=== design 1 ===
### Metal 4, design 1

Supply wires on this layer in gray. Cells faint in the background.
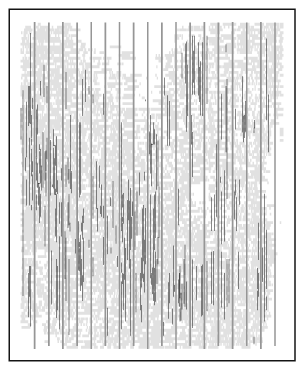

File: src/rtl/complex_mult_pipe_pkg.sv
// rtl/complex_mult_pipe_pkg.sv - shared widths, helper and pipeline slot type for the complex multiplier
package cmult_pkg;

  localparam int CMULT_A_W     = 16;
  localparam int CMULT_B_W     = 16;
  localparam int CMULT_OUT_W   = 16;
  localparam int CMULT_SHIFT   = 15;
  localparam int CMULT_TAG_W   = 8;
  // Slot tag field is sized for the widest sideband any instance may carry.
  localparam int CMULT_TAG_MAX = 32;

  function automatic int cmult_full_w(input int a_w, input int b_w);
    return a_w + b_w + 3;
  endfunction

  typedef struct packed {
    logic                     valid;
    logic [CMULT_TAG_MAX-1:0] tag;
  } cmult_slot_t;

endpackage

File: src/rtl/complex_mult_pipe_if.sv
// rtl/complex_mult_pipe_if.sv - input/output stream bundle for complex_mult_pipe
interface complex_mult_pipe_if
  import cmult_pkg::*;
#(
  parameter int A_WIDTH   = CMULT_A_W,
  parameter int B_WIDTH   = CMULT_B_W,
  parameter int OUT_WIDTH = CMULT_OUT_W,
  parameter int TAG_WIDTH = CMULT_TAG_W
);

  logic                        s_valid_i;
  logic                        s_ready_o;
  logic                        conj_i;
  logic signed [A_WIDTH-1:0]   a_real_i;
  logic signed [A_WIDTH-1:0]   a_imag_i;
  logic signed [B_WIDTH-1:0]   b_real_i;
  logic signed [B_WIDTH-1:0]   b_imag_i;
  logic [TAG_WIDTH-1:0]        tag_i;
  logic                        m_valid_o;
  logic                        m_ready_i;
  logic signed [OUT_WIDTH-1:0] y_real_o;
  logic signed [OUT_WIDTH-1:0] y_imag_o;
  logic [TAG_WIDTH-1:0]        tag_o;
  logic                        ovf_o;

  modport slave (
    input  s_valid_i, conj_i, a_real_i, a_imag_i, b_real_i, b_imag_i, tag_i, m_ready_i,
    output s_ready_o, m_valid_o, y_real_o, y_imag_o, tag_o, ovf_o
  );

  modport master (
    output s_valid_i, conj_i, a_real_i, a_imag_i, b_real_i, b_imag_i, tag_i, m_ready_i,
    input  s_ready_o, m_valid_o, y_real_o, y_imag_o, tag_o, ovf_o
  );

endinterface

File: src/rtl/complex_mult_pipe_round_sat.sv
// rtl/complex_mult_pipe_round_sat.sv - round-half-up scaling then saturate (CMULT_SAT_EN) or wrap
module cmult_round_sat #(
  parameter int IN_W  = 35,
  parameter int OUT_W = 16,
  parameter int SHIFT = 15
) (
  input  logic signed [IN_W-1:0]  din,
  output logic signed [OUT_W-1:0] dout,
  output logic                    ovf
);

  localparam int EXT_W = IN_W + 1;
  localparam logic signed [EXT_W-1:0] MAX_V = {{(EXT_W-OUT_W+1){1'b0}}, {(OUT_W-1){1'b1}}};
  localparam logic signed [EXT_W-1:0] MIN_V = ~MAX_V;

  logic signed [EXT_W-1:0] din_ext;
  logic signed [EXT_W-1:0] scaled;

  assign din_ext = EXT_W'(din);

  generate
    if (SHIFT > 0) begin : g_round
      localparam logic signed [EXT_W-1:0] HALF = EXT_W'(1) << (SHIFT - 1);
      // Extra headroom bit keeps the rounding bias from wrapping at the positive limit.
      assign scaled = (din_ext + HALF) >>> SHIFT;
    end else begin : g_pass
      assign scaled = din_ext;
    end
  endgenerate

`ifdef CMULT_SAT_EN
  always_comb begin
    dout = scaled[OUT_W-1:0];
    ovf  = 1'b0;
    if (scaled > MAX_V) begin
      dout = MAX_V[OUT_W-1:0];
      ovf  = 1'b1;
    end else if (scaled < MIN_V) begin
      dout = MIN_V[OUT_W-1:0];
      ovf  = 1'b1;
    end
  end
`else
  logic unused_hi;
  assign unused_hi = ^{scaled[EXT_W-1:OUT_W], MAX_V, MIN_V};
  assign dout      = scaled[OUT_W-1:0];
  assign ovf       = 1'b0;
`endif

endmodule

File: src/rtl/complex_mult_pipe.sv
// rtl/complex_mult_pipe.sv - 3-stage, 3-multiplier complex multiply y=a*b or a*conj(b)
// Saturating narrowing when CMULT_SAT_EN is defined, two's-complement wrap otherwise.
module complex_mult_pipe
  import cmult_pkg::*;
#(
  parameter int A_WIDTH   = CMULT_A_W,
  parameter int B_WIDTH   = CMULT_B_W,
  parameter int OUT_WIDTH = CMULT_OUT_W,
  parameter int SHIFT     = CMULT_SHIFT,
  parameter int TAG_WIDTH = CMULT_TAG_W
) (
  input logic                 sys_clk_i,
  input logic                 rst_n_i,
  complex_mult_pipe_if.slave  bus
);

  localparam int AE_W   = A_WIDTH + 1;
  localparam int BE_W   = B_WIDTH + 1;
  localparam int PB_W   = B_WIDTH + 2;
  localparam int PROD_W = A_WIDTH + B_WIDTH + 2;
  localparam int FULL_W = cmult_full_w(A_WIDTH, B_WIDTH);

  logic ce;
  assign ce            = !bus.m_valid_o || bus.m_ready_i;
  assign bus.s_ready_o = ce;

  // S1 operand conditioning; b is widened before negation so -min is exact.
  logic signed [AE_W-1:0] a_r_ext, a_i_ext;
  logic signed [BE_W-1:0] b_r_ext, b_i_ext, b_i_cj;

  assign a_r_ext = AE_W'(bus.a_real_i);
  assign a_i_ext = AE_W'(bus.a_imag_i);
  assign b_r_ext = BE_W'(bus.b_real_i);
  assign b_i_ext = BE_W'(bus.b_imag_i);
  assign b_i_cj  = bus.conj_i ? -b_i_ext : b_i_ext;

  logic signed [A_WIDTH-1:0] a_r1;
  logic signed [BE_W-1:0]    b_r1, b_i1;
  logic signed [AE_W-1:0]    pa1, pm1;
  logic signed [PB_W-1:0]    pb1;
  logic signed [PROD_W-1:0]  p0_2, p1_2, p2_2;
  cmult_slot_t               slot1, slot2;

  always_ff @(posedge sys_clk_i) begin
    if (ce) begin
      a_r1 <= bus.a_real_i;
      b_r1 <= b_r_ext;
      b_i1 <= b_i_cj;
      pa1  <= a_r_ext + a_i_ext;
      pm1  <= a_r_ext - a_i_ext;
      pb1  <= PB_W'(b_r_ext) + PB_W'(b_i_cj);
      p0_2 <= PROD_W'(a_r1) * PROD_W'(pb1);
      p1_2 <= PROD_W'(b_i1) * PROD_W'(pa1);
      p2_2 <= PROD_W'(b_r1) * PROD_W'(pm1);
    end
  end

  always_ff @(posedge sys_clk_i or negedge rst_n_i) begin
    if (!rst_n_i) begin
      slot1 <= '0;
      slot2 <= '0;
    end else if (ce) begin
      slot1.valid <= bus.s_valid_i;
      slot1.tag   <= CMULT_TAG_MAX'(bus.tag_i);
      slot2       <= slot1;
    end
  end

  generate
    if (TAG_WIDTH < CMULT_TAG_MAX) begin : g_tag_pad
      logic unused_tag;
      assign unused_tag = ^slot2.tag[CMULT_TAG_MAX-1:TAG_WIDTH];
    end
  endgenerate

  // S3: re = ar*br - ai*bi, im = ar*bi + ai*br recovered from the three products.
  logic signed [FULL_W-1:0]    re_full, im_full;
  logic signed [OUT_WIDTH-1:0] re_n, im_n;
  logic                        ovf_re, ovf_im;

  assign re_full = FULL_W'(p0_2) - FULL_W'(p1_2);
  assign im_full = FULL_W'(p0_2) - FULL_W'(p2_2);

  cmult_round_sat #(.IN_W(FULL_W), .OUT_W(OUT_WIDTH), .SHIFT(SHIFT)) u_rs_re (
    .din  (re_full),
    .dout (re_n),
    .ovf  (ovf_re)
  );

  cmult_round_sat #(.IN_W(FULL_W), .OUT_W(OUT_WIDTH), .SHIFT(SHIFT)) u_rs_im (
    .din  (im_full),
    .dout (im_n),
    .ovf  (ovf_im)
  );

  always_ff @(posedge sys_clk_i or negedge rst_n_i) begin
    if (!rst_n_i) begin
      bus.m_valid_o <= 1'b0;
      bus.y_real_o  <= '0;
      bus.y_imag_o  <= '0;
      bus.tag_o     <= '0;
      bus.ovf_o     <= 1'b0;
    end else if (ce) begin
      bus.m_valid_o <= slot2.valid;
      bus.y_real_o  <= re_n;
      bus.y_imag_o  <= im_n;
      bus.tag_o     <= slot2.tag[TAG_WIDTH-1:0];
      bus.ovf_o     <= ovf_re | ovf_im;
    end
  end

endmodule
File: src/flat_wrapper.sv
// flat-port wrapper written by rule: the top's interface ports become plain ports
module complex_mult_pipe_flat import cmult_pkg::*;
#(
  parameter int A_WIDTH   = CMULT_A_W,
  parameter int B_WIDTH   = CMULT_B_W,
  parameter int OUT_WIDTH = CMULT_OUT_W,
  parameter int SHIFT     = CMULT_SHIFT,
  parameter int TAG_WIDTH = CMULT_TAG_W
)
  (sys_clk_i, rst_n_i, bus_s_valid_i, bus_conj_i, bus_a_real_i, bus_a_imag_i, bus_b_real_i, bus_b_imag_i, bus_tag_i, bus_m_ready_i, bus_s_ready_o, bus_m_valid_o, bus_y_real_o, bus_y_imag_o, bus_tag_o, bus_ovf_o);
  complex_mult_pipe_if #(.A_WIDTH(A_WIDTH), .B_WIDTH(B_WIDTH), .OUT_WIDTH(OUT_WIDTH), .TAG_WIDTH(TAG_WIDTH)) bus_i ();
  input logic sys_clk_i;
  input logic rst_n_i;
  input wire logic [$bits(bus_i.s_valid_i)-1:0] bus_s_valid_i;
  input wire logic [$bits(bus_i.conj_i)-1:0] bus_conj_i;
  input wire logic [$bits(bus_i.a_real_i)-1:0] bus_a_real_i;
  input wire logic [$bits(bus_i.a_imag_i)-1:0] bus_a_imag_i;
  input wire logic [$bits(bus_i.b_real_i)-1:0] bus_b_real_i;
  input wire logic [$bits(bus_i.b_imag_i)-1:0] bus_b_imag_i;
  input wire logic [$bits(bus_i.tag_i)-1:0] bus_tag_i;
  input wire logic [$bits(bus_i.m_ready_i)-1:0] bus_m_ready_i;
  output wire logic [$bits(bus_i.s_ready_o)-1:0] bus_s_ready_o;
  output wire logic [$bits(bus_i.m_valid_o)-1:0] bus_m_valid_o;
  output wire logic [$bits(bus_i.y_real_o)-1:0] bus_y_real_o;
  output wire logic [$bits(bus_i.y_imag_o)-1:0] bus_y_imag_o;
  output wire logic [$bits(bus_i.tag_o)-1:0] bus_tag_o;
  output wire logic [$bits(bus_i.ovf_o)-1:0] bus_ovf_o;
  assign bus_i.s_valid_i = bus_s_valid_i;
  assign bus_i.conj_i = bus_conj_i;
  assign bus_i.a_real_i = bus_a_real_i;
  assign bus_i.a_imag_i = bus_a_imag_i;
  assign bus_i.b_real_i = bus_b_real_i;
  assign bus_i.b_imag_i = bus_b_imag_i;
  assign bus_i.tag_i = bus_tag_i;
  assign bus_i.m_ready_i = bus_m_ready_i;
  assign bus_s_ready_o = bus_i.s_ready_o;
  assign bus_m_valid_o = bus_i.m_valid_o;
  assign bus_y_real_o = bus_i.y_real_o;
  assign bus_y_imag_o = bus_i.y_imag_o;
  assign bus_tag_o = bus_i.tag_o;
  assign bus_ovf_o = bus_i.ovf_o;
  complex_mult_pipe #(.A_WIDTH(A_WIDTH), .B_WIDTH(B_WIDTH), .OUT_WIDTH(OUT_WIDTH), .SHIFT(SHIFT), .TAG_WIDTH(TAG_WIDTH)) u_core (.sys_clk_i(sys_clk_i), .rst_n_i(rst_n_i), .bus(bus_i));
endmodule
File: config.mk
export PLATFORM = sky130hd
export DESIGN_NAME = complex_mult_pipe_flat
export DESIGN_NICKNAME = d
export VERILOG_FILES = /design/src/rtl/complex_mult_pipe_pkg.sv /design/src/rtl/complex_mult_pipe_if.sv /design/src/rtl/complex_mult_pipe_round_sat.sv /design/src/rtl/complex_mult_pipe.sv /design/src/flat_wrapper.sv
export SDC_FILE = /design/constraint.sdc
export NUM_CORES = 2
export LEC_CHECK = 0
export ABC_AREA = 1
export CORE_ASPECT_RATIO = 1.25
export CORE_MARGIN = 10
export CORE_UTILIZATION = 60
export DETAILED_ROUTE_END_ITERATION = 6
export HOLD_SLACK_MARGIN = 0.08
export PLACE_DENSITY = 0.78
export SLEW_MARGIN = 10
export SYNTH_ARGS = -nofsm -noshare
export SYNTH_HDL_FRONTEND = slang
export SYNTH_SLANG_ARGS = --single-unit
File: constraint.sdc
create_clock -name sys_clk_i -period 17.3 [get_ports sys_clk_i]
set_clock_uncertainty 0.1 [all_clocks]
set_input_delay 1.73 -clock sys_clk_i [delete_from_list [all_inputs] [get_ports sys_clk_i]]
set_output_delay 1.73 -clock sys_clk_i [all_outputs]
set_load 0.02 [all_outputs]
=== design 2 ===
$ cat src/rtl/lcd_sprite_engine.sv
// KS0108-style dual-chip 128x64 GLCD sprite driver.
// Powers the panel up, clears it, then paints clipped sprites fetched from an
// external combinational pattern ROM, splitting rows across the two chip halves.
// Optional feature macro: LCD_SPRITE_INVERT_EN (adds i_cmd_inv, inverts sprite bytes).
module lcd_sprite_engine #(
  parameter int SPR_W      = 8,
  parameter int SPR_PAGES  = 1,
  parameter int NUM_SPR    = 4,
  parameter int GAP_CYCLES = 4,
  localparam int SPR_SEL_W = (NUM_SPR > 1) ? $clog2(NUM_SPR) : 1,
  localparam int IDX_W     = (SPR_W * SPR_PAGES > 1) ? $clog2(SPR_W * SPR_PAGES) : 1
) (
  input  logic                       i_lcd_clk,
  input  logic                       i_reset,
  input  logic                       i_cmd_valid,
  output logic                       o_cmd_ready,
  input  logic                       i_cmd_clear,
  input  logic [2:0]                 i_cmd_page,
  input  logic [6:0]                 i_cmd_col,
  input  logic [SPR_SEL_W-1:0]       i_cmd_spr,
`ifdef LCD_SPRITE_INVERT_EN
  input  logic                       i_cmd_inv,
`endif
  output logic [SPR_SEL_W+IDX_W-1:0] o_rom_addr,
  input  logic [7:0]                 i_rom_data,
  output logic                       o_busy,
  output logic                       o_done,
  output logic [7:0]                 o_lcd_data,
  output logic                       o_lcd_di,
  output logic                       o_lcd_rw,
  output logic                       o_lcd_cs1,
  output logic                       o_lcd_cs2,
  output logic                       o_lcd_enable,
  output logic                       o_lcd_rstn
);

  localparam int GAP_W = (GAP_CYCLES > 1) ? $clog2(GAP_CYCLES) : 1;
  localparam logic [6:0]       C_LAST = 7'(SPR_W - 1);
  localparam logic [3:0]       P_LAST = 4'(SPR_PAGES - 1);
  localparam logic [GAP_W-1:0] G_LAST = GAP_W'(GAP_CYCLES - 1);

  typedef enum logic [2:0] {
    S_INIT_ON, S_INIT_SL, S_CLEAR, S_IDLE, S_SET_PAGE, S_SET_COL, S_WRITE, S_GAP
  } state_t;

  state_t                r_state;
  state_t                w_state_next;
  logic [2:0]            r_page_base;
  logic [6:0]            r_col_base;
  logic [SPR_SEL_W-1:0]  r_spr;
  logic                  r_clear_cmd;
  logic [3:0]            r_p;          // page offset within the sprite
  logic [6:0]            r_c;          // column offset within the sprite
  logic [2:0]            r_clr_page;
  logic [6:0]            r_clr_step;   // 0: set page, 1: set column, 2..65: zero bytes
  logic [GAP_W-1:0]      r_gap;
  logic [7:0]            r_lcd_data;
  logic                  r_lcd_di;
  logic                  r_cs1;
  logic                  r_cs2;
  logic                  r_en;
  logic                  r_ready;
  logic                  r_done;

  logic                  w_txn;
  logic [7:0]            w_data;
  logic                  w_di;
  logic                  w_cs1;
  logic                  w_cs2;
  logic                  w_accept;
  logic [3:0]            w_page_abs;
  logic [7:0]            w_col_abs;
  logic [7:0]            w_col_nxt;
  logic                  w_row_last;
  logic                  w_pg_last;
  logic [IDX_W-1:0]      w_idx;
  logic [7:0]            w_byte;

`ifdef LCD_SPRITE_INVERT_EN
  logic                  r_inv;
  assign w_byte = r_inv ? ~i_rom_data : i_rom_data;
`else
  assign w_byte = i_rom_data;
`endif

  // Eight-bit column arithmetic so that column 127 + 1 is seen as off-screen.
  assign w_page_abs = {1'b0, r_page_base} + r_p;
  assign w_col_abs  = {1'b0, r_col_base} + {1'b0, r_c};
  assign w_col_nxt  = w_col_abs + 8'd1;
  assign w_row_last = (r_c == C_LAST) || w_col_nxt[7];
  assign w_pg_last  = (r_p == P_LAST) || (w_page_abs == 4'd7);
  assign w_idx      = IDX_W'(32'(r_p) * 32'(SPR_W) + 32'(r_c));
  assign w_accept   = (r_state == S_IDLE) && r_ready && i_cmd_valid;

  assign o_rom_addr   = {r_spr, w_idx};
  assign o_cmd_ready  = r_ready;
  assign o_busy       = ~r_ready;
  assign o_done       = r_done;
  assign o_lcd_data   = r_lcd_data;
  assign o_lcd_di     = r_lcd_di;
  assign o_lcd_rw     = 1'b0;
  assign o_lcd_cs1    = r_cs1;
  assign o_lcd_cs2    = r_cs2;
  assign o_lcd_enable = i_lcd_clk & r_en;
  assign o_lcd_rstn   = ~i_reset;

  // Next state and the bus transaction to launch on the coming edge.
  always_comb begin
    w_state_next = r_state;
    w_txn        = 1'b0;
    w_data       = r_lcd_data;
    w_di         = r_lcd_di;
    w_cs1        = r_cs1;
    w_cs2        = r_cs2;
    case (r_state)
      S_INIT_ON: begin
        w_txn = 1'b1; w_data = 8'h3F; w_di = 1'b0; w_cs1 = 1'b1; w_cs2 = 1'b1;
        w_state_next = S_INIT_SL;
      end
      S_INIT_SL: begin
        w_txn = 1'b1; w_data = 8'hC0; w_di = 1'b0; w_cs1 = 1'b1; w_cs2 = 1'b1;
        w_state_next = S_CLEAR;
      end
      S_CLEAR: begin
        w_txn = 1'b1; w_cs1 = 1'b1; w_cs2 = 1'b1;
        if (r_clr_step == 7'd0) begin
          w_data = 8'hB8 | {5'd0, r_clr_page}; w_di = 1'b0;
        end else if (r_clr_step == 7'd1) begin
          w_data = 8'h40; w_di = 1'b0;
        end else begin
          w_data = 8'h00; w_di = 1'b1;
        end
        if (r_clr_page == 3'd7 && r_clr_step == 7'd65)
          w_state_next = r_clear_cmd ? S_GAP : S_IDLE;
      end
      S_IDLE: begin
        if (w_accept) w_state_next = i_cmd_clear ? S_CLEAR : S_SET_PAGE;
      end
      S_SET_PAGE: begin
        w_txn = 1'b1; w_data = 8'hB8 | {5'd0, w_page_abs[2:0]}; w_di = 1'b0;
        w_cs1 = ~w_col_abs[6]; w_cs2 = w_col_abs[6];
        w_state_next = S_SET_COL;
      end
      S_SET_COL: begin
        w_txn = 1'b1; w_data = 8'h40 | {2'd0, w_col_abs[5:0]}; w_di = 1'b0;
        w_cs1 = ~w_col_abs[6]; w_cs2 = w_col_abs[6];
        w_state_next = S_WRITE;
      end
      S_WRITE: begin
        w_txn = 1'b1; w_data = w_byte; w_di = 1'b1;
        w_cs1 = ~w_col_abs[6]; w_cs2 = w_col_abs[6];
        if (w_row_last)              w_state_next = w_pg_last ? S_GAP : S_SET_PAGE;
        else if (w_col_nxt == 8'd64) w_state_next = S_SET_PAGE;
        else                         w_state_next = S_WRITE;
      end
      S_GAP: begin
        if (r_gap == G_LAST) w_state_next = S_IDLE;
      end
      default: w_state_next = S_INIT_ON;
    endcase
  end

  // State register and registered LCD bus / handshake outputs.
  always_ff @(posedge i_lcd_clk) begin
    if (i_reset) begin
      r_state    <= S_INIT_ON;
      r_lcd_data <= 8'h00;
      r_lcd_di   <= 1'b0;
      r_cs1      <= 1'b1;
      r_cs2      <= 1'b1;
      r_en       <= 1'b0;
      r_ready    <= 1'b0;
      r_done     <= 1'b0;
    end else begin
      r_state    <= w_state_next;
      r_lcd_data <= w_data;
      r_lcd_di   <= w_di;
      r_cs1      <= w_cs1;
      r_cs2      <= w_cs2;
      r_en       <= w_txn;
      r_ready    <= (r_state == S_IDLE) && (w_state_next == S_IDLE);
      r_done     <= (r_state == S_GAP) && (r_gap == '0);
    end
  end

  // Command latch and the page/column/clear/gap counters.
  always_ff @(posedge i_lcd_clk) begin
    if (i_reset) begin
      r_page_base <= 3'd0;
      r_col_base  <= 7'd0;
      r_spr       <= '0;
      r_clear_cmd <= 1'b0;
      r_p         <= 4'd0;
      r_c         <= 7'd0;
      r_clr_page  <= 3'd0;
      r_clr_step  <= 7'd0;
      r_gap       <= '0;
`ifdef LCD_SPRITE_INVERT_EN
      r_inv       <= 1'b0;
`endif
    end else begin
      case (r_state)
        S_IDLE: if (w_accept) begin
          r_page_base <= i_cmd_page;
          r_col_base  <= i_cmd_col;
          r_spr       <= i_cmd_spr;
          r_clear_cmd <= i_cmd_clear;
          r_p         <= 4'd0;
          r_c         <= 7'd0;
          r_clr_page  <= 3'd0;
          r_clr_step  <= 7'd0;
          r_gap       <= '0;
`ifdef LCD_SPRITE_INVERT_EN
          r_inv       <= i_cmd_inv;
`endif
        end
        S_CLEAR: begin
          if (r_clr_step == 7'd65) begin
            r_clr_step <= 7'd0;
            r_clr_page <= r_clr_page + 3'd1;
          end else begin
            r_clr_step <= r_clr_step + 7'd1;
          end
        end
        S_WRITE: begin
          if (w_row_last) begin
            r_c <= 7'd0;
            r_p <= r_p + 4'd1;
          end else begin
            r_c <= r_c + 7'd1;
          end
        end
        S_GAP: r_gap <= r_gap + 1'b1;
        default: ;
      endcase
    end
  end

endmodule

$ cat config.mk
export PLATFORM = sky130hd
export DESIGN_NAME = lcd_sprite_engine
export DESIGN_NICKNAME = d
export VERILOG_FILES = /design/src/rtl/lcd_sprite_engine.sv
export SDC_FILE = /design/constraint.sdc
export NUM_CORES = 1
export LEC_CHECK = 0
export ABC_CLOCK_PERIOD_IN_PS = 3500
export CORE_ASPECT_RATIO = 1.2
export CORE_MARGIN = 2
export CORE_UTILIZATION = 54
export CTS_CLUSTER_SIZE = 20
export DETAILED_ROUTE_END_ITERATION = 6
export PLACE_DENSITY = 0.81
export RECOVER_POWER = 100
export SYNTH_ARGS = -nofsm -noshare
export SYNTH_HDL_FRONTEND = slang
export SYNTH_SLANG_ARGS = --single-unit
$ cat constraint.sdc
create_clock -name i_lcd_clk -period 3.5 [get_ports i_lcd_clk]
set_clock_uncertainty 0.1 [all_clocks]
set_input_delay 0.7 -clock i_lcd_clk [delete_from_list [all_inputs] [get_ports i_lcd_clk]]
set_output_delay 0.7 -clock i_lcd_clk [all_outputs]
set_load 0.05 [all_outputs]
=== design 3 ===
===== src/rtl/seq_alu.sv =====
// seq_alu: registered ALU behind a valid/ready handshake, with a sequential shift-add multiplier.
// Optional sticky overflow flag (ov_clr/ov_sticky) when SEQ_ALU_OV_STICKY_EN is defined.
module seq_alu #(
  parameter int unsigned WIDTH    = 32,
  parameter int unsigned MUL_STEP = 1
) (
  input  logic             clk,
  input  logic             rst,
  input  logic             in_valid,
  output logic             in_ready,
  input  logic [WIDTH-1:0] a,
  input  logic [WIDTH-1:0] b,
  input  logic [3:0]       sel,
  input  logic             cin,
  output logic             out_valid,
  input  logic             out_ready,
  output logic [WIDTH-1:0] y,
  output logic             cout,
  output logic             negative,
  output logic             zero,
  output logic             overflow
`ifdef SEQ_ALU_OV_STICKY_EN
  ,
  input  logic             ov_clr,
  output logic             ov_sticky
`endif
);
  localparam int unsigned HALF  = WIDTH / 2;
  localparam int unsigned M     = WIDTH - 1;
  localparam int unsigned CNT_W = $clog2(WIDTH / MUL_STEP + 1);
  localparam logic [CNT_W-1:0] ITER_FULL = CNT_W'(WIDTH / MUL_STEP);
  localparam logic [CNT_W-1:0] ITER_HALF = CNT_W'(HALF / MUL_STEP);

  typedef enum logic [1:0] {S_IDLE, S_MUL, S_DONE} state_t;

  state_t             state_q, state_d;
  logic [2*WIDTH-1:0] acc_q, acc_d;
  logic [WIDTH-1:0]   mcand_q, mcand_d;
  logic [CNT_W-1:0]   cnt_q, cnt_d;
  logic               half_q, half_d;
  logic [WIDTH-1:0]   y_q, y_d;
  logic               cout_q, cout_d, neg_q, neg_d, zero_q, zero_d, ovf_q, ovf_d;
  logic               accept;

  logic [WIDTH:0]     add_s, sub_s;
  logic               add_v, sub_v;
  logic [WIDTH-1:0]   diff_abs;
  logic [WIDTH-1:0]   alu_y;
  logic               alu_c, alu_n, alu_v;

  assign add_s    = {1'b0, a} + {1'b0, b} + {{WIDTH{1'b0}}, (sel == 4'b0110) & cin};
  assign sub_s    = {1'b0, a} + {1'b0, ~b} + {{WIDTH{1'b0}}, 1'b1};
  assign add_v    = (a[M] == b[M]) && (add_s[M] != a[M]);
  assign sub_v    = (a[M] != b[M]) && (sub_s[M] != a[M]);
  assign diff_abs = sub_s[M] ? (~sub_s[M:0] + WIDTH'(1)) : sub_s[M:0];

  always_comb begin
    alu_y = '0;
    alu_c = 1'b0;
    alu_n = 1'b0;
    alu_v = 1'b0;
    case (sel)
      4'b0000: alu_y = a & b;
      4'b0001: alu_y = a | b;
      4'b0010: alu_y = ~a;
      4'b0011: alu_y = ~(a | b);
      4'b0100: alu_y = a ^ b;
      4'b0101: alu_y = ~(a & b);
      4'b0110, 4'b1110: begin
        alu_y = add_s[M:0];
        alu_c = add_s[WIDTH];
        alu_v = add_v;
        alu_n = add_s[M];
      end
      4'b0111: begin
        alu_y = sub_s[M:0];
        alu_c = sub_s[WIDTH];
        alu_v = sub_v;
        alu_n = sub_s[M];
      end
      4'b1000: begin
        alu_y = diff_abs;
        alu_v = sub_v;
      end
      4'b1010, 4'b1011: begin
        alu_y = {a[M-1:0], 1'b0};
        alu_c = a[M];
        alu_v = (sel == 4'b1010) ? a[M] : (a[M] ^ a[M-1]);
        alu_n = a[M-1];
      end
      4'b1100: alu_y = {1'b0, a[M:1]};
      4'b1101: begin
        alu_y = {a[M], a[M:1]};
        alu_n = a[M];
      end
      default: alu_y = '0;
    endcase
  end

  // Right-shifting shift-add: high half accumulates, low half holds the remaining multiplier bits.
  logic [2*WIDTH-1:0] step;
  logic [WIDTH:0]     part;
  logic [WIDTH-1:0]   mul_y;
  logic               mul_hi_nz;

  always_comb begin
    step = acc_q;
    part = '0;
    for (int unsigned i = 0; i < MUL_STEP; i++) begin
      part = {1'b0, step[2*WIDTH-1:WIDTH]} + (step[0] ? {1'b0, mcand_q} : '0);
      step = {part, step[WIDTH-1:1]};
    end
  end

  assign mul_y     = half_q ? step[HALF +: WIDTH] : step[WIDTH-1:0];
  assign mul_hi_nz = !half_q && (step[2*WIDTH-1:WIDTH] != '0);

  always_comb begin
    state_d  = state_q;
    acc_d    = acc_q;
    mcand_d  = mcand_q;
    cnt_d    = cnt_q;
    half_d   = half_q;
    y_d      = y_q;
    cout_d   = cout_q;
    neg_d    = neg_q;
    zero_d   = zero_q;
    ovf_d    = ovf_q;
    accept   = 1'b0;
    in_ready = (state_q == S_IDLE) || ((state_q == S_DONE) && out_ready);
    case (state_q)
      S_IDLE: accept = in_valid;
      S_MUL: begin
        acc_d = step;
        cnt_d = cnt_q - CNT_W'(1);
        if (cnt_q == CNT_W'(1)) begin
          state_d = S_DONE;
          y_d     = mul_y;
          cout_d  = 1'b0;
          neg_d   = !half_q && mul_y[M];
          zero_d  = (mul_y == '0);
          ovf_d   = mul_hi_nz;
        end
      end
      S_DONE: begin
        if (out_ready) begin
          state_d = S_IDLE;
          accept  = in_valid;
        end
      end
      default: state_d = S_IDLE;
    endcase
    if (accept) begin
      if ((sel == 4'b1001) || (sel == 4'b1111)) begin
        state_d = S_MUL;
        half_d  = (sel == 4'b1001);
        if (sel == 4'b1001) begin
          mcand_d = {{HALF{1'b0}}, a[HALF-1:0]};
          acc_d   = {{(WIDTH + HALF){1'b0}}, b[HALF-1:0]};
          cnt_d   = ITER_HALF;
        end else begin
          mcand_d = a;
          acc_d   = {{WIDTH{1'b0}}, b};
          cnt_d   = ITER_FULL;
        end
      end else begin
        state_d = S_DONE;
        y_d     = alu_y;
        cout_d  = alu_c;
        neg_d   = alu_n;
        zero_d  = (alu_y == '0);
        ovf_d   = alu_v;
      end
    end
  end

  always_ff @(posedge clk) begin
    if (rst) begin
      state_q <= S_IDLE;
      acc_q   <= '0;
      mcand_q <= '0;
      cnt_q   <= '0;
      half_q  <= 1'b0;
      y_q     <= '0;
      cout_q  <= 1'b0;
      neg_q   <= 1'b0;
      zero_q  <= 1'b0;
      ovf_q   <= 1'b0;
    end else begin
      state_q <= state_d;
      acc_q   <= acc_d;
      mcand_q <= mcand_d;
      cnt_q   <= cnt_d;
      half_q  <= half_d;
      y_q     <= y_d;
      cout_q  <= cout_d;
      neg_q   <= neg_d;
      zero_q  <= zero_d;
      ovf_q   <= ovf_d;
    end
  end

  assign out_valid = (state_q == S_DONE);
  assign y         = y_q;
  assign cout      = cout_q;
  assign negative  = neg_q;
  assign zero      = zero_q;
  assign overflow  = ovf_q;

`ifdef SEQ_ALU_OV_STICKY_EN
  logic sticky_q, sticky_d;

  always_comb begin
    sticky_d = sticky_q;
    if (out_valid && out_ready && ovf_q) sticky_d = 1'b1;
    else if (ov_clr)                     sticky_d = 1'b0;
  end

  always_ff @(posedge clk) begin
    if (rst) sticky_q <= 1'b0;
    else     sticky_q <= sticky_d;
  end

  assign ov_sticky = sticky_q;
`endif
endmodule


===== config.mk =====
export PLATFORM = sky130hd
export DESIGN_NAME = seq_alu
export DESIGN_NICKNAME = d
export VERILOG_FILES = /design/src/rtl/seq_alu.sv
export SDC_FILE = /design/constraint.sdc
export NUM_CORES = 1
export LEC_CHECK = 0
export ABC_AREA = 1
export CAP_MARGIN = 20
export CORE_UTILIZATION = 26
export DETAILED_ROUTE_END_ITERATION = 10
export SLEW_MARGIN = 0
export SYNTH_ARGS = -nofsm -noshare
export SYNTH_HDL_FRONTEND = slang
export SYNTH_SLANG_ARGS = --single-unit

===== constraint.sdc =====
create_clock -name clk -period 8.1 [get_ports clk]
set_input_delay 1.62 -clock clk [delete_from_list [all_inputs] [get_ports clk]]
set_output_delay 1.62 -clock clk [all_outputs]
set_load 0.01 [all_outputs]

### The metal 3 layer, design 3

Bar = 100 um. Cells faint in the background.
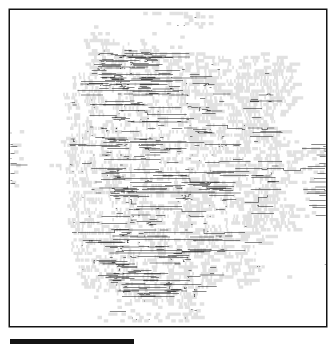
share of all routed wire	8.2%
nets with wire on the layer	339
wire length on this layer	6,280 um
longest straight run	103 um
main direction	horizontal

==> flow_metrics.tcl, design 3 <==
# flow metrics
set metrics [dict create \
    drc 0 \
    mux_share 0 \
    grtUsageTotal 0.2339 \
    cap_viol_max_count 0 \
    met3_usage 0.03327 \
    layout_top_cells "nand2_1, inv_1, nor2_1" \
    dr_wl_met2_um 34510 \
    simple_gate_area_frac 0.3497 \
    die-height_um 254.4 \
    top_cell_area_share 0.1784 \
    cts.sink_count 141 \
    comb_area_sq_mm 0.01166 \
    n_antenna_cell 2 \
    edf_count 0 \
    dieArea_sq_mm 0.06471 \
    syn_inst 2878 \
    worst_pin_slew_ps 1085 \
    via_count 19638 \
    layout_min_cycle_time_ps 5809 \
    drive_gt1_frac 0.04521 \
    dp_hpwl_um 61140 \
    placed_area_sq_mm 0.01836 \
    h-tree-depth 4 \
    grt_max_degree 85 \
    yosysUniqueCellTypes 56 \
    nClkBuffers 22 \
    seq-cell-share 0.1491 \
    required_ps 8470 \
    post_cts_resized 0 \
    startpoint "sel[1]" \
    timing.hold.ws_ps 463.8 \
    holdCritPathClass "reg2reg" \
    ys_area_sq_mm 0.01656 \
    cts.clk_slew.worst_paths_ps 60 \
    flops 141 \
    min_from "mcand_q[23]" \
    outcome "completed" \
    async_reset_ff_frac 0 \
    warning_count 91 \
    inv_count 409 \
    setup_viol 0 \
    grt_pass1_vias 18426 \
    crit_path_end "zero" \
    tns_ps 0 \
    grtUsageMet1 0.2914 \
    ff_type "dfxtp_1" \
    overflow 0 \
    numPlacedInstances 3735 \
    top_cells_by_count "nand2_1, inv_1, nor2_1, o21ai_0" \
    max_freq_mhz 172.1 \
    num_rows 92 \
    crit_top_cell "nand2_1" \
    regMostFlops "acc_q" \
    rsz0062_at_grt "no" \
    nNetsFinal 3116 \
    drt.antenna.violating_nets 0 \
    antenna_found_initial 4 \
    ys_seq_frac 0.1704 \
    core-area_sq_mm 0.06297 \
    place_congestion 1.007 \
]
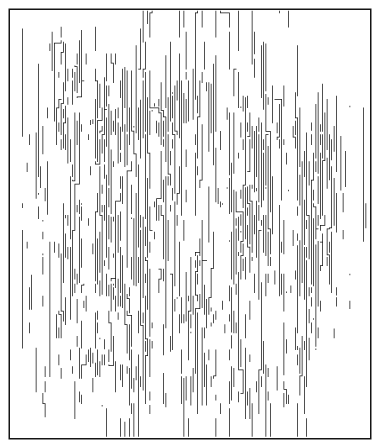
*Metal 2, design 2*
wire length on this layer	3,800 um
longest straight run	30.6 um
met2 global-route usage: 0.4380
vias: 2,916

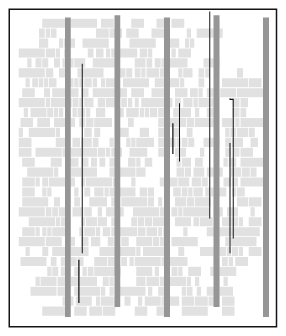
*Metal 4, design 2*
Supply wires on this layer in gray. Cells faint in the background.
longest straight run	56.4 um
main direction	vertical
share of all routed wire	2.8%
WL final: 7491 um

==> flow_metrics.tcl, design 2 <==
# flow metrics
set metrics [dict create \
    outcome "complete, but fails checks" \
    failed_checks "capacitance limit, slew limit" \
    grtUsageTotal 0.2537 \
    grt_pass1_vias 2888 \
    cap_viol_max_count 1 \
    initial_utilization 0.5525 \
    start_kind "clock port" \
    drt-met1-wl_um 3134 \
    setup_viol 0 \
    cp_max_fo 2 \
    cts_setup_buffers 0 \
    clk-insertion-delay-late_ps 410 \
    drtIter0Drc 155 \
    finalMaxSlewViolations 45 \
    die_width_um 72.82 \
    ys_sh_xor 0.01141 \
    fin_cells 498 \
    r2r_slack_ps 220 \
    regArea_sq_mm 0.001061 \
    cpPeakStageDelay_ps 410 \
    slowest_stage "dlygate4sd2_1" \
]
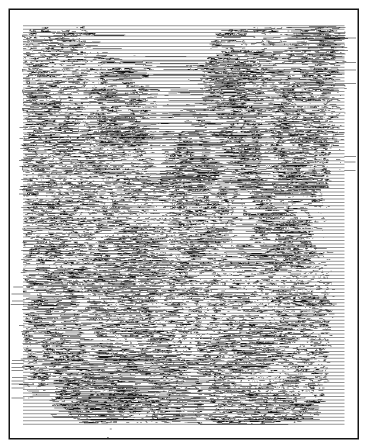
*Metal 1, design 1*
Supply wires on this layer in gray.
nets with wire on the layer	6,933
wire length on this layer	48.3 mm
share of all routed wire	36%
met1 GRT Util: 0.3364
vias: 38,416
WL final: 132,400 um

Notes on 'Metal 4' of design 1 above:
share of all routed wire	6.2%
longest straight run	197 um
nets with wire on the layer	180

==> flow_metrics.tcl, design 1 <==
# flow metrics
set metrics [dict create \
    arrival_ps 6860 \
    top_cells_by_count "inv_1, nand2_1, fa_1, ha_1, nor2_1" \
    outcome "completed" \
    ctsHoldBuffers 0 \
    syn_inst 6101 \
    die_width_um 272.8 \
    yosys.area_share.aoi 0.04357 \
    post_cts_resized 0 \
    setup_ws_ps 10770 \
    port_buffers 118 \
    syn_area_sq_mm 0.04792 \
    period_used_share 0.3775 \
    crit_chain "nand2_1 > inv_1 > fa_1 > inv_1 > fa_1 > inv_1 > fa_1 > fa_1 > fa_1 > fa_1 > ha_1 > nand2_1 > nor3_1 > nand3_1 > nand3_1 > xor2_1" \
    mux_share 0 \
    logic_family "adder cells" \
    largest_class "multi-input combinational cells" \
    warning_count 42 \
    highest_layer "met5" \
    layout_min_cycle_time_ps 6532 \
    numSynthFlops 252 \
    cts_tree "yes" \
    end_kind "flop" \
    ff_type "edfxtp_1" \
    grt_pass1_wl_um 213800 \
    clk-insertion-delay-late_ps 620 \
    numCtsBuffers 29 \
    seq-cell-share 0.1437 \
    cts_setup_buffers 0 \
    drt.antenna.violating_nets 0 \
    ys_sh_xor 0.02613 \
    reg2regPathDepth 16 \
    syn_area_per_cell_sq_um 7.855 \
    wire_per_inst_um 18.58 \
    io_pins 120 \
    routed_via_density 5.392 \
    cp_max_fo 17 \
    final_area_sq_mm 0.05060 \
    worst_pin_slew_ps 1048 \
    comb_area_share 0.6617 \
    synth_stat.cells 6101 \
    cts-root-buf "clkbuf_16" \
    comb_cells 3947 \
    met2_usage 0.5297 \
    num_rows 115 \
    r2r_start "u_core.pa1[2]" \
    required_ps 17630 \
    startpoint "u_core.pa1[2]" \
    crit_top_cell "fa_1" \
    grt_pass1_vias 41151 \
    reg.largest.list "u_core.p0_2 (31), u_core.p1_2 (31), u_core.p2_2 (31)" \
    r2r_slack_ps 10770 \
    max_freq_mhz 153.1 \
    top_cell_area_share 0.3363 \
    layout_top_cells "inv_1, nand2_1, fa_1" \
    drive_gt1_frac 0.01895 \
    taps 1053 \
    n_fill_cell 6804 \
    largest_area_cell "fa_1" \
    worstHoldPathCells 2 \
    pre_cts_slack_ps 10820 \
]

=== design 4 ===
### Metal 2, design 4

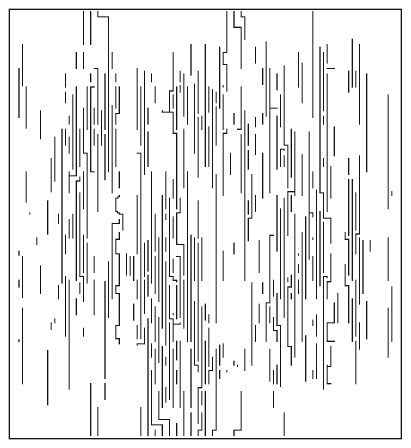

**src/rtl/multicycle_controller_if.sv**
```systemverilog
// multicycle_controller_if: shared memory port request/ready handshake
interface multicycle_controller_if;
  logic mem_req;
  logic mem_we;
  logic mem_ready;
  modport master (output mem_req, mem_we, input mem_ready);
  modport slave (input mem_req, mem_we, output mem_ready);
endinterface

```
**src/rtl/multicycle_controller.sv**
```systemverilog
// multicycle_controller: RV32I multi-cycle control FSM with memory timeout and trap handling
// Define MC_CTRL_PERF_EN to add the instret/stall_cycles performance counters.
module multicycle_controller #(
  parameter int MEM_TIMEOUT = 16,
  parameter int CNT_W = 5
) (
  input  logic                   clk,
  input  logic                   rst_n,
  input  logic [6:0]             opcode,
  input  logic [2:0]             funct3,
  input  logic [6:0]             funct7,
  input  logic                   zero,
  input  logic                   lt,
  input  logic                   ltu,
  multicycle_controller_if.master mem,
  output logic                   ir_we,
  output logic                   pc_we,
  output logic [1:0]             pc_sel,
  output logic                   rf_we,
  output logic [1:0]             alu_a_sel,
  output logic [1:0]             alu_b_sel,
  output logic [3:0]             alu_ctrl,
  output logic [2:0]             imm_sel,
  output logic [1:0]             result_sel,
  output logic                   halted,
  output logic [1:0]             trap_cause
`ifdef MC_CTRL_PERF_EN
  ,
  output logic [31:0]            instret,
  output logic [31:0]            stall_cycles
`endif
);
  typedef enum logic [2:0] {IDLE, FETCH, DECODE, EXEC, MEM, WB, TRAP} state_t;
  state_t state, state_n;
  logic [CNT_W-1:0] cnt;
  logic [1:0] cause, cause_n;
  logic is_op, is_opi, is_lui, is_auipc, is_load, is_store, is_br, is_jal, is_jalr, is_sys;
  logic illegal, taken, stall, tmo, in_alu, active, in_exec;
  logic [3:0] alu_op;
  assign is_op    = opcode == 7'b0110011;
  assign is_opi   = opcode == 7'b0010011;
  assign is_lui   = opcode == 7'b0110111;
  assign is_auipc = opcode == 7'b0010111;
  assign is_load  = opcode == 7'b0000011;
  assign is_store = opcode == 7'b0100011;
  assign is_br    = opcode == 7'b1100011;
  assign is_jal   = opcode == 7'b1101111;
  assign is_jalr  = opcode == 7'b1100111;
  assign is_sys   = opcode == 7'b1110011;
  // funct7=0x20 selects SUB/SRA; only funct3 000/101 accept it for OP, only 101 for shift-immediates
  assign illegal = !(is_op | is_opi | is_lui | is_auipc | is_load | is_store | is_br | is_jal | is_jalr | is_sys)
                 | (is_op & !(funct7 == 7'h00 | (funct7 == 7'h20 & (funct3 == 3'b000 | funct3 == 3'b101))))
                 | (is_opi & funct3[1:0] == 2'b01 & !(funct7 == 7'h00 | (funct7 == 7'h20 & funct3 == 3'b101)))
                 | (is_br & funct3[2:1] == 2'b01);
  assign taken = (funct3[2] ? (funct3[1] ? ltu : lt) : zero) ^ funct3[0];
  always_comb begin
    alu_op = 4'd0;
    case (funct3)
      3'b000:  alu_op = (is_op & funct7[5]) ? 4'd1 : 4'd0;
      3'b001:  alu_op = 4'd5;
      3'b010:  alu_op = 4'd8;
      3'b011:  alu_op = 4'd9;
      3'b100:  alu_op = 4'd4;
      3'b101:  alu_op = funct7[5] ? 4'd7 : 4'd6;
      3'b110:  alu_op = 4'd3;
      default: alu_op = 4'd2;
    endcase
  end
  assign stall = mem.mem_req & !mem.mem_ready;
  assign tmo = stall & (cnt == CNT_W'(MEM_TIMEOUT - 1));
  always_comb begin
    state_n = state;
    cause_n = cause;
    case (state)
      IDLE:   state_n = FETCH;
      FETCH: begin
        if (mem.mem_ready) state_n = DECODE;
        else if (tmo) begin
          state_n = TRAP;
          cause_n = 2'b10;
        end
      end
      DECODE: begin
        state_n = (illegal | is_sys) ? TRAP : EXEC;
        cause_n = illegal ? 2'b01 : is_sys ? 2'b11 : cause;
      end
      EXEC:   state_n = (is_load | is_store) ? MEM : (is_op | is_opi | is_lui | is_auipc) ? WB : FETCH;
      MEM: begin
        if (mem.mem_ready) state_n = is_store ? FETCH : WB;
        else if (tmo) begin
          state_n = TRAP;
          cause_n = 2'b10;
        end
      end
      WB:     state_n = FETCH;
      default: state_n = state;
    endcase
  end
  always_ff @(posedge clk or negedge rst_n) begin
    if (!rst_n) begin
      state <= IDLE;
      cause <= 2'b00;
      cnt <= '0;
    end else begin
      state <= state_n;
      cause <= cause_n;
      cnt <= (state_n != state) ? '0 : stall ? cnt + CNT_W'(1) : cnt;
    end
  end
`ifdef MC_CTRL_PERF_EN
  always_ff @(posedge clk or negedge rst_n) begin
    if (!rst_n) begin
      instret <= '0;
      stall_cycles <= '0;
    end else begin
      if (state_n == FETCH && state inside {EXEC, MEM, WB}) instret <= instret + 32'd1;
      if (stall) stall_cycles <= stall_cycles + 32'd1;
    end
  end
`endif
  assign in_exec = state == EXEC;
  assign in_alu = state inside {EXEC, MEM, WB};
  assign active = state inside {DECODE, EXEC, MEM, WB};
  assign mem.mem_req = state == FETCH || state == MEM;
  assign mem.mem_we = state == MEM && is_store;
  assign ir_we = state == FETCH && mem.mem_ready;
  assign pc_we = ir_we | (in_exec & (is_jal | is_jalr | (is_br & taken)));
  assign pc_sel = !in_exec ? 2'b00 : is_jalr ? 2'b10 : (is_jal | is_br) ? 2'b01 : 2'b00;
  assign rf_we = state == WB || (in_exec && (is_jal || is_jalr));
  assign result_sel = (state == WB && is_load) ? 2'b01 : (in_exec && (is_jal || is_jalr)) ? 2'b10 : 2'b00;
  assign alu_a_sel = !in_alu ? 2'b00 : is_lui ? 2'b10 : is_auipc ? 2'b01 : 2'b00;
  assign alu_b_sel = (in_alu && (is_opi || is_lui || is_auipc || is_load || is_store || is_jalr)) ? 2'b01 : 2'b00;
  assign alu_ctrl = (in_alu && (is_op || is_opi)) ? alu_op : 4'd0;
  assign imm_sel = !active ? 3'd0 : is_store ? 3'd1 : is_br ? 3'd2 : (is_lui | is_auipc) ? 3'd3 : is_jal ? 3'd4 : 3'd0;
  assign halted = state == TRAP;
  assign trap_cause = cause;
endmodule

```
**src/flat_wrapper.sv**
```systemverilog
// flat-port wrapper written by rule: the top's interface ports become plain ports
module multicycle_controller_flat 
#(
  parameter int MEM_TIMEOUT = 16,
  parameter int CNT_W = 5
)
  (clk, rst_n, opcode, funct3, funct7, zero, lt, ltu, ir_we, pc_we, pc_sel, rf_we, alu_a_sel, alu_b_sel, alu_ctrl, imm_sel, result_sel, halted, trap_cause, mem_mem_req, mem_mem_we, mem_mem_ready);
  multicycle_controller_if mem_i ();
  input  logic clk;
  input  logic rst_n;
  input  logic [6:0] opcode;
  input  logic [2:0] funct3;
  input  logic [6:0] funct7;
  input  logic zero;
  input  logic lt;
  input  logic ltu;
  output logic ir_we;
  output logic pc_we;
  output logic [1:0] pc_sel;
  output logic rf_we;
  output logic [1:0] alu_a_sel;
  output logic [1:0] alu_b_sel;
  output logic [3:0] alu_ctrl;
  output logic [2:0] imm_sel;
  output logic [1:0] result_sel;
  output logic halted;
  output logic [1:0] trap_cause;
  output wire logic [$bits(mem_i.mem_req)-1:0] mem_mem_req;
  output wire logic [$bits(mem_i.mem_we)-1:0] mem_mem_we;
  input wire logic [$bits(mem_i.mem_ready)-1:0] mem_mem_ready;
  assign mem_mem_req = mem_i.mem_req;
  assign mem_mem_we = mem_i.mem_we;
  assign mem_i.mem_ready = mem_mem_ready;
  multicycle_controller #(.MEM_TIMEOUT(MEM_TIMEOUT), .CNT_W(CNT_W)) u_core (.clk(clk), .rst_n(rst_n), .opcode(opcode), .funct3(funct3), .funct7(funct7), .zero(zero), .lt(lt), .ltu(ltu), .mem(mem_i), .ir_we(ir_we), .pc_we(pc_we), .pc_sel(pc_sel), .rf_we(rf_we), .alu_a_sel(alu_a_sel), .alu_b_sel(alu_b_sel), .alu_ctrl(alu_ctrl), .imm_sel(imm_sel), .result_sel(result_sel), .halted(halted), .trap_cause(trap_cause));
endmodule
```
**config.mk**
```make
export PLATFORM = sky130hd
export DESIGN_NAME = multicycle_controller_flat
export DESIGN_NICKNAME = d
export VERILOG_FILES = /design/src/rtl/multicycle_controller_if.sv /design/src/rtl/multicycle_controller.sv /design/src/flat_wrapper.sv
export SDC_FILE = /design/constraint.sdc
export NUM_CORES = 1
export LEC_CHECK = 0
export ABC_AREA = 1
export ABC_CLOCK_PERIOD_IN_PS = 3800
export CAP_MARGIN = 10
export CORE_ASPECT_RATIO = 1.1
export CORE_UTILIZATION = 45
export CTS_CLUSTER_SIZE = 10
export DETAILED_ROUTE_END_ITERATION = 8
export GPL_TIMING_DRIVEN = 0
export PLACE_DENSITY = 0.82
export SLEW_MARGIN = 20
export SYNTH_ARGS = -nofsm -noshare
export SYNTH_HDL_FRONTEND = slang
export SYNTH_SLANG_ARGS = --single-unit
```
**constraint.sdc**
```tcl
create_clock -name clk -period 3.8 [get_ports clk]
set_clock_uncertainty 0.2 [all_clocks]
set_input_delay 0.95 -clock clk [delete_from_list [all_inputs] [get_ports clk]]
set_output_delay 0.95 -clock clk [all_outputs]
set_load 0.02 [all_outputs]
```
=== design 5 ===
===== src/rtl/dot_prod_acc_pip.sv =====
// Pipelined complex dot-product accumulator.
// Each accepted x/y pair is multiplied as a complex product, with optional
// conjugation of y. The products are summed over LENGTH pairs. The finished
// sum is held in an output register with a valid/ready handshake.
//
// Handshake semantics:
//   Input side:  a pair transfers on a rising edge when m_axis_x_tvalid,
//                m_axis_y_tvalid and s_axis_xy_tready are all 1.
//   Output side: a result transfers on a rising edge when
//                s_axis_product_tvalid and m_axis_product_tready are both 1.
//                While a result waits, i/q do not change.
//   A pending result that is not taken (stall) freezes the whole pipeline.
//   It also drops s_axis_xy_tready, so no pair can be lost or overtaken.
//
// Pipeline: input capture -> partial products -> complex product -> accumulate.
// The final pair of a vector reaches the output register 3 edges after the
// edge that accepts it.
module dot_prod_acc_pip #(
    parameter int X_BITS = 8,
    parameter int Y_BITS = 8,
    parameter int LENGTH = 4,
    localparam int SUM_BITS = X_BITS + Y_BITS + 1 + $clog2(LENGTH)
) (
    input  logic                       clk,
    input  logic                       reset,
    input  logic                       m_axis_x_tvalid,
    input  logic signed [X_BITS-1:0]   xi,
    input  logic signed [X_BITS-1:0]   xq,
    input  logic                       m_axis_y_tvalid,
    input  logic signed [Y_BITS-1:0]   yi,
    input  logic signed [Y_BITS-1:0]   yq,
    input  logic                       conj,
    output logic                       s_axis_xy_tready,
    input  logic                       m_axis_product_tready,
    output logic                       s_axis_product_tvalid,
    output logic signed [SUM_BITS-1:0] i,
    output logic signed [SUM_BITS-1:0] q
);

    localparam int CNT_BITS = (LENGTH > 1) ? $clog2(LENGTH) : 1;
    localparam logic [CNT_BITS-1:0] CNT_LAST = CNT_BITS'(LENGTH - 1);

    // ------------------------------------------------------------------
    // Handshake control
    // ------------------------------------------------------------------
    logic stall;
    logic accept;
    logic prod_valid_q, prod_valid_d;

    // Reset forces ready high, and accept is gated so nothing enters during reset.
    assign stall            = prod_valid_q & ~m_axis_product_tready & ~reset;
    assign s_axis_xy_tready = ~stall;
    assign accept           = m_axis_x_tvalid & m_axis_y_tvalid & ~stall & ~reset;

    // ------------------------------------------------------------------
    // Sample counter: position of the next accepted pair within its vector
    // ------------------------------------------------------------------
    logic [CNT_BITS-1:0] cnt_q, cnt_d;
    logic                cnt_last;

    assign cnt_last = (cnt_q == CNT_LAST);

    // Advance on every accept and wrap after the LENGTH-th pair.
    always_comb begin
        cnt_d = cnt_q;
        if (accept) begin
            cnt_d = cnt_last ? '0 : cnt_q + 1'b1;
        end
    end

    // Counter register.
    always_ff @(posedge clk) begin
        if (reset) cnt_q <= '0;
        else       cnt_q <= cnt_d;
    end

    // ------------------------------------------------------------------
    // Stage 0: capture of the accepted pair
    // ------------------------------------------------------------------
    logic                     s0_vld_q,  s0_vld_d;
    logic                     s0_last_q, s0_last_d;
    logic                     s0_conj_q, s0_conj_d;
    logic signed [X_BITS-1:0] s0_xi_q,   s0_xi_d;
    logic signed [X_BITS-1:0] s0_xq_q,   s0_xq_d;
    logic signed [Y_BITS-1:0] s0_yi_q,   s0_yi_d;
    logic signed [Y_BITS-1:0] s0_yq_q,   s0_yq_d;

    // Load the pair on accept; otherwise insert a bubble unless stalled.
    always_comb begin
        s0_vld_d  = s0_vld_q;
        s0_last_d = s0_last_q;
        s0_conj_d = s0_conj_q;
        s0_xi_d   = s0_xi_q;
        s0_xq_d   = s0_xq_q;
        s0_yi_d   = s0_yi_q;
        s0_yq_d   = s0_yq_q;
        if (!stall) begin
            s0_vld_d  = accept;
            s0_last_d = accept & cnt_last;
            if (accept) begin
                s0_conj_d = conj;
                s0_xi_d   = xi;
                s0_xq_d   = xq;
                s0_yi_d   = yi;
                s0_yq_d   = yq;
            end
        end
    end

    // Stage 0 registers.
    always_ff @(posedge clk) begin
        if (reset) begin
            s0_vld_q  <= 1'b0;
            s0_last_q <= 1'b0;
            s0_conj_q <= 1'b0;
            s0_xi_q   <= '0;
            s0_xq_q   <= '0;
            s0_yi_q   <= '0;
            s0_yq_q   <= '0;
        end else begin
            s0_vld_q  <= s0_vld_d;
            s0_last_q <= s0_last_d;
            s0_conj_q <= s0_conj_d;
            s0_xi_q   <= s0_xi_d;
            s0_xq_q   <= s0_xq_d;
            s0_yi_q   <= s0_yi_d;
            s0_yq_q   <= s0_yq_d;
        end
    end

    // ------------------------------------------------------------------
    // Stage 1: four partial products, operands sign-extended to SUM_BITS
    // ------------------------------------------------------------------
    logic                       s1_vld_q,  s1_vld_d;
    logic                       s1_last_q, s1_last_d;
    logic                       s1_conj_q, s1_conj_d;
    logic signed [SUM_BITS-1:0] s1_ii_q,   s1_ii_d;
    logic signed [SUM_BITS-1:0] s1_qq_q,   s1_qq_d;
    logic signed [SUM_BITS-1:0] s1_iq_q,   s1_iq_d;
    logic signed [SUM_BITS-1:0] s1_qi_q,   s1_qi_d;

    // Form xi*yi, xq*yq, xi*yq and xq*yi at full precision.
    always_comb begin
        s1_vld_d  = s1_vld_q;
        s1_last_d = s1_last_q;
        s1_conj_d = s1_conj_q;
        s1_ii_d   = s1_ii_q;
        s1_qq_d   = s1_qq_q;
        s1_iq_d   = s1_iq_q;
        s1_qi_d   = s1_qi_q;
        if (!stall) begin
            s1_vld_d  = s0_vld_q;
            s1_last_d = s0_last_q;
            s1_conj_d = s0_conj_q;
            s1_ii_d   = SUM_BITS'(s0_xi_q) * SUM_BITS'(s0_yi_q);
            s1_qq_d   = SUM_BITS'(s0_xq_q) * SUM_BITS'(s0_yq_q);
            s1_iq_d   = SUM_BITS'(s0_xi_q) * SUM_BITS'(s0_yq_q);
            s1_qi_d   = SUM_BITS'(s0_xq_q) * SUM_BITS'(s0_yi_q);
        end
    end

    // Stage 1 registers.
    always_ff @(posedge clk) begin
        if (reset) begin
            s1_vld_q  <= 1'b0;
            s1_last_q <= 1'b0;
            s1_conj_q <= 1'b0;
            s1_ii_q   <= '0;
            s1_qq_q   <= '0;
            s1_iq_q   <= '0;
            s1_qi_q   <= '0;
        end else begin
            s1_vld_q  <= s1_vld_d;
            s1_last_q <= s1_last_d;
            s1_conj_q <= s1_conj_d;
            s1_ii_q   <= s1_ii_d;
            s1_qq_q   <= s1_qq_d;
            s1_iq_q   <= s1_iq_d;
            s1_qi_q   <= s1_qi_d;
        end
    end

    // ------------------------------------------------------------------
    // Stage 2: complex product real/imag
    // ------------------------------------------------------------------
    logic                       s2_vld_q,  s2_vld_d;
    logic                       s2_last_q, s2_last_d;
    logic signed [SUM_BITS-1:0] s2_re_q,   s2_re_d;
    logic signed [SUM_BITS-1:0] s2_im_q,   s2_im_d;

    // Conjugating y flips the sign of every yq term.
    always_comb begin
        s2_vld_d  = s2_vld_q;
        s2_last_d = s2_last_q;
        s2_re_d   = s2_re_q;
        s2_im_d   = s2_im_q;
        if (!stall) begin
            s2_vld_d  = s1_vld_q;
            s2_last_d = s1_last_q;
            if (s1_conj_q) begin
                s2_re_d = s1_ii_q + s1_qq_q;
                s2_im_d = s1_qi_q - s1_iq_q;
            end else begin
                s2_re_d = s1_ii_q - s1_qq_q;
                s2_im_d = s1_iq_q + s1_qi_q;
            end
        end
    end

    // Stage 2 registers.
    always_ff @(posedge clk) begin
        if (reset) begin
            s2_vld_q  <= 1'b0;
            s2_last_q <= 1'b0;
            s2_re_q   <= '0;
            s2_im_q   <= '0;
        end else begin
            s2_vld_q  <= s2_vld_d;
            s2_last_q <= s2_last_d;
            s2_re_q   <= s2_re_d;
            s2_im_q   <= s2_im_d;
        end
    end

    // ------------------------------------------------------------------
    // Stage 3: accumulate and result register
    // ------------------------------------------------------------------
    logic signed [SUM_BITS-1:0] acc_i_q, acc_i_d;
    logic signed [SUM_BITS-1:0] acc_q_q, acc_q_d;
    logic signed [SUM_BITS-1:0] res_i_q, res_i_d;
    logic signed [SUM_BITS-1:0] res_q_q, res_q_d;
    logic                       res_write;

    assign res_write = ~stall & s2_vld_q & s2_last_q;

    // The last pair of a vector publishes the full sum and restarts the accumulator at zero.
    always_comb begin
        acc_i_d = acc_i_q;
        acc_q_d = acc_q_q;
        if (!stall && s2_vld_q) begin
            if (s2_last_q) begin
                acc_i_d = '0;
                acc_q_d = '0;
            end else begin
                acc_i_d = acc_i_q + s2_re_q;
                acc_q_d = acc_q_q + s2_im_q;
            end
        end
    end

    // A new result may replace one being consumed on the same edge.
    always_comb begin
        res_i_d      = res_i_q;
        res_q_d      = res_q_q;
        prod_valid_d = prod_valid_q;
        if (res_write) begin
            res_i_d      = acc_i_q + s2_re_q;
            res_q_d      = acc_q_q + s2_im_q;
            prod_valid_d = 1'b1;
        end else if (m_axis_product_tready) begin
            prod_valid_d = 1'b0;
        end
    end

    // Accumulator and result registers.
    always_ff @(posedge clk) begin
        if (reset) begin
            acc_i_q      <= '0;
            acc_q_q      <= '0;
            res_i_q      <= '0;
            res_q_q      <= '0;
            prod_valid_q <= 1'b0;
        end else begin
            acc_i_q      <= acc_i_d;
            acc_q_q      <= acc_q_d;
            res_i_q      <= res_i_d;
            res_q_q      <= res_q_d;
            prod_valid_q <= prod_valid_d;
        end
    end

    assign s_axis_product_tvalid = prod_valid_q;
    assign i                     = res_i_q;
    assign q                     = res_q_q;

endmodule


===== config.mk =====
export PLATFORM = sky130hd
export DESIGN_NAME = dot_prod_acc_pip
export DESIGN_NICKNAME = d
export VERILOG_FILES = /design/src/rtl/dot_prod_acc_pip.sv
export SDC_FILE = /design/constraint.sdc
export NUM_CORES = 1
export LEC_CHECK = 0
export CORE_AREA = 2 2 250 252
export DETAILED_ROUTE_END_ITERATION = 6
export DIE_AREA = 0 0 252 254
export GPL_TIMING_DRIVEN = 0
export PLACE_DENSITY = 0.54
export RECOVER_POWER = 100
export SLEW_MARGIN = 25
export SYNTH_ARGS = -nofsm -noshare
export SYNTH_HDL_FRONTEND = slang
export SYNTH_SLANG_ARGS = --single-unit

===== constraint.sdc =====
create_clock -name clk -period 5.8 [get_ports clk]
set_clock_uncertainty 0.2 [all_clocks]
set_input_delay 1.16 -clock clk [delete_from_list [all_inputs] [get_ports clk]]
set_output_delay 1.16 -clock clk [all_outputs]
set_load 0.005 [all_outputs]

=== design 6 ===
File: config.mk
export PLATFORM = sky130hd
export DESIGN_NAME = search_controller
export DESIGN_NICKNAME = d
export VERILOG_FILES = /design/src/rtl/search_controller.sv
export SDC_FILE = /design/constraint.sdc
export NUM_CORES = 1
export LEC_CHECK = 0
export CORE_ASPECT_RATIO = 2
export CORE_UTILIZATION = 43
export DETAILED_ROUTE_END_ITERATION = 8
export HOLD_SLACK_MARGIN = 0.03
export PLACE_DENSITY = 0.91
export SLEW_MARGIN = 40
export SYNTH_ARGS = -nofsm -noshare
export SYNTH_HDL_FRONTEND = slang
export SYNTH_SLANG_ARGS = --single-unit
File: constraint.sdc
create_clock -name CLK -period 2.6 [get_ports CLK]
set_input_delay 0.39 -clock CLK [delete_from_list [all_inputs] [get_ports CLK]]
set_output_delay 0.39 -clock CLK [all_outputs]
set_load 0.1 [all_outputs]
File: src/rtl/search_controller.sv
// Brute-force password search sequencer: steps a packed-BCD candidate past the decoder
// and latches the first hit. Define SEARCH_CTRL_STATS_EN to build the BCD attempt counter.
module search_controller #(
  parameter int PASSLEN = 5,
  parameter int ATT_DIG = 12
) (
  input  logic                   CLK,
  input  logic                   RST,
  input  logic                   START,
  input  logic                   ABORT,
  input  logic                   ACK,
  input  logic [8*PASSLEN-1:0]   START_VAL,
  input  logic [8*PASSLEN-1:0]   END_VAL,
  input  logic                   FOUND,
  output logic [8*PASSLEN-1:0]   CAND,
  output logic                   BUSY,
  output logic                   DONE,
  output logic                   HIT,
  output logic [8*PASSLEN-1:0]   RESULT,
  output logic                   ERR,
  output logic [4*ATT_DIG-1:0]   ATTEMPTS
);

  localparam int CAND_DIG = 2 * PASSLEN;

  typedef enum logic [1:0] {IDLE, RUN, S_HIT, S_MISS} state_t;

  state_t                 state;
  state_t                 state_nxt;
  logic                   args_ok;
  logic                   start_ok;
  logic                   cand_carry;
  logic [8*PASSLEN-1:0]   cand_inc;

  // NOTE: every variable gets a default at the top of always_comb so no path can infer a latch.
  always_comb begin
    args_ok = 1'b1;
    for (int i = 0; i < CAND_DIG; i++) begin
      if (START_VAL[4*i +: 4] > 4'd9 || END_VAL[4*i +: 4] > 4'd9) args_ok = 1'b0;
    end

    // Digit-serial decimal increment; all-9s rolls over to all-0s.
    cand_inc   = CAND;
    cand_carry = 1'b1;
    for (int i = 0; i < CAND_DIG; i++) begin
      if (cand_carry) begin
        if (CAND[4*i +: 4] == 4'd9) begin
          cand_inc[4*i +: 4] = 4'd0;
        end else begin
          cand_inc[4*i +: 4] = CAND[4*i +: 4] + 4'd1;
          cand_carry         = 1'b0;
        end
      end
    end
  end

  // START is only honoured outside RUN; a rejected START leaves the state alone.
  assign start_ok = (state != RUN) && START && args_ok;

  always_comb begin
    state_nxt = state;
    case (state)
      RUN: begin
        if (ABORT)                state_nxt = IDLE;
        else if (FOUND)           state_nxt = S_HIT;
        else if (CAND == END_VAL) state_nxt = S_MISS;
      end
      default: begin
        if (start_ok)                   state_nxt = RUN;
        else if (ACK && state != IDLE)  state_nxt = IDLE;
      end
    endcase
  end

  // NOTE: sequential state uses non-blocking assignments only, so every register samples pre-edge values.
  always_ff @(posedge CLK) begin
    if (RST) begin
      state  <= IDLE;
      CAND   <= '0;
      RESULT <= '0;
      BUSY   <= 1'b0;
      DONE   <= 1'b0;
      HIT    <= 1'b0;
      ERR    <= 1'b0;
    end else begin
      state <= state_nxt;
      BUSY  <= (state_nxt == RUN);
      DONE  <= (state_nxt == S_HIT) || (state_nxt == S_MISS);
      HIT   <= (state_nxt == S_HIT);
      ERR   <= (state != RUN) && START && !args_ok;

      if (start_ok) begin
        CAND   <= START_VAL;
        RESULT <= '0;
      end else if (state == RUN && !ABORT) begin
        if (FOUND)                RESULT <= CAND;
        else if (CAND != END_VAL) CAND   <= cand_inc;
      end
    end
  end

`ifdef SEARCH_CTRL_STATS_EN
  logic                 att_carry;
  logic                 att_sat;
  logic [4*ATT_DIG-1:0] att_inc;

  always_comb begin
    att_sat   = 1'b1;
    att_inc   = ATTEMPTS;
    att_carry = 1'b1;
    for (int i = 0; i < ATT_DIG; i++) begin
      if (ATTEMPTS[4*i +: 4] != 4'd9) att_sat = 1'b0;
      if (att_carry) begin
        if (ATTEMPTS[4*i +: 4] == 4'd9) begin
          att_inc[4*i +: 4] = 4'd0;
        end else begin
          att_inc[4*i +: 4] = ATTEMPTS[4*i +: 4] + 4'd1;
          att_carry         = 1'b0;
        end
      end
    end
  end

  // Every RUN cycle that is not aborted tests one candidate; the count sticks at all-9s.
  always_ff @(posedge CLK) begin
    if (RST)                                     ATTEMPTS <= '0;
    else if (start_ok)                           ATTEMPTS <= '0;
    else if (state == RUN && !ABORT && !att_sat) ATTEMPTS <= att_inc;
  end
`else
  assign ATTEMPTS = '0;
`endif

endmodule

=== design 7 ===
[src/rtl/bus_arbiter_rr_if.sv]
// Shared-bus arbitration interface: request lines in, one-hot grant and
// grant/timeout status out. "master" is the requester side, "slave" the arbiter.
interface bus_arbiter_rr_if #(
   parameter int NUM_MASTERS = 8,
   parameter int ID_WIDTH    = 3
);

   logic [NUM_MASTERS-1:0] req;
   logic [NUM_MASTERS-1:0] master_ack;
   logic                   grant_valid;
   logic [ID_WIDTH-1:0]    grant_id;
   logic                   timeout;
   logic [ID_WIDTH-1:0]    timeout_id;

   modport master (
      output req,
      input  master_ack,
      input  grant_valid,
      input  grant_id,
      input  timeout,
      input  timeout_id
   );

   modport slave (
      input  req,
      output master_ack,
      output grant_valid,
      output grant_id,
      output timeout,
      output timeout_id
   );

endinterface

[src/rtl/bus_arbiter_rr.sv]
// Round-robin bus arbiter: IDLE -> GRANT -> RELEASE tenures, one-hot ack.
// Define BUS_ARB_TIMEOUT_EN to force release after MAX_TENURE cycles.
module bus_arbiter_rr #(
   parameter int NUM_MASTERS = 8,
   parameter int ID_WIDTH    = 3,
   parameter int MAX_TENURE  = 256,
   parameter int CNT_WIDTH   = 9
) (
   input logic              clk,
   input logic              reset_L,
   bus_arbiter_rr_if.slave  bus
);

   if (NUM_MASTERS > (1 << ID_WIDTH)) begin : g_bad_id_width
      $error("ID_WIDTH cannot encode NUM_MASTERS");
   end
   if (MAX_TENURE > (1 << CNT_WIDTH)) begin : g_bad_cnt_width
      $error("CNT_WIDTH cannot hold MAX_TENURE");
   end

   typedef enum logic [1:0] {
      IDLE    = 2'd0,
      GRANT   = 2'd1,
      RELEASE = 2'd2
   } state_t;

   localparam logic [ID_WIDTH:0]   NM   = (ID_WIDTH+1)'(NUM_MASTERS);
   localparam logic [ID_WIDTH-1:0] LAST = ID_WIDTH'(NUM_MASTERS - 1);

   state_t                 state;
   logic [NUM_MASTERS-1:0] ack_q;
   logic                   valid_q;
   logic [ID_WIDTH-1:0]    id_q;
   logic [ID_WIDTH-1:0]    ptr;
   logic [ID_WIDTH-1:0]    ptr_next;

   logic                   win_found;
   logic [ID_WIDTH-1:0]    win_id;
   logic [ID_WIDTH:0]      sum;

   // Rotating priority search starting at ptr, wrapping at NUM_MASTERS.
   always_comb begin
      win_found = 1'b0;
      win_id    = '0;
      sum       = '0;
      for (int i = 0; i < NUM_MASTERS; i++) begin
         sum = {1'b0, ptr} + (ID_WIDTH+1)'(i);
         if (sum >= NM) begin
            sum = sum - NM;
         end
         if (!win_found && bus.req[sum[ID_WIDTH-1:0]]) begin
            win_found = 1'b1;
            win_id    = sum[ID_WIDTH-1:0];
         end
      end
   end

   assign ptr_next = (id_q == LAST) ? '0 : id_q + 1'b1;

`ifdef BUS_ARB_TIMEOUT_EN
   localparam logic [CNT_WIDTH-1:0] CNT_LAST = CNT_WIDTH'(MAX_TENURE - 1);

   logic [CNT_WIDTH-1:0] cnt;
   logic                 to_q;
   logic [ID_WIDTH-1:0]  to_id_q;

   always_ff @(posedge clk) begin
      if (!reset_L) begin
         state   <= IDLE;
         ack_q   <= '0;
         valid_q <= 1'b0;
         id_q    <= '0;
         ptr     <= '0;
         cnt     <= '0;
         to_q    <= 1'b0;
         to_id_q <= '0;
      end else begin
         to_q <= 1'b0;
         unique case (state)
            IDLE: begin
               if (win_found) begin
                  state   <= GRANT;
                  ack_q   <= NUM_MASTERS'(1) << win_id;
                  valid_q <= 1'b1;
                  id_q    <= win_id;
                  cnt     <= '0;
               end
            end
            GRANT: begin
               if (!bus.req[id_q]) begin
                  state   <= RELEASE;
                  ack_q   <= '0;
                  valid_q <= 1'b0;
                  id_q    <= '0;
                  ptr     <= ptr_next;
               end else if (cnt == CNT_LAST) begin
                  state   <= RELEASE;
                  ack_q   <= '0;
                  valid_q <= 1'b0;
                  id_q    <= '0;
                  ptr     <= ptr_next;
                  to_q    <= 1'b1;
                  to_id_q <= id_q;
               end else if (cnt != '1) begin
                  cnt <= cnt + 1'b1;
               end
            end
            RELEASE: state <= IDLE;
            default: state <= IDLE;
         endcase
      end
   end

   assign bus.timeout    = to_q;
   assign bus.timeout_id = to_id_q;
`else
   always_ff @(posedge clk) begin
      if (!reset_L) begin
         state   <= IDLE;
         ack_q   <= '0;
         valid_q <= 1'b0;
         id_q    <= '0;
         ptr     <= '0;
      end else begin
         unique case (state)
            IDLE: begin
               if (win_found) begin
                  state   <= GRANT;
                  ack_q   <= NUM_MASTERS'(1) << win_id;
                  valid_q <= 1'b1;
                  id_q    <= win_id;
               end
            end
            GRANT: begin
               // No preemption: only the owner's request ends a tenure.
               if (!bus.req[id_q]) begin
                  state   <= RELEASE;
                  ack_q   <= '0;
                  valid_q <= 1'b0;
                  id_q    <= '0;
                  ptr     <= ptr_next;
               end
            end
            RELEASE: state <= IDLE;
            default: state <= IDLE;
         endcase
      end
   end

   assign bus.timeout    = 1'b0;
   assign bus.timeout_id = '0;
`endif

   assign bus.master_ack  = ack_q;
   assign bus.grant_valid = valid_q;
   assign bus.grant_id    = id_q;

endmodule
[src/flat_wrapper.sv]
// flat-port wrapper written by rule: the top's interface ports become plain ports
module bus_arbiter_rr_flat 
#(
   parameter int NUM_MASTERS = 8,
   parameter int ID_WIDTH    = 3,
   parameter int MAX_TENURE  = 256,
   parameter int CNT_WIDTH   = 9
)
  (clk, reset_L, bus_req, bus_master_ack, bus_grant_valid, bus_grant_id, bus_timeout, bus_timeout_id);
  bus_arbiter_rr_if #(.NUM_MASTERS(NUM_MASTERS), .ID_WIDTH(ID_WIDTH)) bus_i ();
  input logic clk;
  input logic reset_L;
  input wire logic [$bits(bus_i.req)-1:0] bus_req;
  output wire logic [$bits(bus_i.master_ack)-1:0] bus_master_ack;
  output wire logic [$bits(bus_i.grant_valid)-1:0] bus_grant_valid;
  output wire logic [$bits(bus_i.grant_id)-1:0] bus_grant_id;
  output wire logic [$bits(bus_i.timeout)-1:0] bus_timeout;
  output wire logic [$bits(bus_i.timeout_id)-1:0] bus_timeout_id;
  assign bus_i.req = bus_req;
  assign bus_master_ack = bus_i.master_ack;
  assign bus_grant_valid = bus_i.grant_valid;
  assign bus_grant_id = bus_i.grant_id;
  assign bus_timeout = bus_i.timeout;
  assign bus_timeout_id = bus_i.timeout_id;
  bus_arbiter_rr #(.NUM_MASTERS(NUM_MASTERS), .ID_WIDTH(ID_WIDTH), .MAX_TENURE(MAX_TENURE), .CNT_WIDTH(CNT_WIDTH)) u_core (.clk(clk), .reset_L(reset_L), .bus(bus_i));
endmodule
[config.mk]
export PLATFORM = sky130hd
export DESIGN_NAME = bus_arbiter_rr_flat
export DESIGN_NICKNAME = d
export VERILOG_FILES = /design/src/rtl/bus_arbiter_rr_if.sv /design/src/rtl/bus_arbiter_rr.sv /design/src/flat_wrapper.sv
export SDC_FILE = /design/constraint.sdc
export NUM_CORES = 1
export LEC_CHECK = 0
export CAP_MARGIN = 40
export CELL_PAD_IN_SITES_DETAIL_PLACEMENT = 1
export CELL_PAD_IN_SITES_GLOBAL_PLACEMENT = 1
export CORE_MARGIN = 2
export CORE_UTILIZATION = 25
export CTS_CLUSTER_SIZE = 12
export DETAILED_ROUTE_END_ITERATION = 10
export PLACE_DENSITY = 0.6
export REMOVE_ABC_BUFFERS = 1
export SYNTH_ARGS = -nofsm -noshare
export SYNTH_HDL_FRONTEND = slang
export SYNTH_SLANG_ARGS = --single-unit
[constraint.sdc]
create_clock -name clk -period 8.9 [get_ports clk]
set_clock_uncertainty 0.05 [all_clocks]
set_input_delay 1.78 -clock clk [delete_from_list [all_inputs] [get_ports clk]]
set_output_delay 1.78 -clock clk [all_outputs]
set_load 0.1 [all_outputs]
### Metal 4, design 6

Supply wires on this layer in gray. Cells faint in the background.
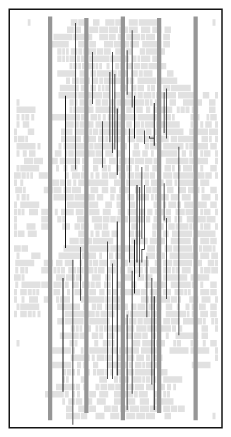
nets with wire on the layer	32
longest straight run	70.0 um
wire length on this layer	1,140 um
main direction	vertical
WL final: 17,840 um
vias: 5,377

==> flow_metrics.tcl, design 6 <==
# flow metrics
set metrics [dict create \
    grt_pass1_vias 5189 \
    place_congestion 0.9748 \
    drt-met1-wl_um 6102 \
    mux_share 0.01999 \
    worst_pin_slew_ps 520.1 \
    outcome "completed" \
    n_fill_cell 1009 \
    worstHoldEndpoint "RESULT[16]" \
    h-tree-depth 3 \
    crit_buf_inv 4 \
    cp_top_family "buffers and inverters" \
    cap_viol_max_count 0 \
    edf_count 0 \
    vdd_drop_max_uv 421.0 \
    finalMaxSlewViolations 0 \
    ys_sh_xor 0.09672 \
    crit_chain "clkdlybuf4s50_1 > xor2_1 > nor4_1 > buf_4 > nand2_1 > or3_1 > buf_4 > buf_4 > nand3b_1 > o21ai_1 > a311oi_1" \
    ys_sh_adder 0 \
    syn_inst 652 \
    wire_per_inst_um 18.15 \
    fin_util 0.6248 \
    drtIter0Drc 379 \
]
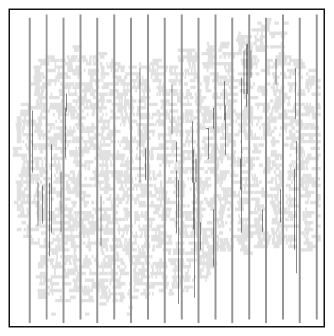
*Metal 4, design 5*
Supply wires on this layer in gray. Cells faint in the background.
main direction	vertical
longest straight run	124 um
share of all routed wire	2.7%

==> flow_metrics.tcl, design 5 <==
# flow metrics
set metrics [dict create \
    outcome "completed" \
    comb_cells 1846 \
    min_from "s0_vld_q" \
    logic_family "adder cells" \
    ff_type "dfxtp_1" \
    num_rows 91 \
    numPlacedInstances 3392 \
    die_width_um 252 \
    n_antenna_cell 0 \
    h-tree-depth 1 \
    ctsHoldBuffers 0 \
    io_pins 78 \
    via_count 17105 \
    numCtsBuffers 27 \
    cap_viol_max_count 0 \
    top_cell_area_share 0.2116 \
    critPathKind "reg2reg" \
    clockBufferDepth 3 \
    reg2regPathDepth 18 \
    finalMaxSlewViolations 0 \
    busiest_layer "met2" \
    synth.area.top_cells "fa_1, dfxtp_1, ha_1" \
]
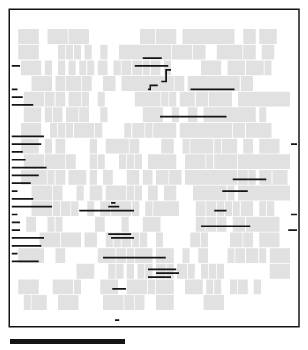
*The metal 3 layer, design 4*
Bar = 20 um. Cells faint in the background.
share of all routed wire	5.0%
wire length on this layer	161 um
main direction	horizontal

Notes on 'Metal 2' of design 4 above:
share of all routed wire	55%
nets with wire on the layer	216
longest straight run	23.8 um
WL final: 3204 um
vias: 1,378
met2 global-route usage: 0.5067

==> flow_metrics.tcl, design 4 <==
# flow metrics
set metrics [dict create \
    dr_wl_met2_um 1766 \
    outcome "completed" \
    hold_violations 0 \
    layout_top_cells "nand2_1, nor2_1, clkdlybuf4s50_1" \
    period_used_share 0.9712 \
    syn_area_per_cell_sq_um 6.367 \
    io_pins 46 \
    grt_max_degree 11 \
    die-height_um 54.93 \
    buffers 47 \
    synth_stat.cells 180 \
    r2r_start "u_core.cnt[0]" \
    critPathKind "in2out" \
    die_width_um 50.12 \
    grt_pass1_wl_um 5161 \
    busiest_layer "met2" \
    nClkBuffers 4 \
    clk-insertion-delay-late_ps 270 \
    post_cts_resized 19 \
    drc 0 \
    largest_class "multi-input combinational cells" \
    rsz0062_at_grt "yes" \
    highest_layer "met4" \
    place_congestion 0.8758 \
    async_reset_ff_frac 1.000 \
    port_buffers 44 \
    placed_area_sq_mm 0.001624 \
    core-area_sq_mm 0.002320 \
    clock_area_frac 0.02212 \
    largest_area_cell "dfrtp_1" \
    seq-cell-share 0.1526 \
    cp_top_family "buffers and inverters" \
    edf_count 0 \
    buffer_area_frac 0.2654 \
    setup_ws_ps 109.5 \
    drt-met1-wl_um 1231 \
    overflow 0 \
    n_fill_cell 210 \
    syn2layout_area_growth_pct 43.12 \
]
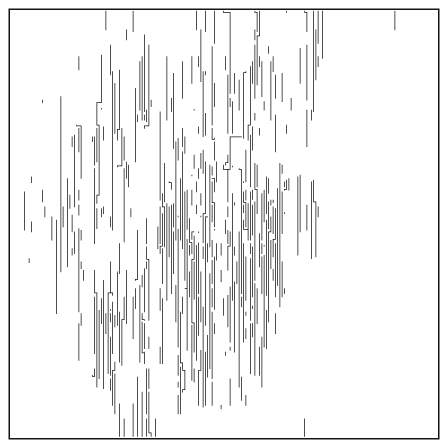
*Metal 2, design 7*
wire length on this layer	2,530 um
main direction	vertical
nets with wire on the layer	194
vias: 1,569
met2 global-route usage: 0.2415
WL final: 4947 um

==> flow_metrics.tcl, design 7 <==
# flow metrics
set metrics [dict create \
    met3_usage 0.02464 \
    inv_count 5 \
    routed_via_density 5.564 \
    buffer_area_frac 0.1836 \
    placed_area_sq_mm 0.002163 \
    crit_chain "clkdlybuf4s50_1 > mux2i_1 > mux4_2 > mux2i_1 > or2_2 > a222oi_1 > o21ai_2 > a32o_1" \
    yosys.area_share.aoi 0.1757 \
    h-tree-depth 1 \
    syn_inst 173 \
    period_used_share 0.4860 \
    core-area_sq_mm 0.006756 \
    fin_cells 282 \
    grt_pass1_wl_um 8452 \
    tns_ps 0 \
    power_frac_clock 0.127 \
    crit_path_end "u_core.bus.master_ack[1]" \
    top_cells_by_count "dfxtp_1, mux2i_1, nor2_1, nand2_1, mux4_2" \
    clock_area_frac 0.02040 \
    taps 80 \
    vdd_drop_max_uv 83.85 \
    outcome "completed" \
    layout_min_cycle_time_ps 4326 \
    grtUsageTotal 0.1412 \
    holdCritPathClass "reg2reg" \
    p_clk_uw 58.1 \
    largest_area_cell "dfxtp_1" \
    crit_top_cell "mux2i_1" \
    r2r_slack_ps 4880 \
    max_freq_mhz 231.2 \
    p_leak_nw 0.7797 \
    arrival_ps 4420 \
    grt_pass1_vias 1644 \
    cap_viol_max_count 0 \
    numPlacedInstances 278 \
    overflow 0 \
    nClkBuffers 4 \
    power_leader "combinational cells" \
    finalMaxSlewViolations 0 \
    layout_top_cells "clkdlybuf4s50_1, dfxtp_1, mux2i_1" \
    edf_count 0 \
    pre_cts_slack_ps 4295 \
    setup_viol 0 \
    worstHoldPathCells 2 \
]

=== design 8 ===
### Metal 4, design 8

Supply wires on this layer in gray. Cells faint in the background.
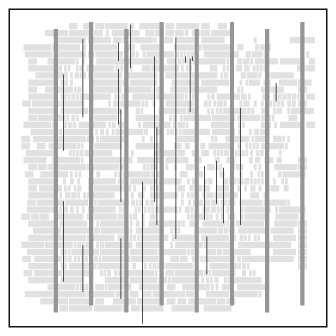

<file path="config.mk">
export PLATFORM = sky130hd
export DESIGN_NAME = issue_scheduler
export DESIGN_NICKNAME = d
export VERILOG_FILES = /design/src/rtl/issue_scheduler.sv
export SDC_FILE = /design/constraint.sdc
export NUM_CORES = 1
export LEC_CHECK = 0
export ABC_AREA = 1
export CAP_MARGIN = 40
export CORE_MARGIN = 4
export CORE_UTILIZATION = 60
export DETAILED_ROUTE_END_ITERATION = 6
export PLACE_DENSITY = 0.85
export SKIP_LAST_GASP = 1
export SLEW_MARGIN = 20
export SYNTH_ARGS = -nofsm -noshare
export SYNTH_HDL_FRONTEND = slang
export SYNTH_SLANG_ARGS = --single-unit
</file>
<file path="constraint.sdc">
create_clock -name clk -period 6.1 [get_ports clk]
set_clock_uncertainty 0.2 [all_clocks]
set_input_delay 0.915 -clock clk [delete_from_list [all_inputs] [get_ports clk]]
set_output_delay 0.915 -clock clk [all_outputs]
set_load 0.05 [all_outputs]
</file>
<file path="src/rtl/issue_scheduler.sv">
// Issue controller in front of a non-forwarding 3-stage pipeline: buffers
// instructions in a FIFO and inserts bubbles while a head source is in flight.
module issue_scheduler #(
  parameter int DEPTH     = 4,
  parameter int HAZ_DEPTH = 3
) (
  input  logic                   clk,
  input  logic                   reset,
  input  logic                   in_valid,
  input  logic [31:0]            in_instr,
  output logic                   in_ready,
  input  logic                   flush,
  output logic [31:0]            instr_out,
  output logic                   issue,
  output logic                   stall,
  output logic [$clog2(DEPTH):0] count
);
  localparam int PTR_W = $clog2(DEPTH);
  localparam int CNT_W = PTR_W + 1;
  localparam logic [CNT_W-1:0] FULL_CNT = CNT_W'(DEPTH);

  logic [31:0]          mem [DEPTH];
  logic [PTR_W-1:0]     rd_ptr;
  logic [PTR_W-1:0]     wr_ptr;
  logic [HAZ_DEPTH-1:0] sb_v;
  logic [4:0]           sb_dest [HAZ_DEPTH];

  logic [31:0] head;
  logic        empty;
  logic        full;
  logic        push;
  logic        pop;
  logic        hazard;
  logic        head_is_nop;
  logic        head_rtype;
  logic [4:0]  head_src1;
  logic [4:0]  head_src2;
  logic [4:0]  head_dest;

  assign head     = mem[rd_ptr];
  assign empty    = (count == '0);
  assign full     = (count == FULL_CNT);
  assign in_ready = !full;
  assign push     = in_valid && in_ready;
  assign pop      = !empty && !hazard;

  // r0 is folded to "no register" here so the hazard and scoreboard logic never see it
  always_comb begin
    head_is_nop = (head == 32'h0);
    head_rtype  = (head[31:26] == 6'd0);
    head_src1   = head_is_nop ? 5'd0 : head[25:21];
    head_src2   = (head_is_nop || !head_rtype) ? 5'd0 : head[20:16];
    head_dest   = head_is_nop ? 5'd0 : (head_rtype ? head[15:11] : head[20:16]);
  end

  always_comb begin
    hazard = 1'b0;
    for (int i = 0; i < HAZ_DEPTH; i++) begin
      if (sb_v[i] &&
          (((head_src1 != 5'd0) && (sb_dest[i] == head_src1)) ||
           ((head_src2 != 5'd0) && (sb_dest[i] == head_src2))))
        hazard = 1'b1;
    end
  end

  always_ff @(posedge clk) begin
    if (push && !flush && !reset)
      mem[wr_ptr] <= in_instr;
  end

  always_ff @(posedge clk or posedge reset) begin
    if (reset) begin
      rd_ptr    <= '0;
      wr_ptr    <= '0;
      count     <= '0;
      sb_v      <= '0;
      for (int i = 0; i < HAZ_DEPTH; i++) sb_dest[i] <= 5'd0;
      instr_out <= 32'h0;
      issue     <= 1'b0;
      stall     <= 1'b0;
    end else if (flush) begin
      rd_ptr    <= '0;
      wr_ptr    <= '0;
      count     <= '0;
      sb_v      <= '0;
      for (int i = 0; i < HAZ_DEPTH; i++) sb_dest[i] <= 5'd0;
      instr_out <= 32'h0;
      issue     <= 1'b0;
      stall     <= 1'b0;
    end else begin
      if (push) wr_ptr <= wr_ptr + 1'b1;
      if (pop)  rd_ptr <= rd_ptr + 1'b1;
      case ({push, pop})
        2'b10:   count <= count + 1'b1;
        2'b01:   count <= count - 1'b1;
        default: count <= count;
      endcase
      // entry 0 always mirrors what instr_out is about to hold
      for (int i = HAZ_DEPTH - 1; i > 0; i--) begin
        sb_v[i]    <= sb_v[i-1];
        sb_dest[i] <= sb_dest[i-1];
      end
      sb_v[0]    <= pop && (head_dest != 5'd0);
      sb_dest[0] <= pop ? head_dest : 5'd0;
      instr_out  <= pop ? head : 32'h0;
      issue      <= pop;
      stall      <= !empty && hazard;
    end
  end

endmodule

</file>
=== design 9 ===
--- src/rtl/sbit_align_pkg.sv ---
// Shared constants and state encoding for the S-bit aligner supervisor.
package sbit_align_pkg;

    localparam int VFAT_IDX_BITS        = 5;
    localparam int DEF_NVFAT            = 24;
    localparam int DEF_RESET_CYCLES     = 8;
    localparam int DEF_SETTLE_CYCLES    = 64;
    localparam int DEF_CHECK_CYCLES     = 256;
    localparam int DEF_MAX_RETRIES      = 3;
    localparam int DEF_CNT_BITS         = 8;

    typedef enum logic [2:0] {
        S_IDLE,
        S_RST,
        S_SETTLE,
        S_CHECK,
        S_NEXT,
        S_MONITOR
    } state_t;

    function automatic int max3(input int a, input int b, input int c);
        int m;
        m = (a > b) ? a : b;
        return (m > c) ? m : c;
    endfunction

endpackage

--- src/rtl/sbit_align_supervisor_sat_counter.sv ---
// Saturating error counter; clear has priority over increment.
module sat_counter #(
    parameter int CNT_BITS = 8
) (
    input  logic                clock,
    input  logic                reset_n,
    input  logic                inc,
    input  logic                clr,
    output logic [CNT_BITS-1:0] count
);

    always_ff @(posedge clock) begin
        if (!reset_n || clr)
            count <= '0;
        else if (inc && (count != '1))
            count <= count + CNT_BITS'(1);
    end

endmodule

--- src/rtl/sbit_align_supervisor.sv ---
// Sequences reset/lock/qualification of each S-bit aligner, auto-masks failures,
// and monitors for lost lock with optional single-VFAT re-alignment.
module sbit_align_supervisor
    import sbit_align_pkg::*;
#(
    parameter int NVFAT         = DEF_NVFAT,
    parameter int RESET_CYCLES  = DEF_RESET_CYCLES,
    parameter int SETTLE_CYCLES = DEF_SETTLE_CYCLES,
    parameter int CHECK_CYCLES  = DEF_CHECK_CYCLES,
    parameter int MAX_RETRIES   = DEF_MAX_RETRIES,
    parameter int CNT_BITS      = DEF_CNT_BITS
) (
    input  logic                     clock,
    input  logic                     reset_n,
    input  logic                     start,
    input  logic                     auto_realign,
    input  logic                     cnt_reset,
    input  logic [NVFAT-1:0]         cfg_mask,
    input  logic [NVFAT-1:0]         aligner_ready,
    input  logic [NVFAT-1:0]         alignment_error,
    output logic [NVFAT-1:0]         aligner_reset,
    output logic [NVFAT-1:0]         aligner_mask,
    output logic [NVFAT-1:0]         auto_mask,
    output logic [NVFAT-1:0]         aligned,
    output logic                     busy,
    output logic                     done,
    output logic [VFAT_IDX_BITS-1:0] cur_vfat,
    input  logic [VFAT_IDX_BITS-1:0] cnt_sel,
    output logic [CNT_BITS-1:0]      cnt_out
);

    localparam int TW = $clog2(max3(RESET_CYCLES, SETTLE_CYCLES, CHECK_CYCLES) + 1);
    localparam int RW = $clog2(MAX_RETRIES + 1);
    localparam logic [TW-1:0] T_RST_END = TW'(RESET_CYCLES - 1);
    localparam logic [TW-1:0] T_SET_END = TW'(SETTLE_CYCLES - 1);
    localparam logic [TW-1:0] T_CHK_END = TW'(CHECK_CYCLES - 1);
    localparam logic [RW-1:0] R_LAST    = RW'(MAX_RETRIES - 1);

    state_t                   state, state_n;
    logic [VFAT_IDX_BITS-1:0] idx, idx_n, pick_idx;
    logic [RW-1:0]            retries, retries_n;
    logic [TW-1:0]            timer, timer_n;
    logic                     sweep, sweep_n, done_n, fail, pick_any, in_svc;
    logic [NVFAT-1:0]         aligned_n, auto_mask_n, cfg_mask_q, cand;
    logic [NVFAT-1:0]         reset_v, mask_v;
    logic [NVFAT-1:0][CNT_BITS-1:0] cnt;

    // Lowest-index aligned VFAT reporting an error gets re-aligned first.
    assign cand = aligned & alignment_error;
    always_comb begin
        pick_any = 1'b0;
        pick_idx = '0;
        for (int i = NVFAT - 1; i >= 0; i--) begin
            if (cand[i]) begin
                pick_any = 1'b1;
                pick_idx = VFAT_IDX_BITS'(i);
            end
        end
    end

    always_comb begin
        state_n     = state;
        idx_n       = idx;
        retries_n   = retries;
        timer_n     = timer;
        sweep_n     = sweep;
        aligned_n   = aligned;
        auto_mask_n = auto_mask;
        done_n      = 1'b0;
        fail        = 1'b0;
        if (start && (state == S_IDLE || state == S_MONITOR)) begin
            aligned_n   = '0;
            auto_mask_n = '0;
            retries_n   = '0;
            timer_n     = '0;
            sweep_n     = 1'b1;
            idx_n       = '0;
            state_n     = cfg_mask[0] ? S_NEXT : S_RST;
        end else begin
            case (state)
                S_RST: begin
                    timer_n = timer + TW'(1);
                    if (timer == T_RST_END) begin
                        timer_n = '0;
                        state_n = S_SETTLE;
                    end
                end
                S_SETTLE: begin
                    timer_n = timer + TW'(1);
                    if (aligner_ready[idx]) begin
                        timer_n = '0;
                        state_n = S_CHECK;
                    end else if (timer == T_SET_END) begin
                        fail = 1'b1;
                    end
                end
                S_CHECK: begin
                    timer_n = timer + TW'(1);
                    if (alignment_error[idx] || !aligner_ready[idx]) begin
                        fail = 1'b1;
                    end else if (timer == T_CHK_END) begin
                        aligned_n[idx] = 1'b1;
                        state_n        = S_NEXT;
                    end
                end
                S_NEXT: begin
                    retries_n = '0;
                    timer_n   = '0;
                    if (sweep && int'(idx) < NVFAT - 1) begin
                        idx_n   = idx + VFAT_IDX_BITS'(1);
                        state_n = cfg_mask[idx_n] ? S_NEXT : S_RST;
                    end else begin
                        sweep_n = 1'b0;
                        done_n  = 1'b1;
                        state_n = S_MONITOR;
                    end
                end
                S_MONITOR: begin
                    if (auto_realign && pick_any) begin
                        idx_n               = pick_idx;
                        aligned_n[pick_idx] = 1'b0;
                        retries_n           = '0;
                        timer_n             = '0;
                        state_n             = S_RST;
                    end
                end
                default: ;
            endcase
        end
        if (fail) begin
            timer_n = '0;
            if (retries == R_LAST) begin
                auto_mask_n[idx] = 1'b1;
                state_n          = S_NEXT;
            end else begin
                retries_n = retries + RW'(1);
                state_n   = S_RST;
            end
        end
        // Software masking a VFAT invalidates its qualification.
        aligned_n = aligned_n & ~(cfg_mask & ~cfg_mask_q);
    end

    // Aligner-facing vectors are derived from next-state so they register cleanly.
    assign in_svc = (state_n == S_RST) || (state_n == S_SETTLE) || (state_n == S_CHECK);
    always_comb begin
        reset_v = '1;
        mask_v  = '1;
        if (state_n != S_IDLE) begin
            for (int i = 0; i < NVFAT; i++) begin
                reset_v[i] = (sweep_n && i > int'(idx_n)) ||
                             (state_n == S_RST && i == int'(idx_n));
                mask_v[i]  = cfg_mask[i] | auto_mask_n[i] |
                             (in_svc && i == int'(idx_n)) |
                             (sweep_n && i > int'(idx_n));
            end
        end
    end

    always_ff @(posedge clock) begin
        if (!reset_n) begin
            state         <= S_IDLE;
            idx           <= '0;
            retries       <= '0;
            timer         <= '0;
            sweep         <= 1'b0;
            aligned       <= '0;
            auto_mask     <= '0;
            done          <= 1'b0;
            busy          <= 1'b0;
            aligner_reset <= '1;
            aligner_mask  <= '1;
            cfg_mask_q    <= '0;
            cnt_out       <= '0;
        end else begin
            state         <= state_n;
            idx           <= idx_n;
            retries       <= retries_n;
            timer         <= timer_n;
            sweep         <= sweep_n;
            aligned       <= aligned_n;
            auto_mask     <= auto_mask_n;
            done          <= done_n;
            busy          <= (state_n != S_IDLE) && (state_n != S_MONITOR);
            aligner_reset <= reset_v;
            aligner_mask  <= mask_v;
            cfg_mask_q    <= cfg_mask;
            cnt_out       <= (int'(cnt_sel) < NVFAT) ? cnt[cnt_sel] : '0;
        end
    end

    assign cur_vfat = idx;

    for (genvar g = 0; g < NVFAT; g++) begin : g_cnt
        sat_counter #(.CNT_BITS(CNT_BITS)) u_cnt (
            .clock   (clock),
            .reset_n (reset_n),
            .inc     (alignment_error[g] & ~aligner_mask[g]),
            .clr     (cnt_reset),
            .count   (cnt[g])
        );
    end

endmodule

--- config.mk ---
export PLATFORM = sky130hd
export DESIGN_NAME = sbit_align_supervisor
export DESIGN_NICKNAME = d
export VERILOG_FILES = /design/src/rtl/sbit_align_pkg.sv /design/src/rtl/sbit_align_supervisor_sat_counter.sv /design/src/rtl/sbit_align_supervisor.sv
export SDC_FILE = /design/constraint.sdc
export NUM_CORES = 1
export LEC_CHECK = 0
export ABC_AREA = 1
export CORE_MARGIN = 2
export CORE_UTILIZATION = 40
export CTS_BUF_LIST = sky130_fd_sc_hd__clkbuf_4
export DETAILED_ROUTE_END_ITERATION = 10
export PLACE_DENSITY = 0.6
export SETUP_SLACK_MARGIN = 0.15
export SLEW_MARGIN = 20
export SYNTH_ARGS = -nofsm -noshare
export SYNTH_HDL_FRONTEND = slang
export SYNTH_SLANG_ARGS = --single-unit
--- constraint.sdc ---
create_clock -name clock -period 2.7 [get_ports clock]
set_input_delay 0.54 -clock clock [delete_from_list [all_inputs] [get_ports clock]]
set_output_delay 0.54 -clock clock [all_outputs]
set_load 0.01 [all_outputs]
=== design 10 ===
[src/rtl/brick_pkg.sv]
// Shared types and constants for the brick field.
// Imported by the pattern generator and the field top.
package brick_pkg;

  typedef logic [1:0] state_t;

  localparam state_t S_IDLE    = 2'd0;
  localparam state_t S_LOAD    = 2'd1;
  localparam state_t S_PLAY    = 2'd2;
  localparam state_t S_CLEARED = 2'd3;

  localparam int HIT_PTS       = 1;
  localparam int DESTROY_BONUS = 4;

  localparam int LEVEL_W  = 3;
  localparam int ROW_W    = 4;
  localparam int COL_W    = 5;
  localparam int REM_W    = 10;
  localparam int HP_W_DEF = 2;

endpackage

[src/rtl/brick_pattern.sv]
// Level pattern: starting hit points of one brick.
// Purely combinational so a level editor can reuse it.
module brick_pattern
  import brick_pkg::*;
#(
  parameter int HP_W = HP_W_DEF
) (
  input  logic [LEVEL_W-1:0] level_i,
  input  logic [ROW_W-1:0]   row_i,
  input  logic [COL_W-1:0]   col_i,
  output logic [HP_W-1:0]    hp_o
);

  localparam int HP_MAX = 2**HP_W - 1;

  logic [5:0] sum;
  logic [5:0] rem;

  always_comb begin
    sum  = 6'(row_i) + 6'(level_i);
    rem  = sum % 6'(HP_MAX);
    hp_o = HP_W'(rem) + HP_W'(1);
    // odd levels punch a checkerboard of holes
    if (level_i[0] && (row_i[0] ^ col_i[0]))
      hp_o = '0;
  end

endmodule

[src/rtl/brick_field.sv]
// Brick field: pattern load, hit resolution, scoring and render read port.
// One brick is written per cycle while loading; hits resolve in one cycle.
module brick_field
  import brick_pkg::*;
#(
  parameter int ROWS    = 4,
  parameter int COLS    = 16,
  parameter int HP_W    = 2,
  parameter int SCORE_W = 16
) (
  input  logic               clk,
  input  logic               rst,
  input  logic               load,
  input  logic [2:0]         level,
  input  logic               hit_valid,
  input  logic [3:0]         hit_row,
  input  logic [4:0]         hit_col,
  output logic               hit_ready,
  output logic               hit_done,
  output logic               hit_destroyed,
  output logic               hit_empty,
  input  logic [3:0]         rd_row,
  input  logic [4:0]         rd_col,
  output logic [HP_W-1:0]    rd_hp,
  output logic [9:0]         remaining,
  output logic [SCORE_W-1:0] score,
  output logic               busy,
  output logic               win
);

  localparam int N  = ROWS * COLS;
  localparam int AW = (N > 1) ? $clog2(N) : 1;

  localparam logic [ROW_W:0]   ROWS_L = (ROW_W+1)'(ROWS);
  localparam logic [COL_W:0]   COLS_L = (COL_W+1)'(COLS);
  localparam logic [COL_W-1:0] COL_LAST = COL_W'(COLS - 1);
  localparam logic [REM_W-1:0] IDX_LAST = REM_W'(N - 1);

  logic [HP_W-1:0]    field_q [N];

  state_t             state_q, state_d;
  logic [LEVEL_W-1:0] level_q, level_d;
  logic [REM_W-1:0]   ld_idx_q, ld_idx_d;
  logic [ROW_W-1:0]   ld_row_q, ld_row_d;
  logic [COL_W-1:0]   ld_col_q, ld_col_d;
  logic [REM_W-1:0]   rem_q, rem_d;
  logic [SCORE_W-1:0] score_q, score_d;
  logic [HP_W-1:0]    rd_hp_q;
  logic               done_q, done_d;
  logic               destr_q, destr_d;
  logic               empty_q, empty_d;
  logic               win_q, win_d;

  logic [HP_W-1:0]    pat_hp;
  logic [REM_W-1:0]   hidx, ridx;
  logic               hit_inr, rd_inr;
  logic [HP_W-1:0]    hit_cur;
  logic               hit_live, hit_kill;
  logic               acc, ld_last;
  logic [SCORE_W:0]   score_sum;
  logic               wr_en;
  logic [AW-1:0]      wr_idx;
  logic [HP_W-1:0]    wr_hp;

  brick_pattern #(
    .HP_W(HP_W)
  ) u_pattern (
    .level_i(level_q),
    .row_i  (ld_row_q),
    .col_i  (ld_col_q),
    .hp_o   (pat_hp)
  );

  always_comb begin
    hidx = REM_W'(hit_row) * REM_W'(COLS) + REM_W'(hit_col);
    ridx = REM_W'(rd_row) * REM_W'(COLS) + REM_W'(rd_col);
    hit_inr = ({1'b0, hit_row} < ROWS_L)
           && ({1'b0, hit_col} < COLS_L);
    rd_inr  = ({1'b0, rd_row} < ROWS_L)
           && ({1'b0, rd_col} < COLS_L);
    hit_cur  = hit_inr ? field_q[hidx[AW-1:0]] : '0;
    hit_live = hit_cur != '0;
    hit_kill = hit_cur == HP_W'(1);
    hit_ready = (state_q == S_PLAY) && !load;
    acc       = hit_valid && hit_ready;
    ld_last   = ld_idx_q == IDX_LAST;
    score_sum = {1'b0, score_q}
              + (SCORE_W+1)'(hit_kill ? HIT_PTS + DESTROY_BONUS
                                      : HIT_PTS);
  end

  always_comb begin
    state_d  = state_q;
    level_d  = level_q;
    ld_idx_d = ld_idx_q;
    ld_row_d = ld_row_q;
    ld_col_d = ld_col_q;
    rem_d    = rem_q;
    score_d  = score_q;
    done_d   = 1'b0;
    destr_d  = 1'b0;
    empty_d  = 1'b0;
    win_d    = 1'b0;
    if (load) begin
      state_d  = S_LOAD;
      level_d  = level;
      ld_idx_d = '0;
      ld_row_d = '0;
      ld_col_d = '0;
      rem_d    = '0;
    end else if (state_q == S_LOAD) begin
      rem_d = rem_q + REM_W'(pat_hp != '0);
      if (ld_last) begin
        state_d = (rem_d == '0) ? S_CLEARED : S_PLAY;
        win_d   = rem_d == '0;
      end else begin
        ld_idx_d = ld_idx_q + REM_W'(1);
        if (ld_col_q == COL_LAST) begin
          ld_col_d = '0;
          ld_row_d = ld_row_q + ROW_W'(1);
        end else begin
          ld_col_d = ld_col_q + COL_W'(1);
        end
      end
    end else if (acc) begin
      done_d  = 1'b1;
      empty_d = !hit_live;
      if (hit_live) begin
        score_d = score_sum[SCORE_W] ? '1
                                     : score_sum[SCORE_W-1:0];
        if (hit_kill) begin
          destr_d = 1'b1;
          rem_d   = rem_q - REM_W'(1);
          if (rem_q == REM_W'(1)) begin
            state_d = S_CLEARED;
            win_d   = 1'b1;
          end
        end
      end
    end
  end

  always_comb begin
    wr_en  = 1'b0;
    wr_idx = hidx[AW-1:0];
    wr_hp  = hit_cur - HP_W'(1);
    if (!load && state_q == S_LOAD) begin
      wr_en  = 1'b1;
      wr_idx = ld_idx_q[AW-1:0];
      wr_hp  = pat_hp;
    end else if (acc && hit_live) begin
      wr_en = 1'b1;
    end
  end

  always_ff @(posedge clk or negedge rst) begin
    if (!rst) begin
      for (int i = 0; i < N; i++)
        field_q[i] <= '0;
    end else if (wr_en) begin
      field_q[wr_idx] <= wr_hp;
    end
  end

  always_ff @(posedge clk or negedge rst) begin
    if (!rst) begin
      state_q  <= S_IDLE;
      level_q  <= '0;
      ld_idx_q <= '0;
      ld_row_q <= '0;
      ld_col_q <= '0;
      rem_q    <= '0;
      score_q  <= '0;
      rd_hp_q  <= '0;
      done_q   <= 1'b0;
      destr_q  <= 1'b0;
      empty_q  <= 1'b0;
      win_q    <= 1'b0;
    end else begin
      state_q  <= state_d;
      level_q  <= level_d;
      ld_idx_q <= ld_idx_d;
      ld_row_q <= ld_row_d;
      ld_col_q <= ld_col_d;
      rem_q    <= rem_d;
      score_q  <= score_d;
      rd_hp_q  <= rd_inr ? field_q[ridx[AW-1:0]] : '0;
      done_q   <= done_d;
      destr_q  <= destr_d;
      empty_q  <= empty_d;
      win_q    <= win_d;
    end
  end

  assign hit_done      = done_q;
  assign hit_destroyed = destr_q;
  assign hit_empty     = empty_q;
  assign rd_hp         = rd_hp_q;
  assign remaining     = rem_q;
  assign score         = score_q;
  assign busy          = state_q == S_LOAD;
  assign win           = win_q;

endmodule

[config.mk]
export PLATFORM = sky130hd
export DESIGN_NAME = brick_field
export DESIGN_NICKNAME = d
export VERILOG_FILES = /design/src/rtl/brick_pkg.sv /design/src/rtl/brick_pattern.sv /design/src/rtl/brick_field.sv
export SDC_FILE = /design/constraint.sdc
export NUM_CORES = 1
export LEC_CHECK = 0
export CORE_MARGIN = 10
export CORE_UTILIZATION = 45
export DETAILED_ROUTE_END_ITERATION = 7
export GPL_TIMING_DRIVEN = 0
export PLACE_DENSITY = 0.65
export SYNTH_ARGS = -nofsm -noshare
export SYNTH_HDL_FRONTEND = slang
export SYNTH_HIERARCHICAL = 1
export SYNTH_SLANG_ARGS = --single-unit
[constraint.sdc]
create_clock -name clk -period 6.1 [get_ports clk]
set_clock_uncertainty 0.1 [all_clocks]
set_input_delay 0.61 -clock clk [delete_from_list [all_inputs] [get_ports clk]]
set_output_delay 0.61 -clock clk [all_outputs]
set_load 0.01 [all_outputs]
=== design 11 ===
`config.mk`:
```
export PLATFORM = sky130hd
export DESIGN_NAME = wb_arbiter_2to1
export DESIGN_NICKNAME = d
export VERILOG_FILES = /design/src/rtl/wb_arbiter_2to1.sv
export SDC_FILE = /design/constraint.sdc
export NUM_CORES = 1
export LEC_CHECK = 0
export CAP_MARGIN = 20
export CORE_AREA = 2 2 127 129
export DETAILED_ROUTE_END_ITERATION = 6
export DIE_AREA = 0 0 129 131
export GPL_TIMING_DRIVEN = 0
export PLACE_DENSITY = 0.56
export SLEW_MARGIN = 30
export SYNTH_ARGS = -nofsm -noshare
export SYNTH_HDL_FRONTEND = slang
export SYNTH_SLANG_ARGS = --single-unit
```
`constraint.sdc`:
```
create_clock -name clk_i -period 5 [get_ports clk_i]
set_clock_uncertainty 0.15 [all_clocks]
set_input_delay 1 -clock clk_i [delete_from_list [all_inputs] [get_ports clk_i]]
set_output_delay 1 -clock clk_i [all_outputs]
set_load 0.05 [all_outputs]
```
`src/rtl/wb_arbiter_2to1.sv`:
```
// Two-master to one-slave pipelined Wishbone arbiter.
// A grant is held for a whole bus cycle (CYC high) and rotates round-robin
// at cycle boundaries. Accepted-but-unanswered requests are counted so the
// strobe can be throttled. Responses still owed for an aborted cycle are
// counted separately and swallowed so they never reach the next owner.
module wb_arbiter_2to1 #(
  parameter int AW        = 32,
  parameter int DW        = 32,
  parameter int MAX_OUTST = 4
) (
  input  logic            clk_i,
  input  logic            reset_i,
  // master 0 (instruction fetch)
  input  logic            m0_cyc_i,
  input  logic            m0_stb_i,
  input  logic            m0_we_i,
  input  logic [AW-1:0]   m0_addr_i,
  input  logic [DW/8-1:0] m0_sel_i,
  input  logic [DW-1:0]   m0_wdata_i,
  output logic [DW-1:0]   m0_rdata_o,
  output logic            m0_ack_o,
  output logic            m0_err_o,
  output logic            m0_rty_o,
  output logic            m0_stall_o,
  // master 1 (data)
  input  logic            m1_cyc_i,
  input  logic            m1_stb_i,
  input  logic            m1_we_i,
  input  logic [AW-1:0]   m1_addr_i,
  input  logic [DW/8-1:0] m1_sel_i,
  input  logic [DW-1:0]   m1_wdata_i,
  output logic [DW-1:0]   m1_rdata_o,
  output logic            m1_ack_o,
  output logic            m1_err_o,
  output logic            m1_rty_o,
  output logic            m1_stall_o,
  // shared slave
  output logic            s_cyc_o,
  output logic            s_stb_o,
  output logic            s_we_o,
  output logic [AW-1:0]   s_addr_o,
  output logic [DW/8-1:0] s_sel_o,
  output logic [DW-1:0]   s_wdata_o,
  input  logic [DW-1:0]   s_rdata_i,
  input  logic            s_ack_i,
  input  logic            s_err_i,
  input  logic            s_rty_i,
  input  logic            s_stall_i
);

  localparam int CW  = $clog2(MAX_OUTST + 1);
  // Aborted responses can pile up across back-to-back aborts; the drain
  // counter saturates at twice the window.
  localparam int DRW = $clog2(2 * MAX_OUTST + 1);
  localparam logic [DRW:0] DRAIN_MAX = (DRW + 1)'(2 * MAX_OUTST);

  typedef enum logic [1:0] {IDLE, G0, G1} state_t;

  state_t           state_q, state_d;
  logic             last_q, last_d;
  logic [CW-1:0]    outst_q, outst_d;
  logic [DRW-1:0]   drain_q, drain_d;

  logic             full;
  logic             resp_raw;
  logic             stale;
  logic             accept;
  logic             resp_cnt;
  logic [CW-1:0]    outst_upd;
  logic [DRW-1:0]   drain_dec;
  logic [DRW:0]     drain_sum;
  logic [DRW-1:0]   drain_rel;

  assign full     = (outst_q == CW'(MAX_OUTST));
  assign resp_raw = s_ack_i | s_err_i | s_rty_i;
  // While drain is non-zero, slave responses belong to an aborted cycle.
  assign stale    = (drain_q != '0);

  // Route the granted master to the slave and slave responses back to it.
  always_comb begin
    s_cyc_o    = 1'b0;
    s_stb_o    = 1'b0;
    s_we_o     = 1'b0;
    s_addr_o   = '0;
    s_sel_o    = '0;
    s_wdata_o  = '0;
    m0_rdata_o = s_rdata_i;
    m1_rdata_o = s_rdata_i;
    m0_ack_o   = 1'b0;
    m0_err_o   = 1'b0;
    m0_rty_o   = 1'b0;
    m0_stall_o = 1'b1;
    m1_ack_o   = 1'b0;
    m1_err_o   = 1'b0;
    m1_rty_o   = 1'b0;
    m1_stall_o = 1'b1;
    case (state_q)
      G0: begin
        s_cyc_o    = m0_cyc_i;
        s_stb_o    = m0_cyc_i & m0_stb_i & ~full;
        s_we_o     = m0_we_i;
        s_addr_o   = m0_addr_i;
        s_sel_o    = m0_sel_i;
        s_wdata_o  = m0_wdata_i;
        m0_stall_o = s_stall_i | full;
        m0_ack_o   = s_ack_i & ~stale;
        m0_err_o   = s_err_i & ~stale;
        m0_rty_o   = s_rty_i & ~stale;
      end
      G1: begin
        s_cyc_o    = m1_cyc_i;
        s_stb_o    = m1_cyc_i & m1_stb_i & ~full;
        s_we_o     = m1_we_i;
        s_addr_o   = m1_addr_i;
        s_sel_o    = m1_sel_i;
        s_wdata_o  = m1_wdata_i;
        m1_stall_o = s_stall_i | full;
        m1_ack_o   = s_ack_i & ~stale;
        m1_err_o   = s_err_i & ~stale;
        m1_rty_o   = s_rty_i & ~stale;
      end
      default: ;
    endcase
  end

  // Arbitration, outstanding-request accounting and abort draining.
  always_comb begin
    accept   = s_cyc_o & s_stb_o & ~s_stall_i;
    // A response with nothing outstanding is ignored.
    resp_cnt = resp_raw & ~stale & (outst_q != '0);
    case ({accept, resp_cnt})
      2'b10:   outst_upd = outst_q + CW'(1);
      2'b01:   outst_upd = outst_q - CW'(1);
      default: outst_upd = outst_q;
    endcase
    drain_dec = (stale & resp_raw) ? drain_q - DRW'(1) : drain_q;
    drain_sum = {1'b0, drain_dec} + (DRW + 1)'(outst_upd);
    drain_rel = (drain_sum > DRAIN_MAX) ? DRAIN_MAX[DRW-1:0] : drain_sum[DRW-1:0];

    state_d = state_q;
    last_d  = last_q;
    outst_d = outst_upd;
    drain_d = drain_dec;
    case (state_q)
      IDLE: begin
        outst_d = '0;
        if (m0_cyc_i && m1_cyc_i) state_d = last_q ? G0 : G1;
        else if (m0_cyc_i)        state_d = G0;
        else if (m1_cyc_i)        state_d = G1;
      end
      G0: begin
        if (!m0_cyc_i) begin
          last_d  = 1'b0;
          outst_d = '0;
          drain_d = drain_rel;
          state_d = m1_cyc_i ? G1 : IDLE;
        end
      end
      G1: begin
        if (!m1_cyc_i) begin
          last_d  = 1'b1;
          outst_d = '0;
          drain_d = drain_rel;
          state_d = m0_cyc_i ? G0 : IDLE;
        end
      end
      default: state_d = IDLE;
    endcase
  end

  // Grant, round-robin history and counters.
  always_ff @(posedge clk_i) begin
    if (reset_i) begin
      state_q <= IDLE;
      last_q  <= 1'b1;
      outst_q <= '0;
      drain_q <= '0;
    end else begin
      state_q <= state_d;
      last_q  <= last_d;
      outst_q <= outst_d;
      drain_q <= drain_d;
    end
  end

endmodule

```
### Metal 2, design 11

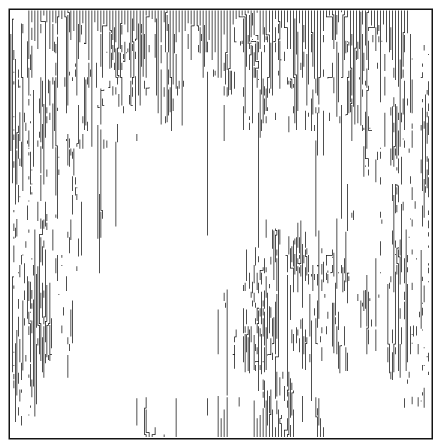
share of all routed wire	52%
nets with wire on the layer	722
wire length on this layer	6,820 um
WL final: 13,150 um
met2 global-route usage: 0.2518
vias: 3,574

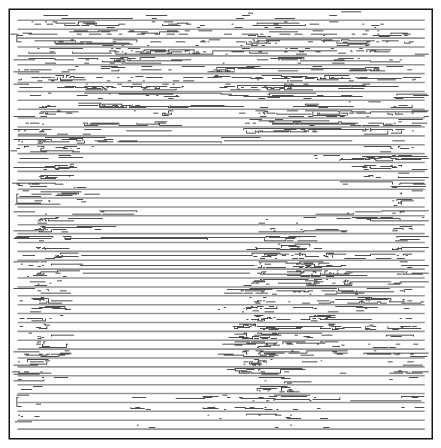
*Metal 1, design 11*
Supply wires on this layer in gray.
longest straight run	53.4 um
main direction	horizontal

==> flow_metrics.tcl, design 11 <==
# flow metrics
set metrics [dict create \
    dp_hpwl_um 11080 \
    setup_ws_ps 419.2 \
    setup_viol 0 \
    cts_tree "yes" \
    buffer_area_frac 0.6066 \
    timing.rr.end "drain_q[0]" \
    die_width_um 129 \
    wl_met3_um 1030 \
    arrival_ps 4610 \
    drt-met1-wl_um 5241 \
    tns_ps 0 \
    maxSlewHeadroom 0.5690 \
    layout_min_cycle_time_ps 4581 \
    yosysUniqueCellTypes 38 \
    post-synth-top-count-cell "nor2b_1" \
    worstHoldEndpoint "last_q" \
    clockBufferDepth 2 \
    yosys.area_share.aoi 0.2767 \
    comb_cells 234 \
    grt_pass1_vias 3440 \
    first_pass_iters 4 \
    cts_setup_buffers 0 \
    p_int_uw 770.6 \
    regMostFlops "drain_q" \
    grt_max_degree 11 \
    worstHoldPathCells 2 \
    outcome "completed" \
    top_cell_area_share 0.2159 \
    drtIter0Drc 100 \
    n_fill_cell 1650 \
]
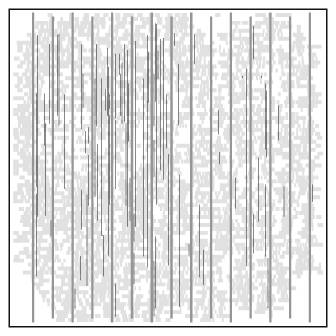
*Metal 4, design 9*
Supply wires on this layer in gray. Cells faint in the background.
main direction	vertical
nets with wire on the layer	64

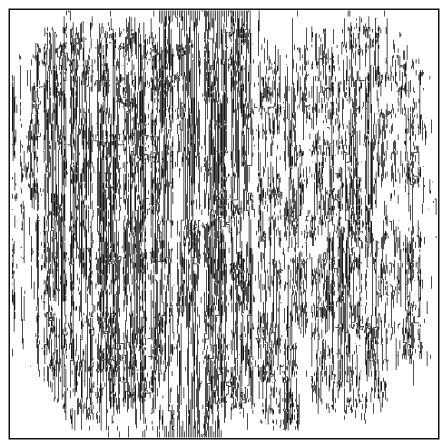
*Metal 2, design 9*
main direction	vertical
wire length on this layer	35.1 mm
share of all routed wire	47%
nets with wire on the layer	2,820

==> flow_metrics.tcl, design 9 <==
# flow metrics
set metrics [dict create \
    grt_pass1_vias 19529 \
    p_switching_mw 8.584 \
    synth.area.top_cells "dfxtp_1, inv_1, a21oi_1" \
    simple_gate_area_frac 0.2306 \
    holdCritPathClass "in2reg" \
    wire_per_inst_um 18.94 \
    drt-met1-wl_um 31110 \
    largest_reg_flops 192 \
    ys_seq_frac 0.3776 \
    met2_usage 0.5159 \
    numSynthFlops 342 \
    drc 0 \
    setup_ws_ps -281.1 \
    nClkBuffers 142 \
    power_leader "combinational cells" \
    seq-cell-share 0.2666 \
    cp_top_family "simple AND/OR/NAND/NOR gates" \
    maxSlewHeadroom 0.5949 \
    first_pass_iters 6 \
    power_density_mw_per_mm2 806.2 \
    ff_type "dfxtp_1" \
    flops 342 \
    top_cells_by_count "inv_1, nand2_1, dfxtp_1, a21oi_1, o21ai_0" \
    core-area_sq_mm 0.04509 \
    worst_pin_slew_ps 607.7 \
    cts_tree "yes" \
    layout_top_cells "inv_1, nand2_1, dfxtp_1" \
    yosysUniqueCellTypes 53 \
    crit_chain "buf_6 > inv_12 > buf_8 > o21ai_2 > o22ai_2 > a22o_1 > nor2_2 > nand2_2 > inv_4 > nand2_4 > o22ai_4 > nand2_4 > inv_4 > nand2_4 > o21ai_4 > nor2_4 > buf_4 > nor3_4 > buf_12 > nand3_1 > nand2_1" \
    edf_count 0 \
    timing.rr.end "aligner_reset[19]" \
    failed_checks "setup timing" \
    port_buffers 192 \
    setup_viol 64 \
    outcome "complete, but fails checks" \
    cts-root-buf "clkbuf_4" \
    tns_ps -11810 \
    reg2regPathDepth 21 \
    overflow 0 \
    pg_seq_mw 5.98 \
    cp.depth 21 \
]
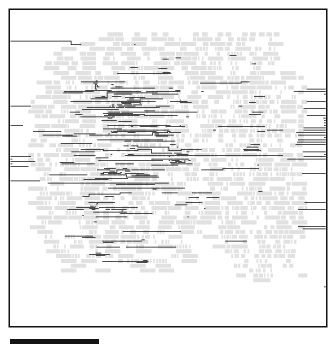
*The metal 3 layer, design 10*
Bar = 50 um. Cells faint in the background.
share of all routed wire	8.0%
main direction	horizontal
GR Util met3: 0.04334
vias: 9,312

==> flow_metrics.tcl, design 10 <==
# flow metrics
set metrics [dict create \
    pg_seq_mw 1.57 \
    warning_count 30 \
    dieArea_sq_mm 0.03180 \
    syn_area_per_cell_sq_um 10.52 \
    cts_setup_buffers 4 \
    synth_stat.cells 1072 \
    reg2regPathDepth 29 \
    antenna_found_initial 0 \
    clockBufferDepth 2 \
    power_leader "registers" \
    dp_hpwl_um 23800 \
    overflow 0 \
    pwr-share-seq 0.431 \
    numSynthFlops 184 \
    outcome "completed" \
    cts.sink_count 184 \
    p_leak_nw 5.423 \
    core-area_sq_mm 0.02446 \
    h-tree-depth 4 \
    crit_buf_inv 4 \
    buffer_area_frac 0.07803 \
    r2r_slack_ps 320 \
    clk-insertion-delay-late_ps 450 \
    power_frac_clock 0.313 \
    post_cts_resized 18 \
    drt.antenna.violating_nets 0 \
    cts_tree "yes" \
    cap_viol_max_count 0 \
    io_pins 59 \
    power_density_mw_per_mm2 277.6 \
]
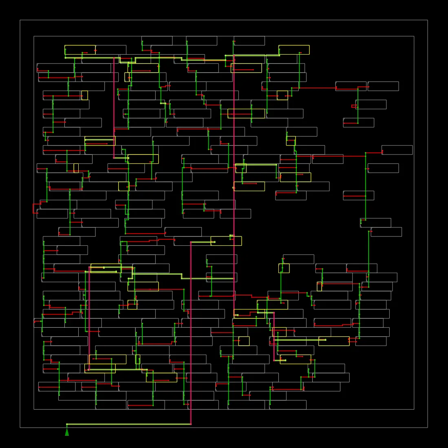
*Clock wiring as the flow saved it, design 8*
clk pwr: 1.07 mW
Num CTS Buffers: 17
clock buffers: 19
clk ins delay skew pair: 430 ps

About 'Metal 4' of design 8:
share of all routed wire	3.4%
wire length on this layer	583 um
nets with wire on the layer	17
main direction	vertical
longest straight run	77.5 um

==> flow_metrics.tcl, design 8 <==
# flow metrics
set metrics [dict create \
    timing.hold.ws_ps 285.7 \
    ys_sh_adder 0.009016 \
    crit_chain "buf_4 > clkinv_2 > nand3_1 > nand2_1 > nand2_1 > nor2_1 > nand2_1 > nor2_2 > nand2_4 > nand3_2 > nand2_1 > nand2_1 > nor2_1 > nand3_1 > a21boi_2 > nor2_4 > nand3_2 > inv_1 > fa_1 > xnor2_1 > nand4_1 > nand2_1 > nand3_1 > nand2_1" \
    power_density_mw_per_mm2 470.1 \
    required_ps 6270 \
    finalPower_mw 4.338 \
    buffer_area_frac 0.09085 \
    r2r_slack_ps 1600 \
    die_width_um 121.8 \
    dieArea_sq_mm 0.01484 \
    simple_gate_area_frac 0.2301 \
    comb_cells 453 \
    post_cts_resized 0 \
    yosysUniqueCellTypes 30 \
    wl_met3_um 1314 \
    met2_usage 0.3978 \
    drc 0 \
    syn2layout_area_growth_pct 18.74 \
    pg_seq_mw 1.57 \
    h-tree-depth 4 \
    grt_pass1_vias 5448 \
    syn_area_sq_mm 0.007771 \
    nNetsFinal 827 \
    power_frac_clock 0.247 \
    numPlacedInstances 938 \
    hold_violations 0 \
    vdd_drop_max_uv 276.7 \
    top_cells_by_count "nand2_1, edfxtp_1, nand3_1, nor2_1, dfrtp_1" \
    reg.largest.list "mem (128), instr_out (32), sb_dest (15)" \
    fin_cells 971 \
    setup_viol 0 \
    outcome "completed" \
    largest_area_cell "edfxtp_1" \
    p_comb_mw 1.69 \
    min_from "sb_v[1]" \
    via_count 5375 \
    layout_top_cells "nand2_1, edfxtp_1, nand3_1" \
    post-synth-top-count-cell "nand2_1" \
    layout_min_cycle_time_ps 4501 \
    slowest_stage "clkinv_2" \
]


==> notes/layouts.md <==
Pictures saved along the way, in no particular order.

Metal 2.
(a)
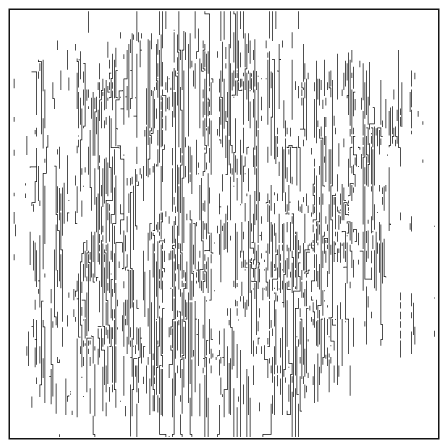
(b)
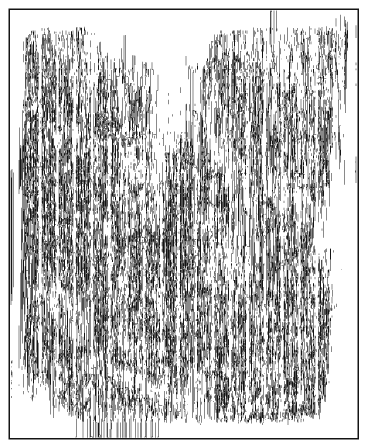
(c)
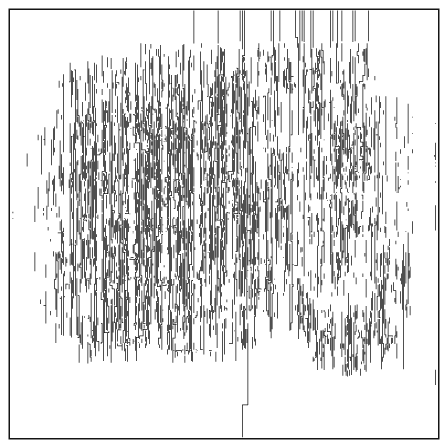
(d)
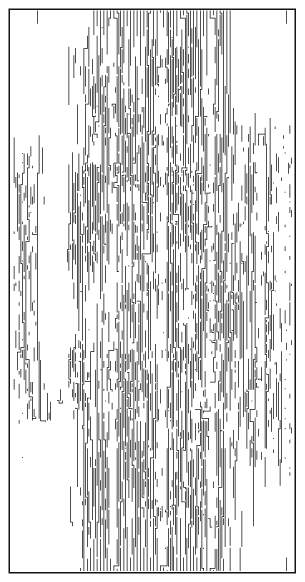
(e)
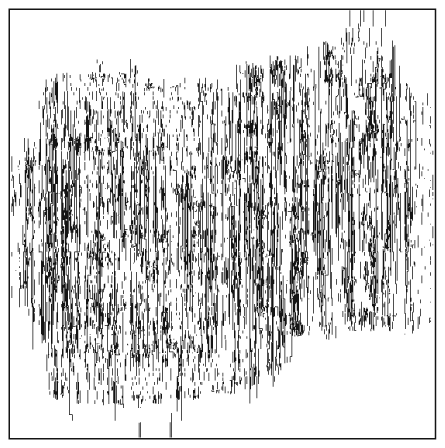
(f)
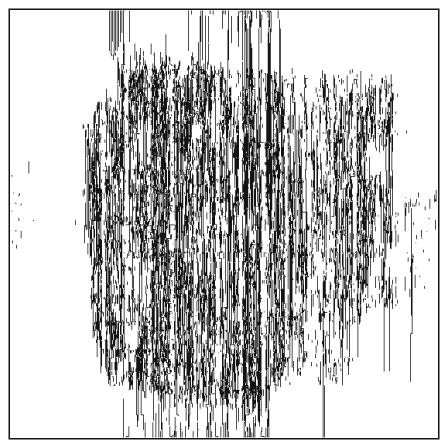
Design 8 is (a).
Design 1 is (b).
Design 6 is (d).
Design 3 is (f).
Design 10 is (c).
Design 5 is (e).

Key to (b):
wire length on this layer	66.4 mm
share of all routed wire	50%
longest straight run	105 um
main direction	vertical


==> gallery <==
The metal 3 layer.
image #1
Bar = 50 um. Cells faint in the background.
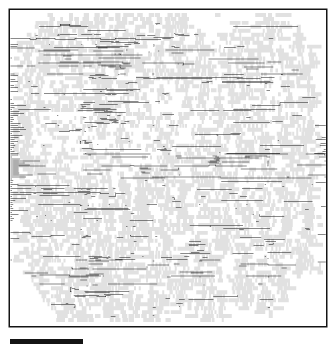
image #2
Bar = 20 um. Cells faint in the background.
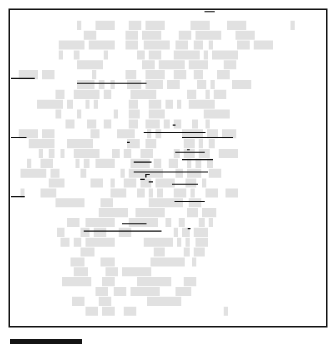
image #3
Bar = 100 um. Cells faint in the background.
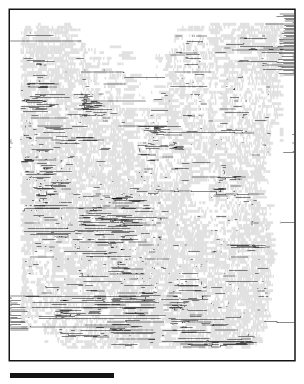
image #4
Bar = 20 um. Cells faint in the background.
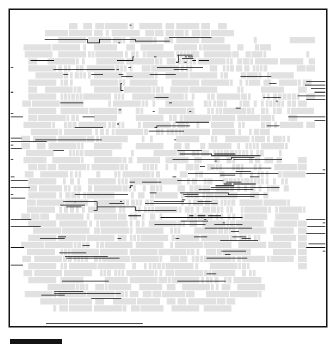
image #5
Bar = 20 um. Cells faint in the background.
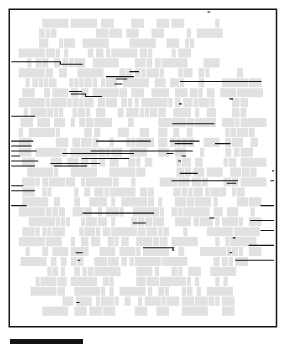
image #6
Bar = 100 um. Cells faint in the background.
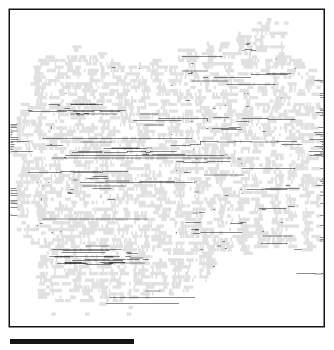
- largest die: image #3
- smallest die: image #5
Design 9 is image #1.
Design 8 is image #4.
Design 1 is image #3.
Design 2 is image #5.
Design 5 is image #6.
Design 7 is image #2.

Power is estimated from default activity; no workload was simulated.
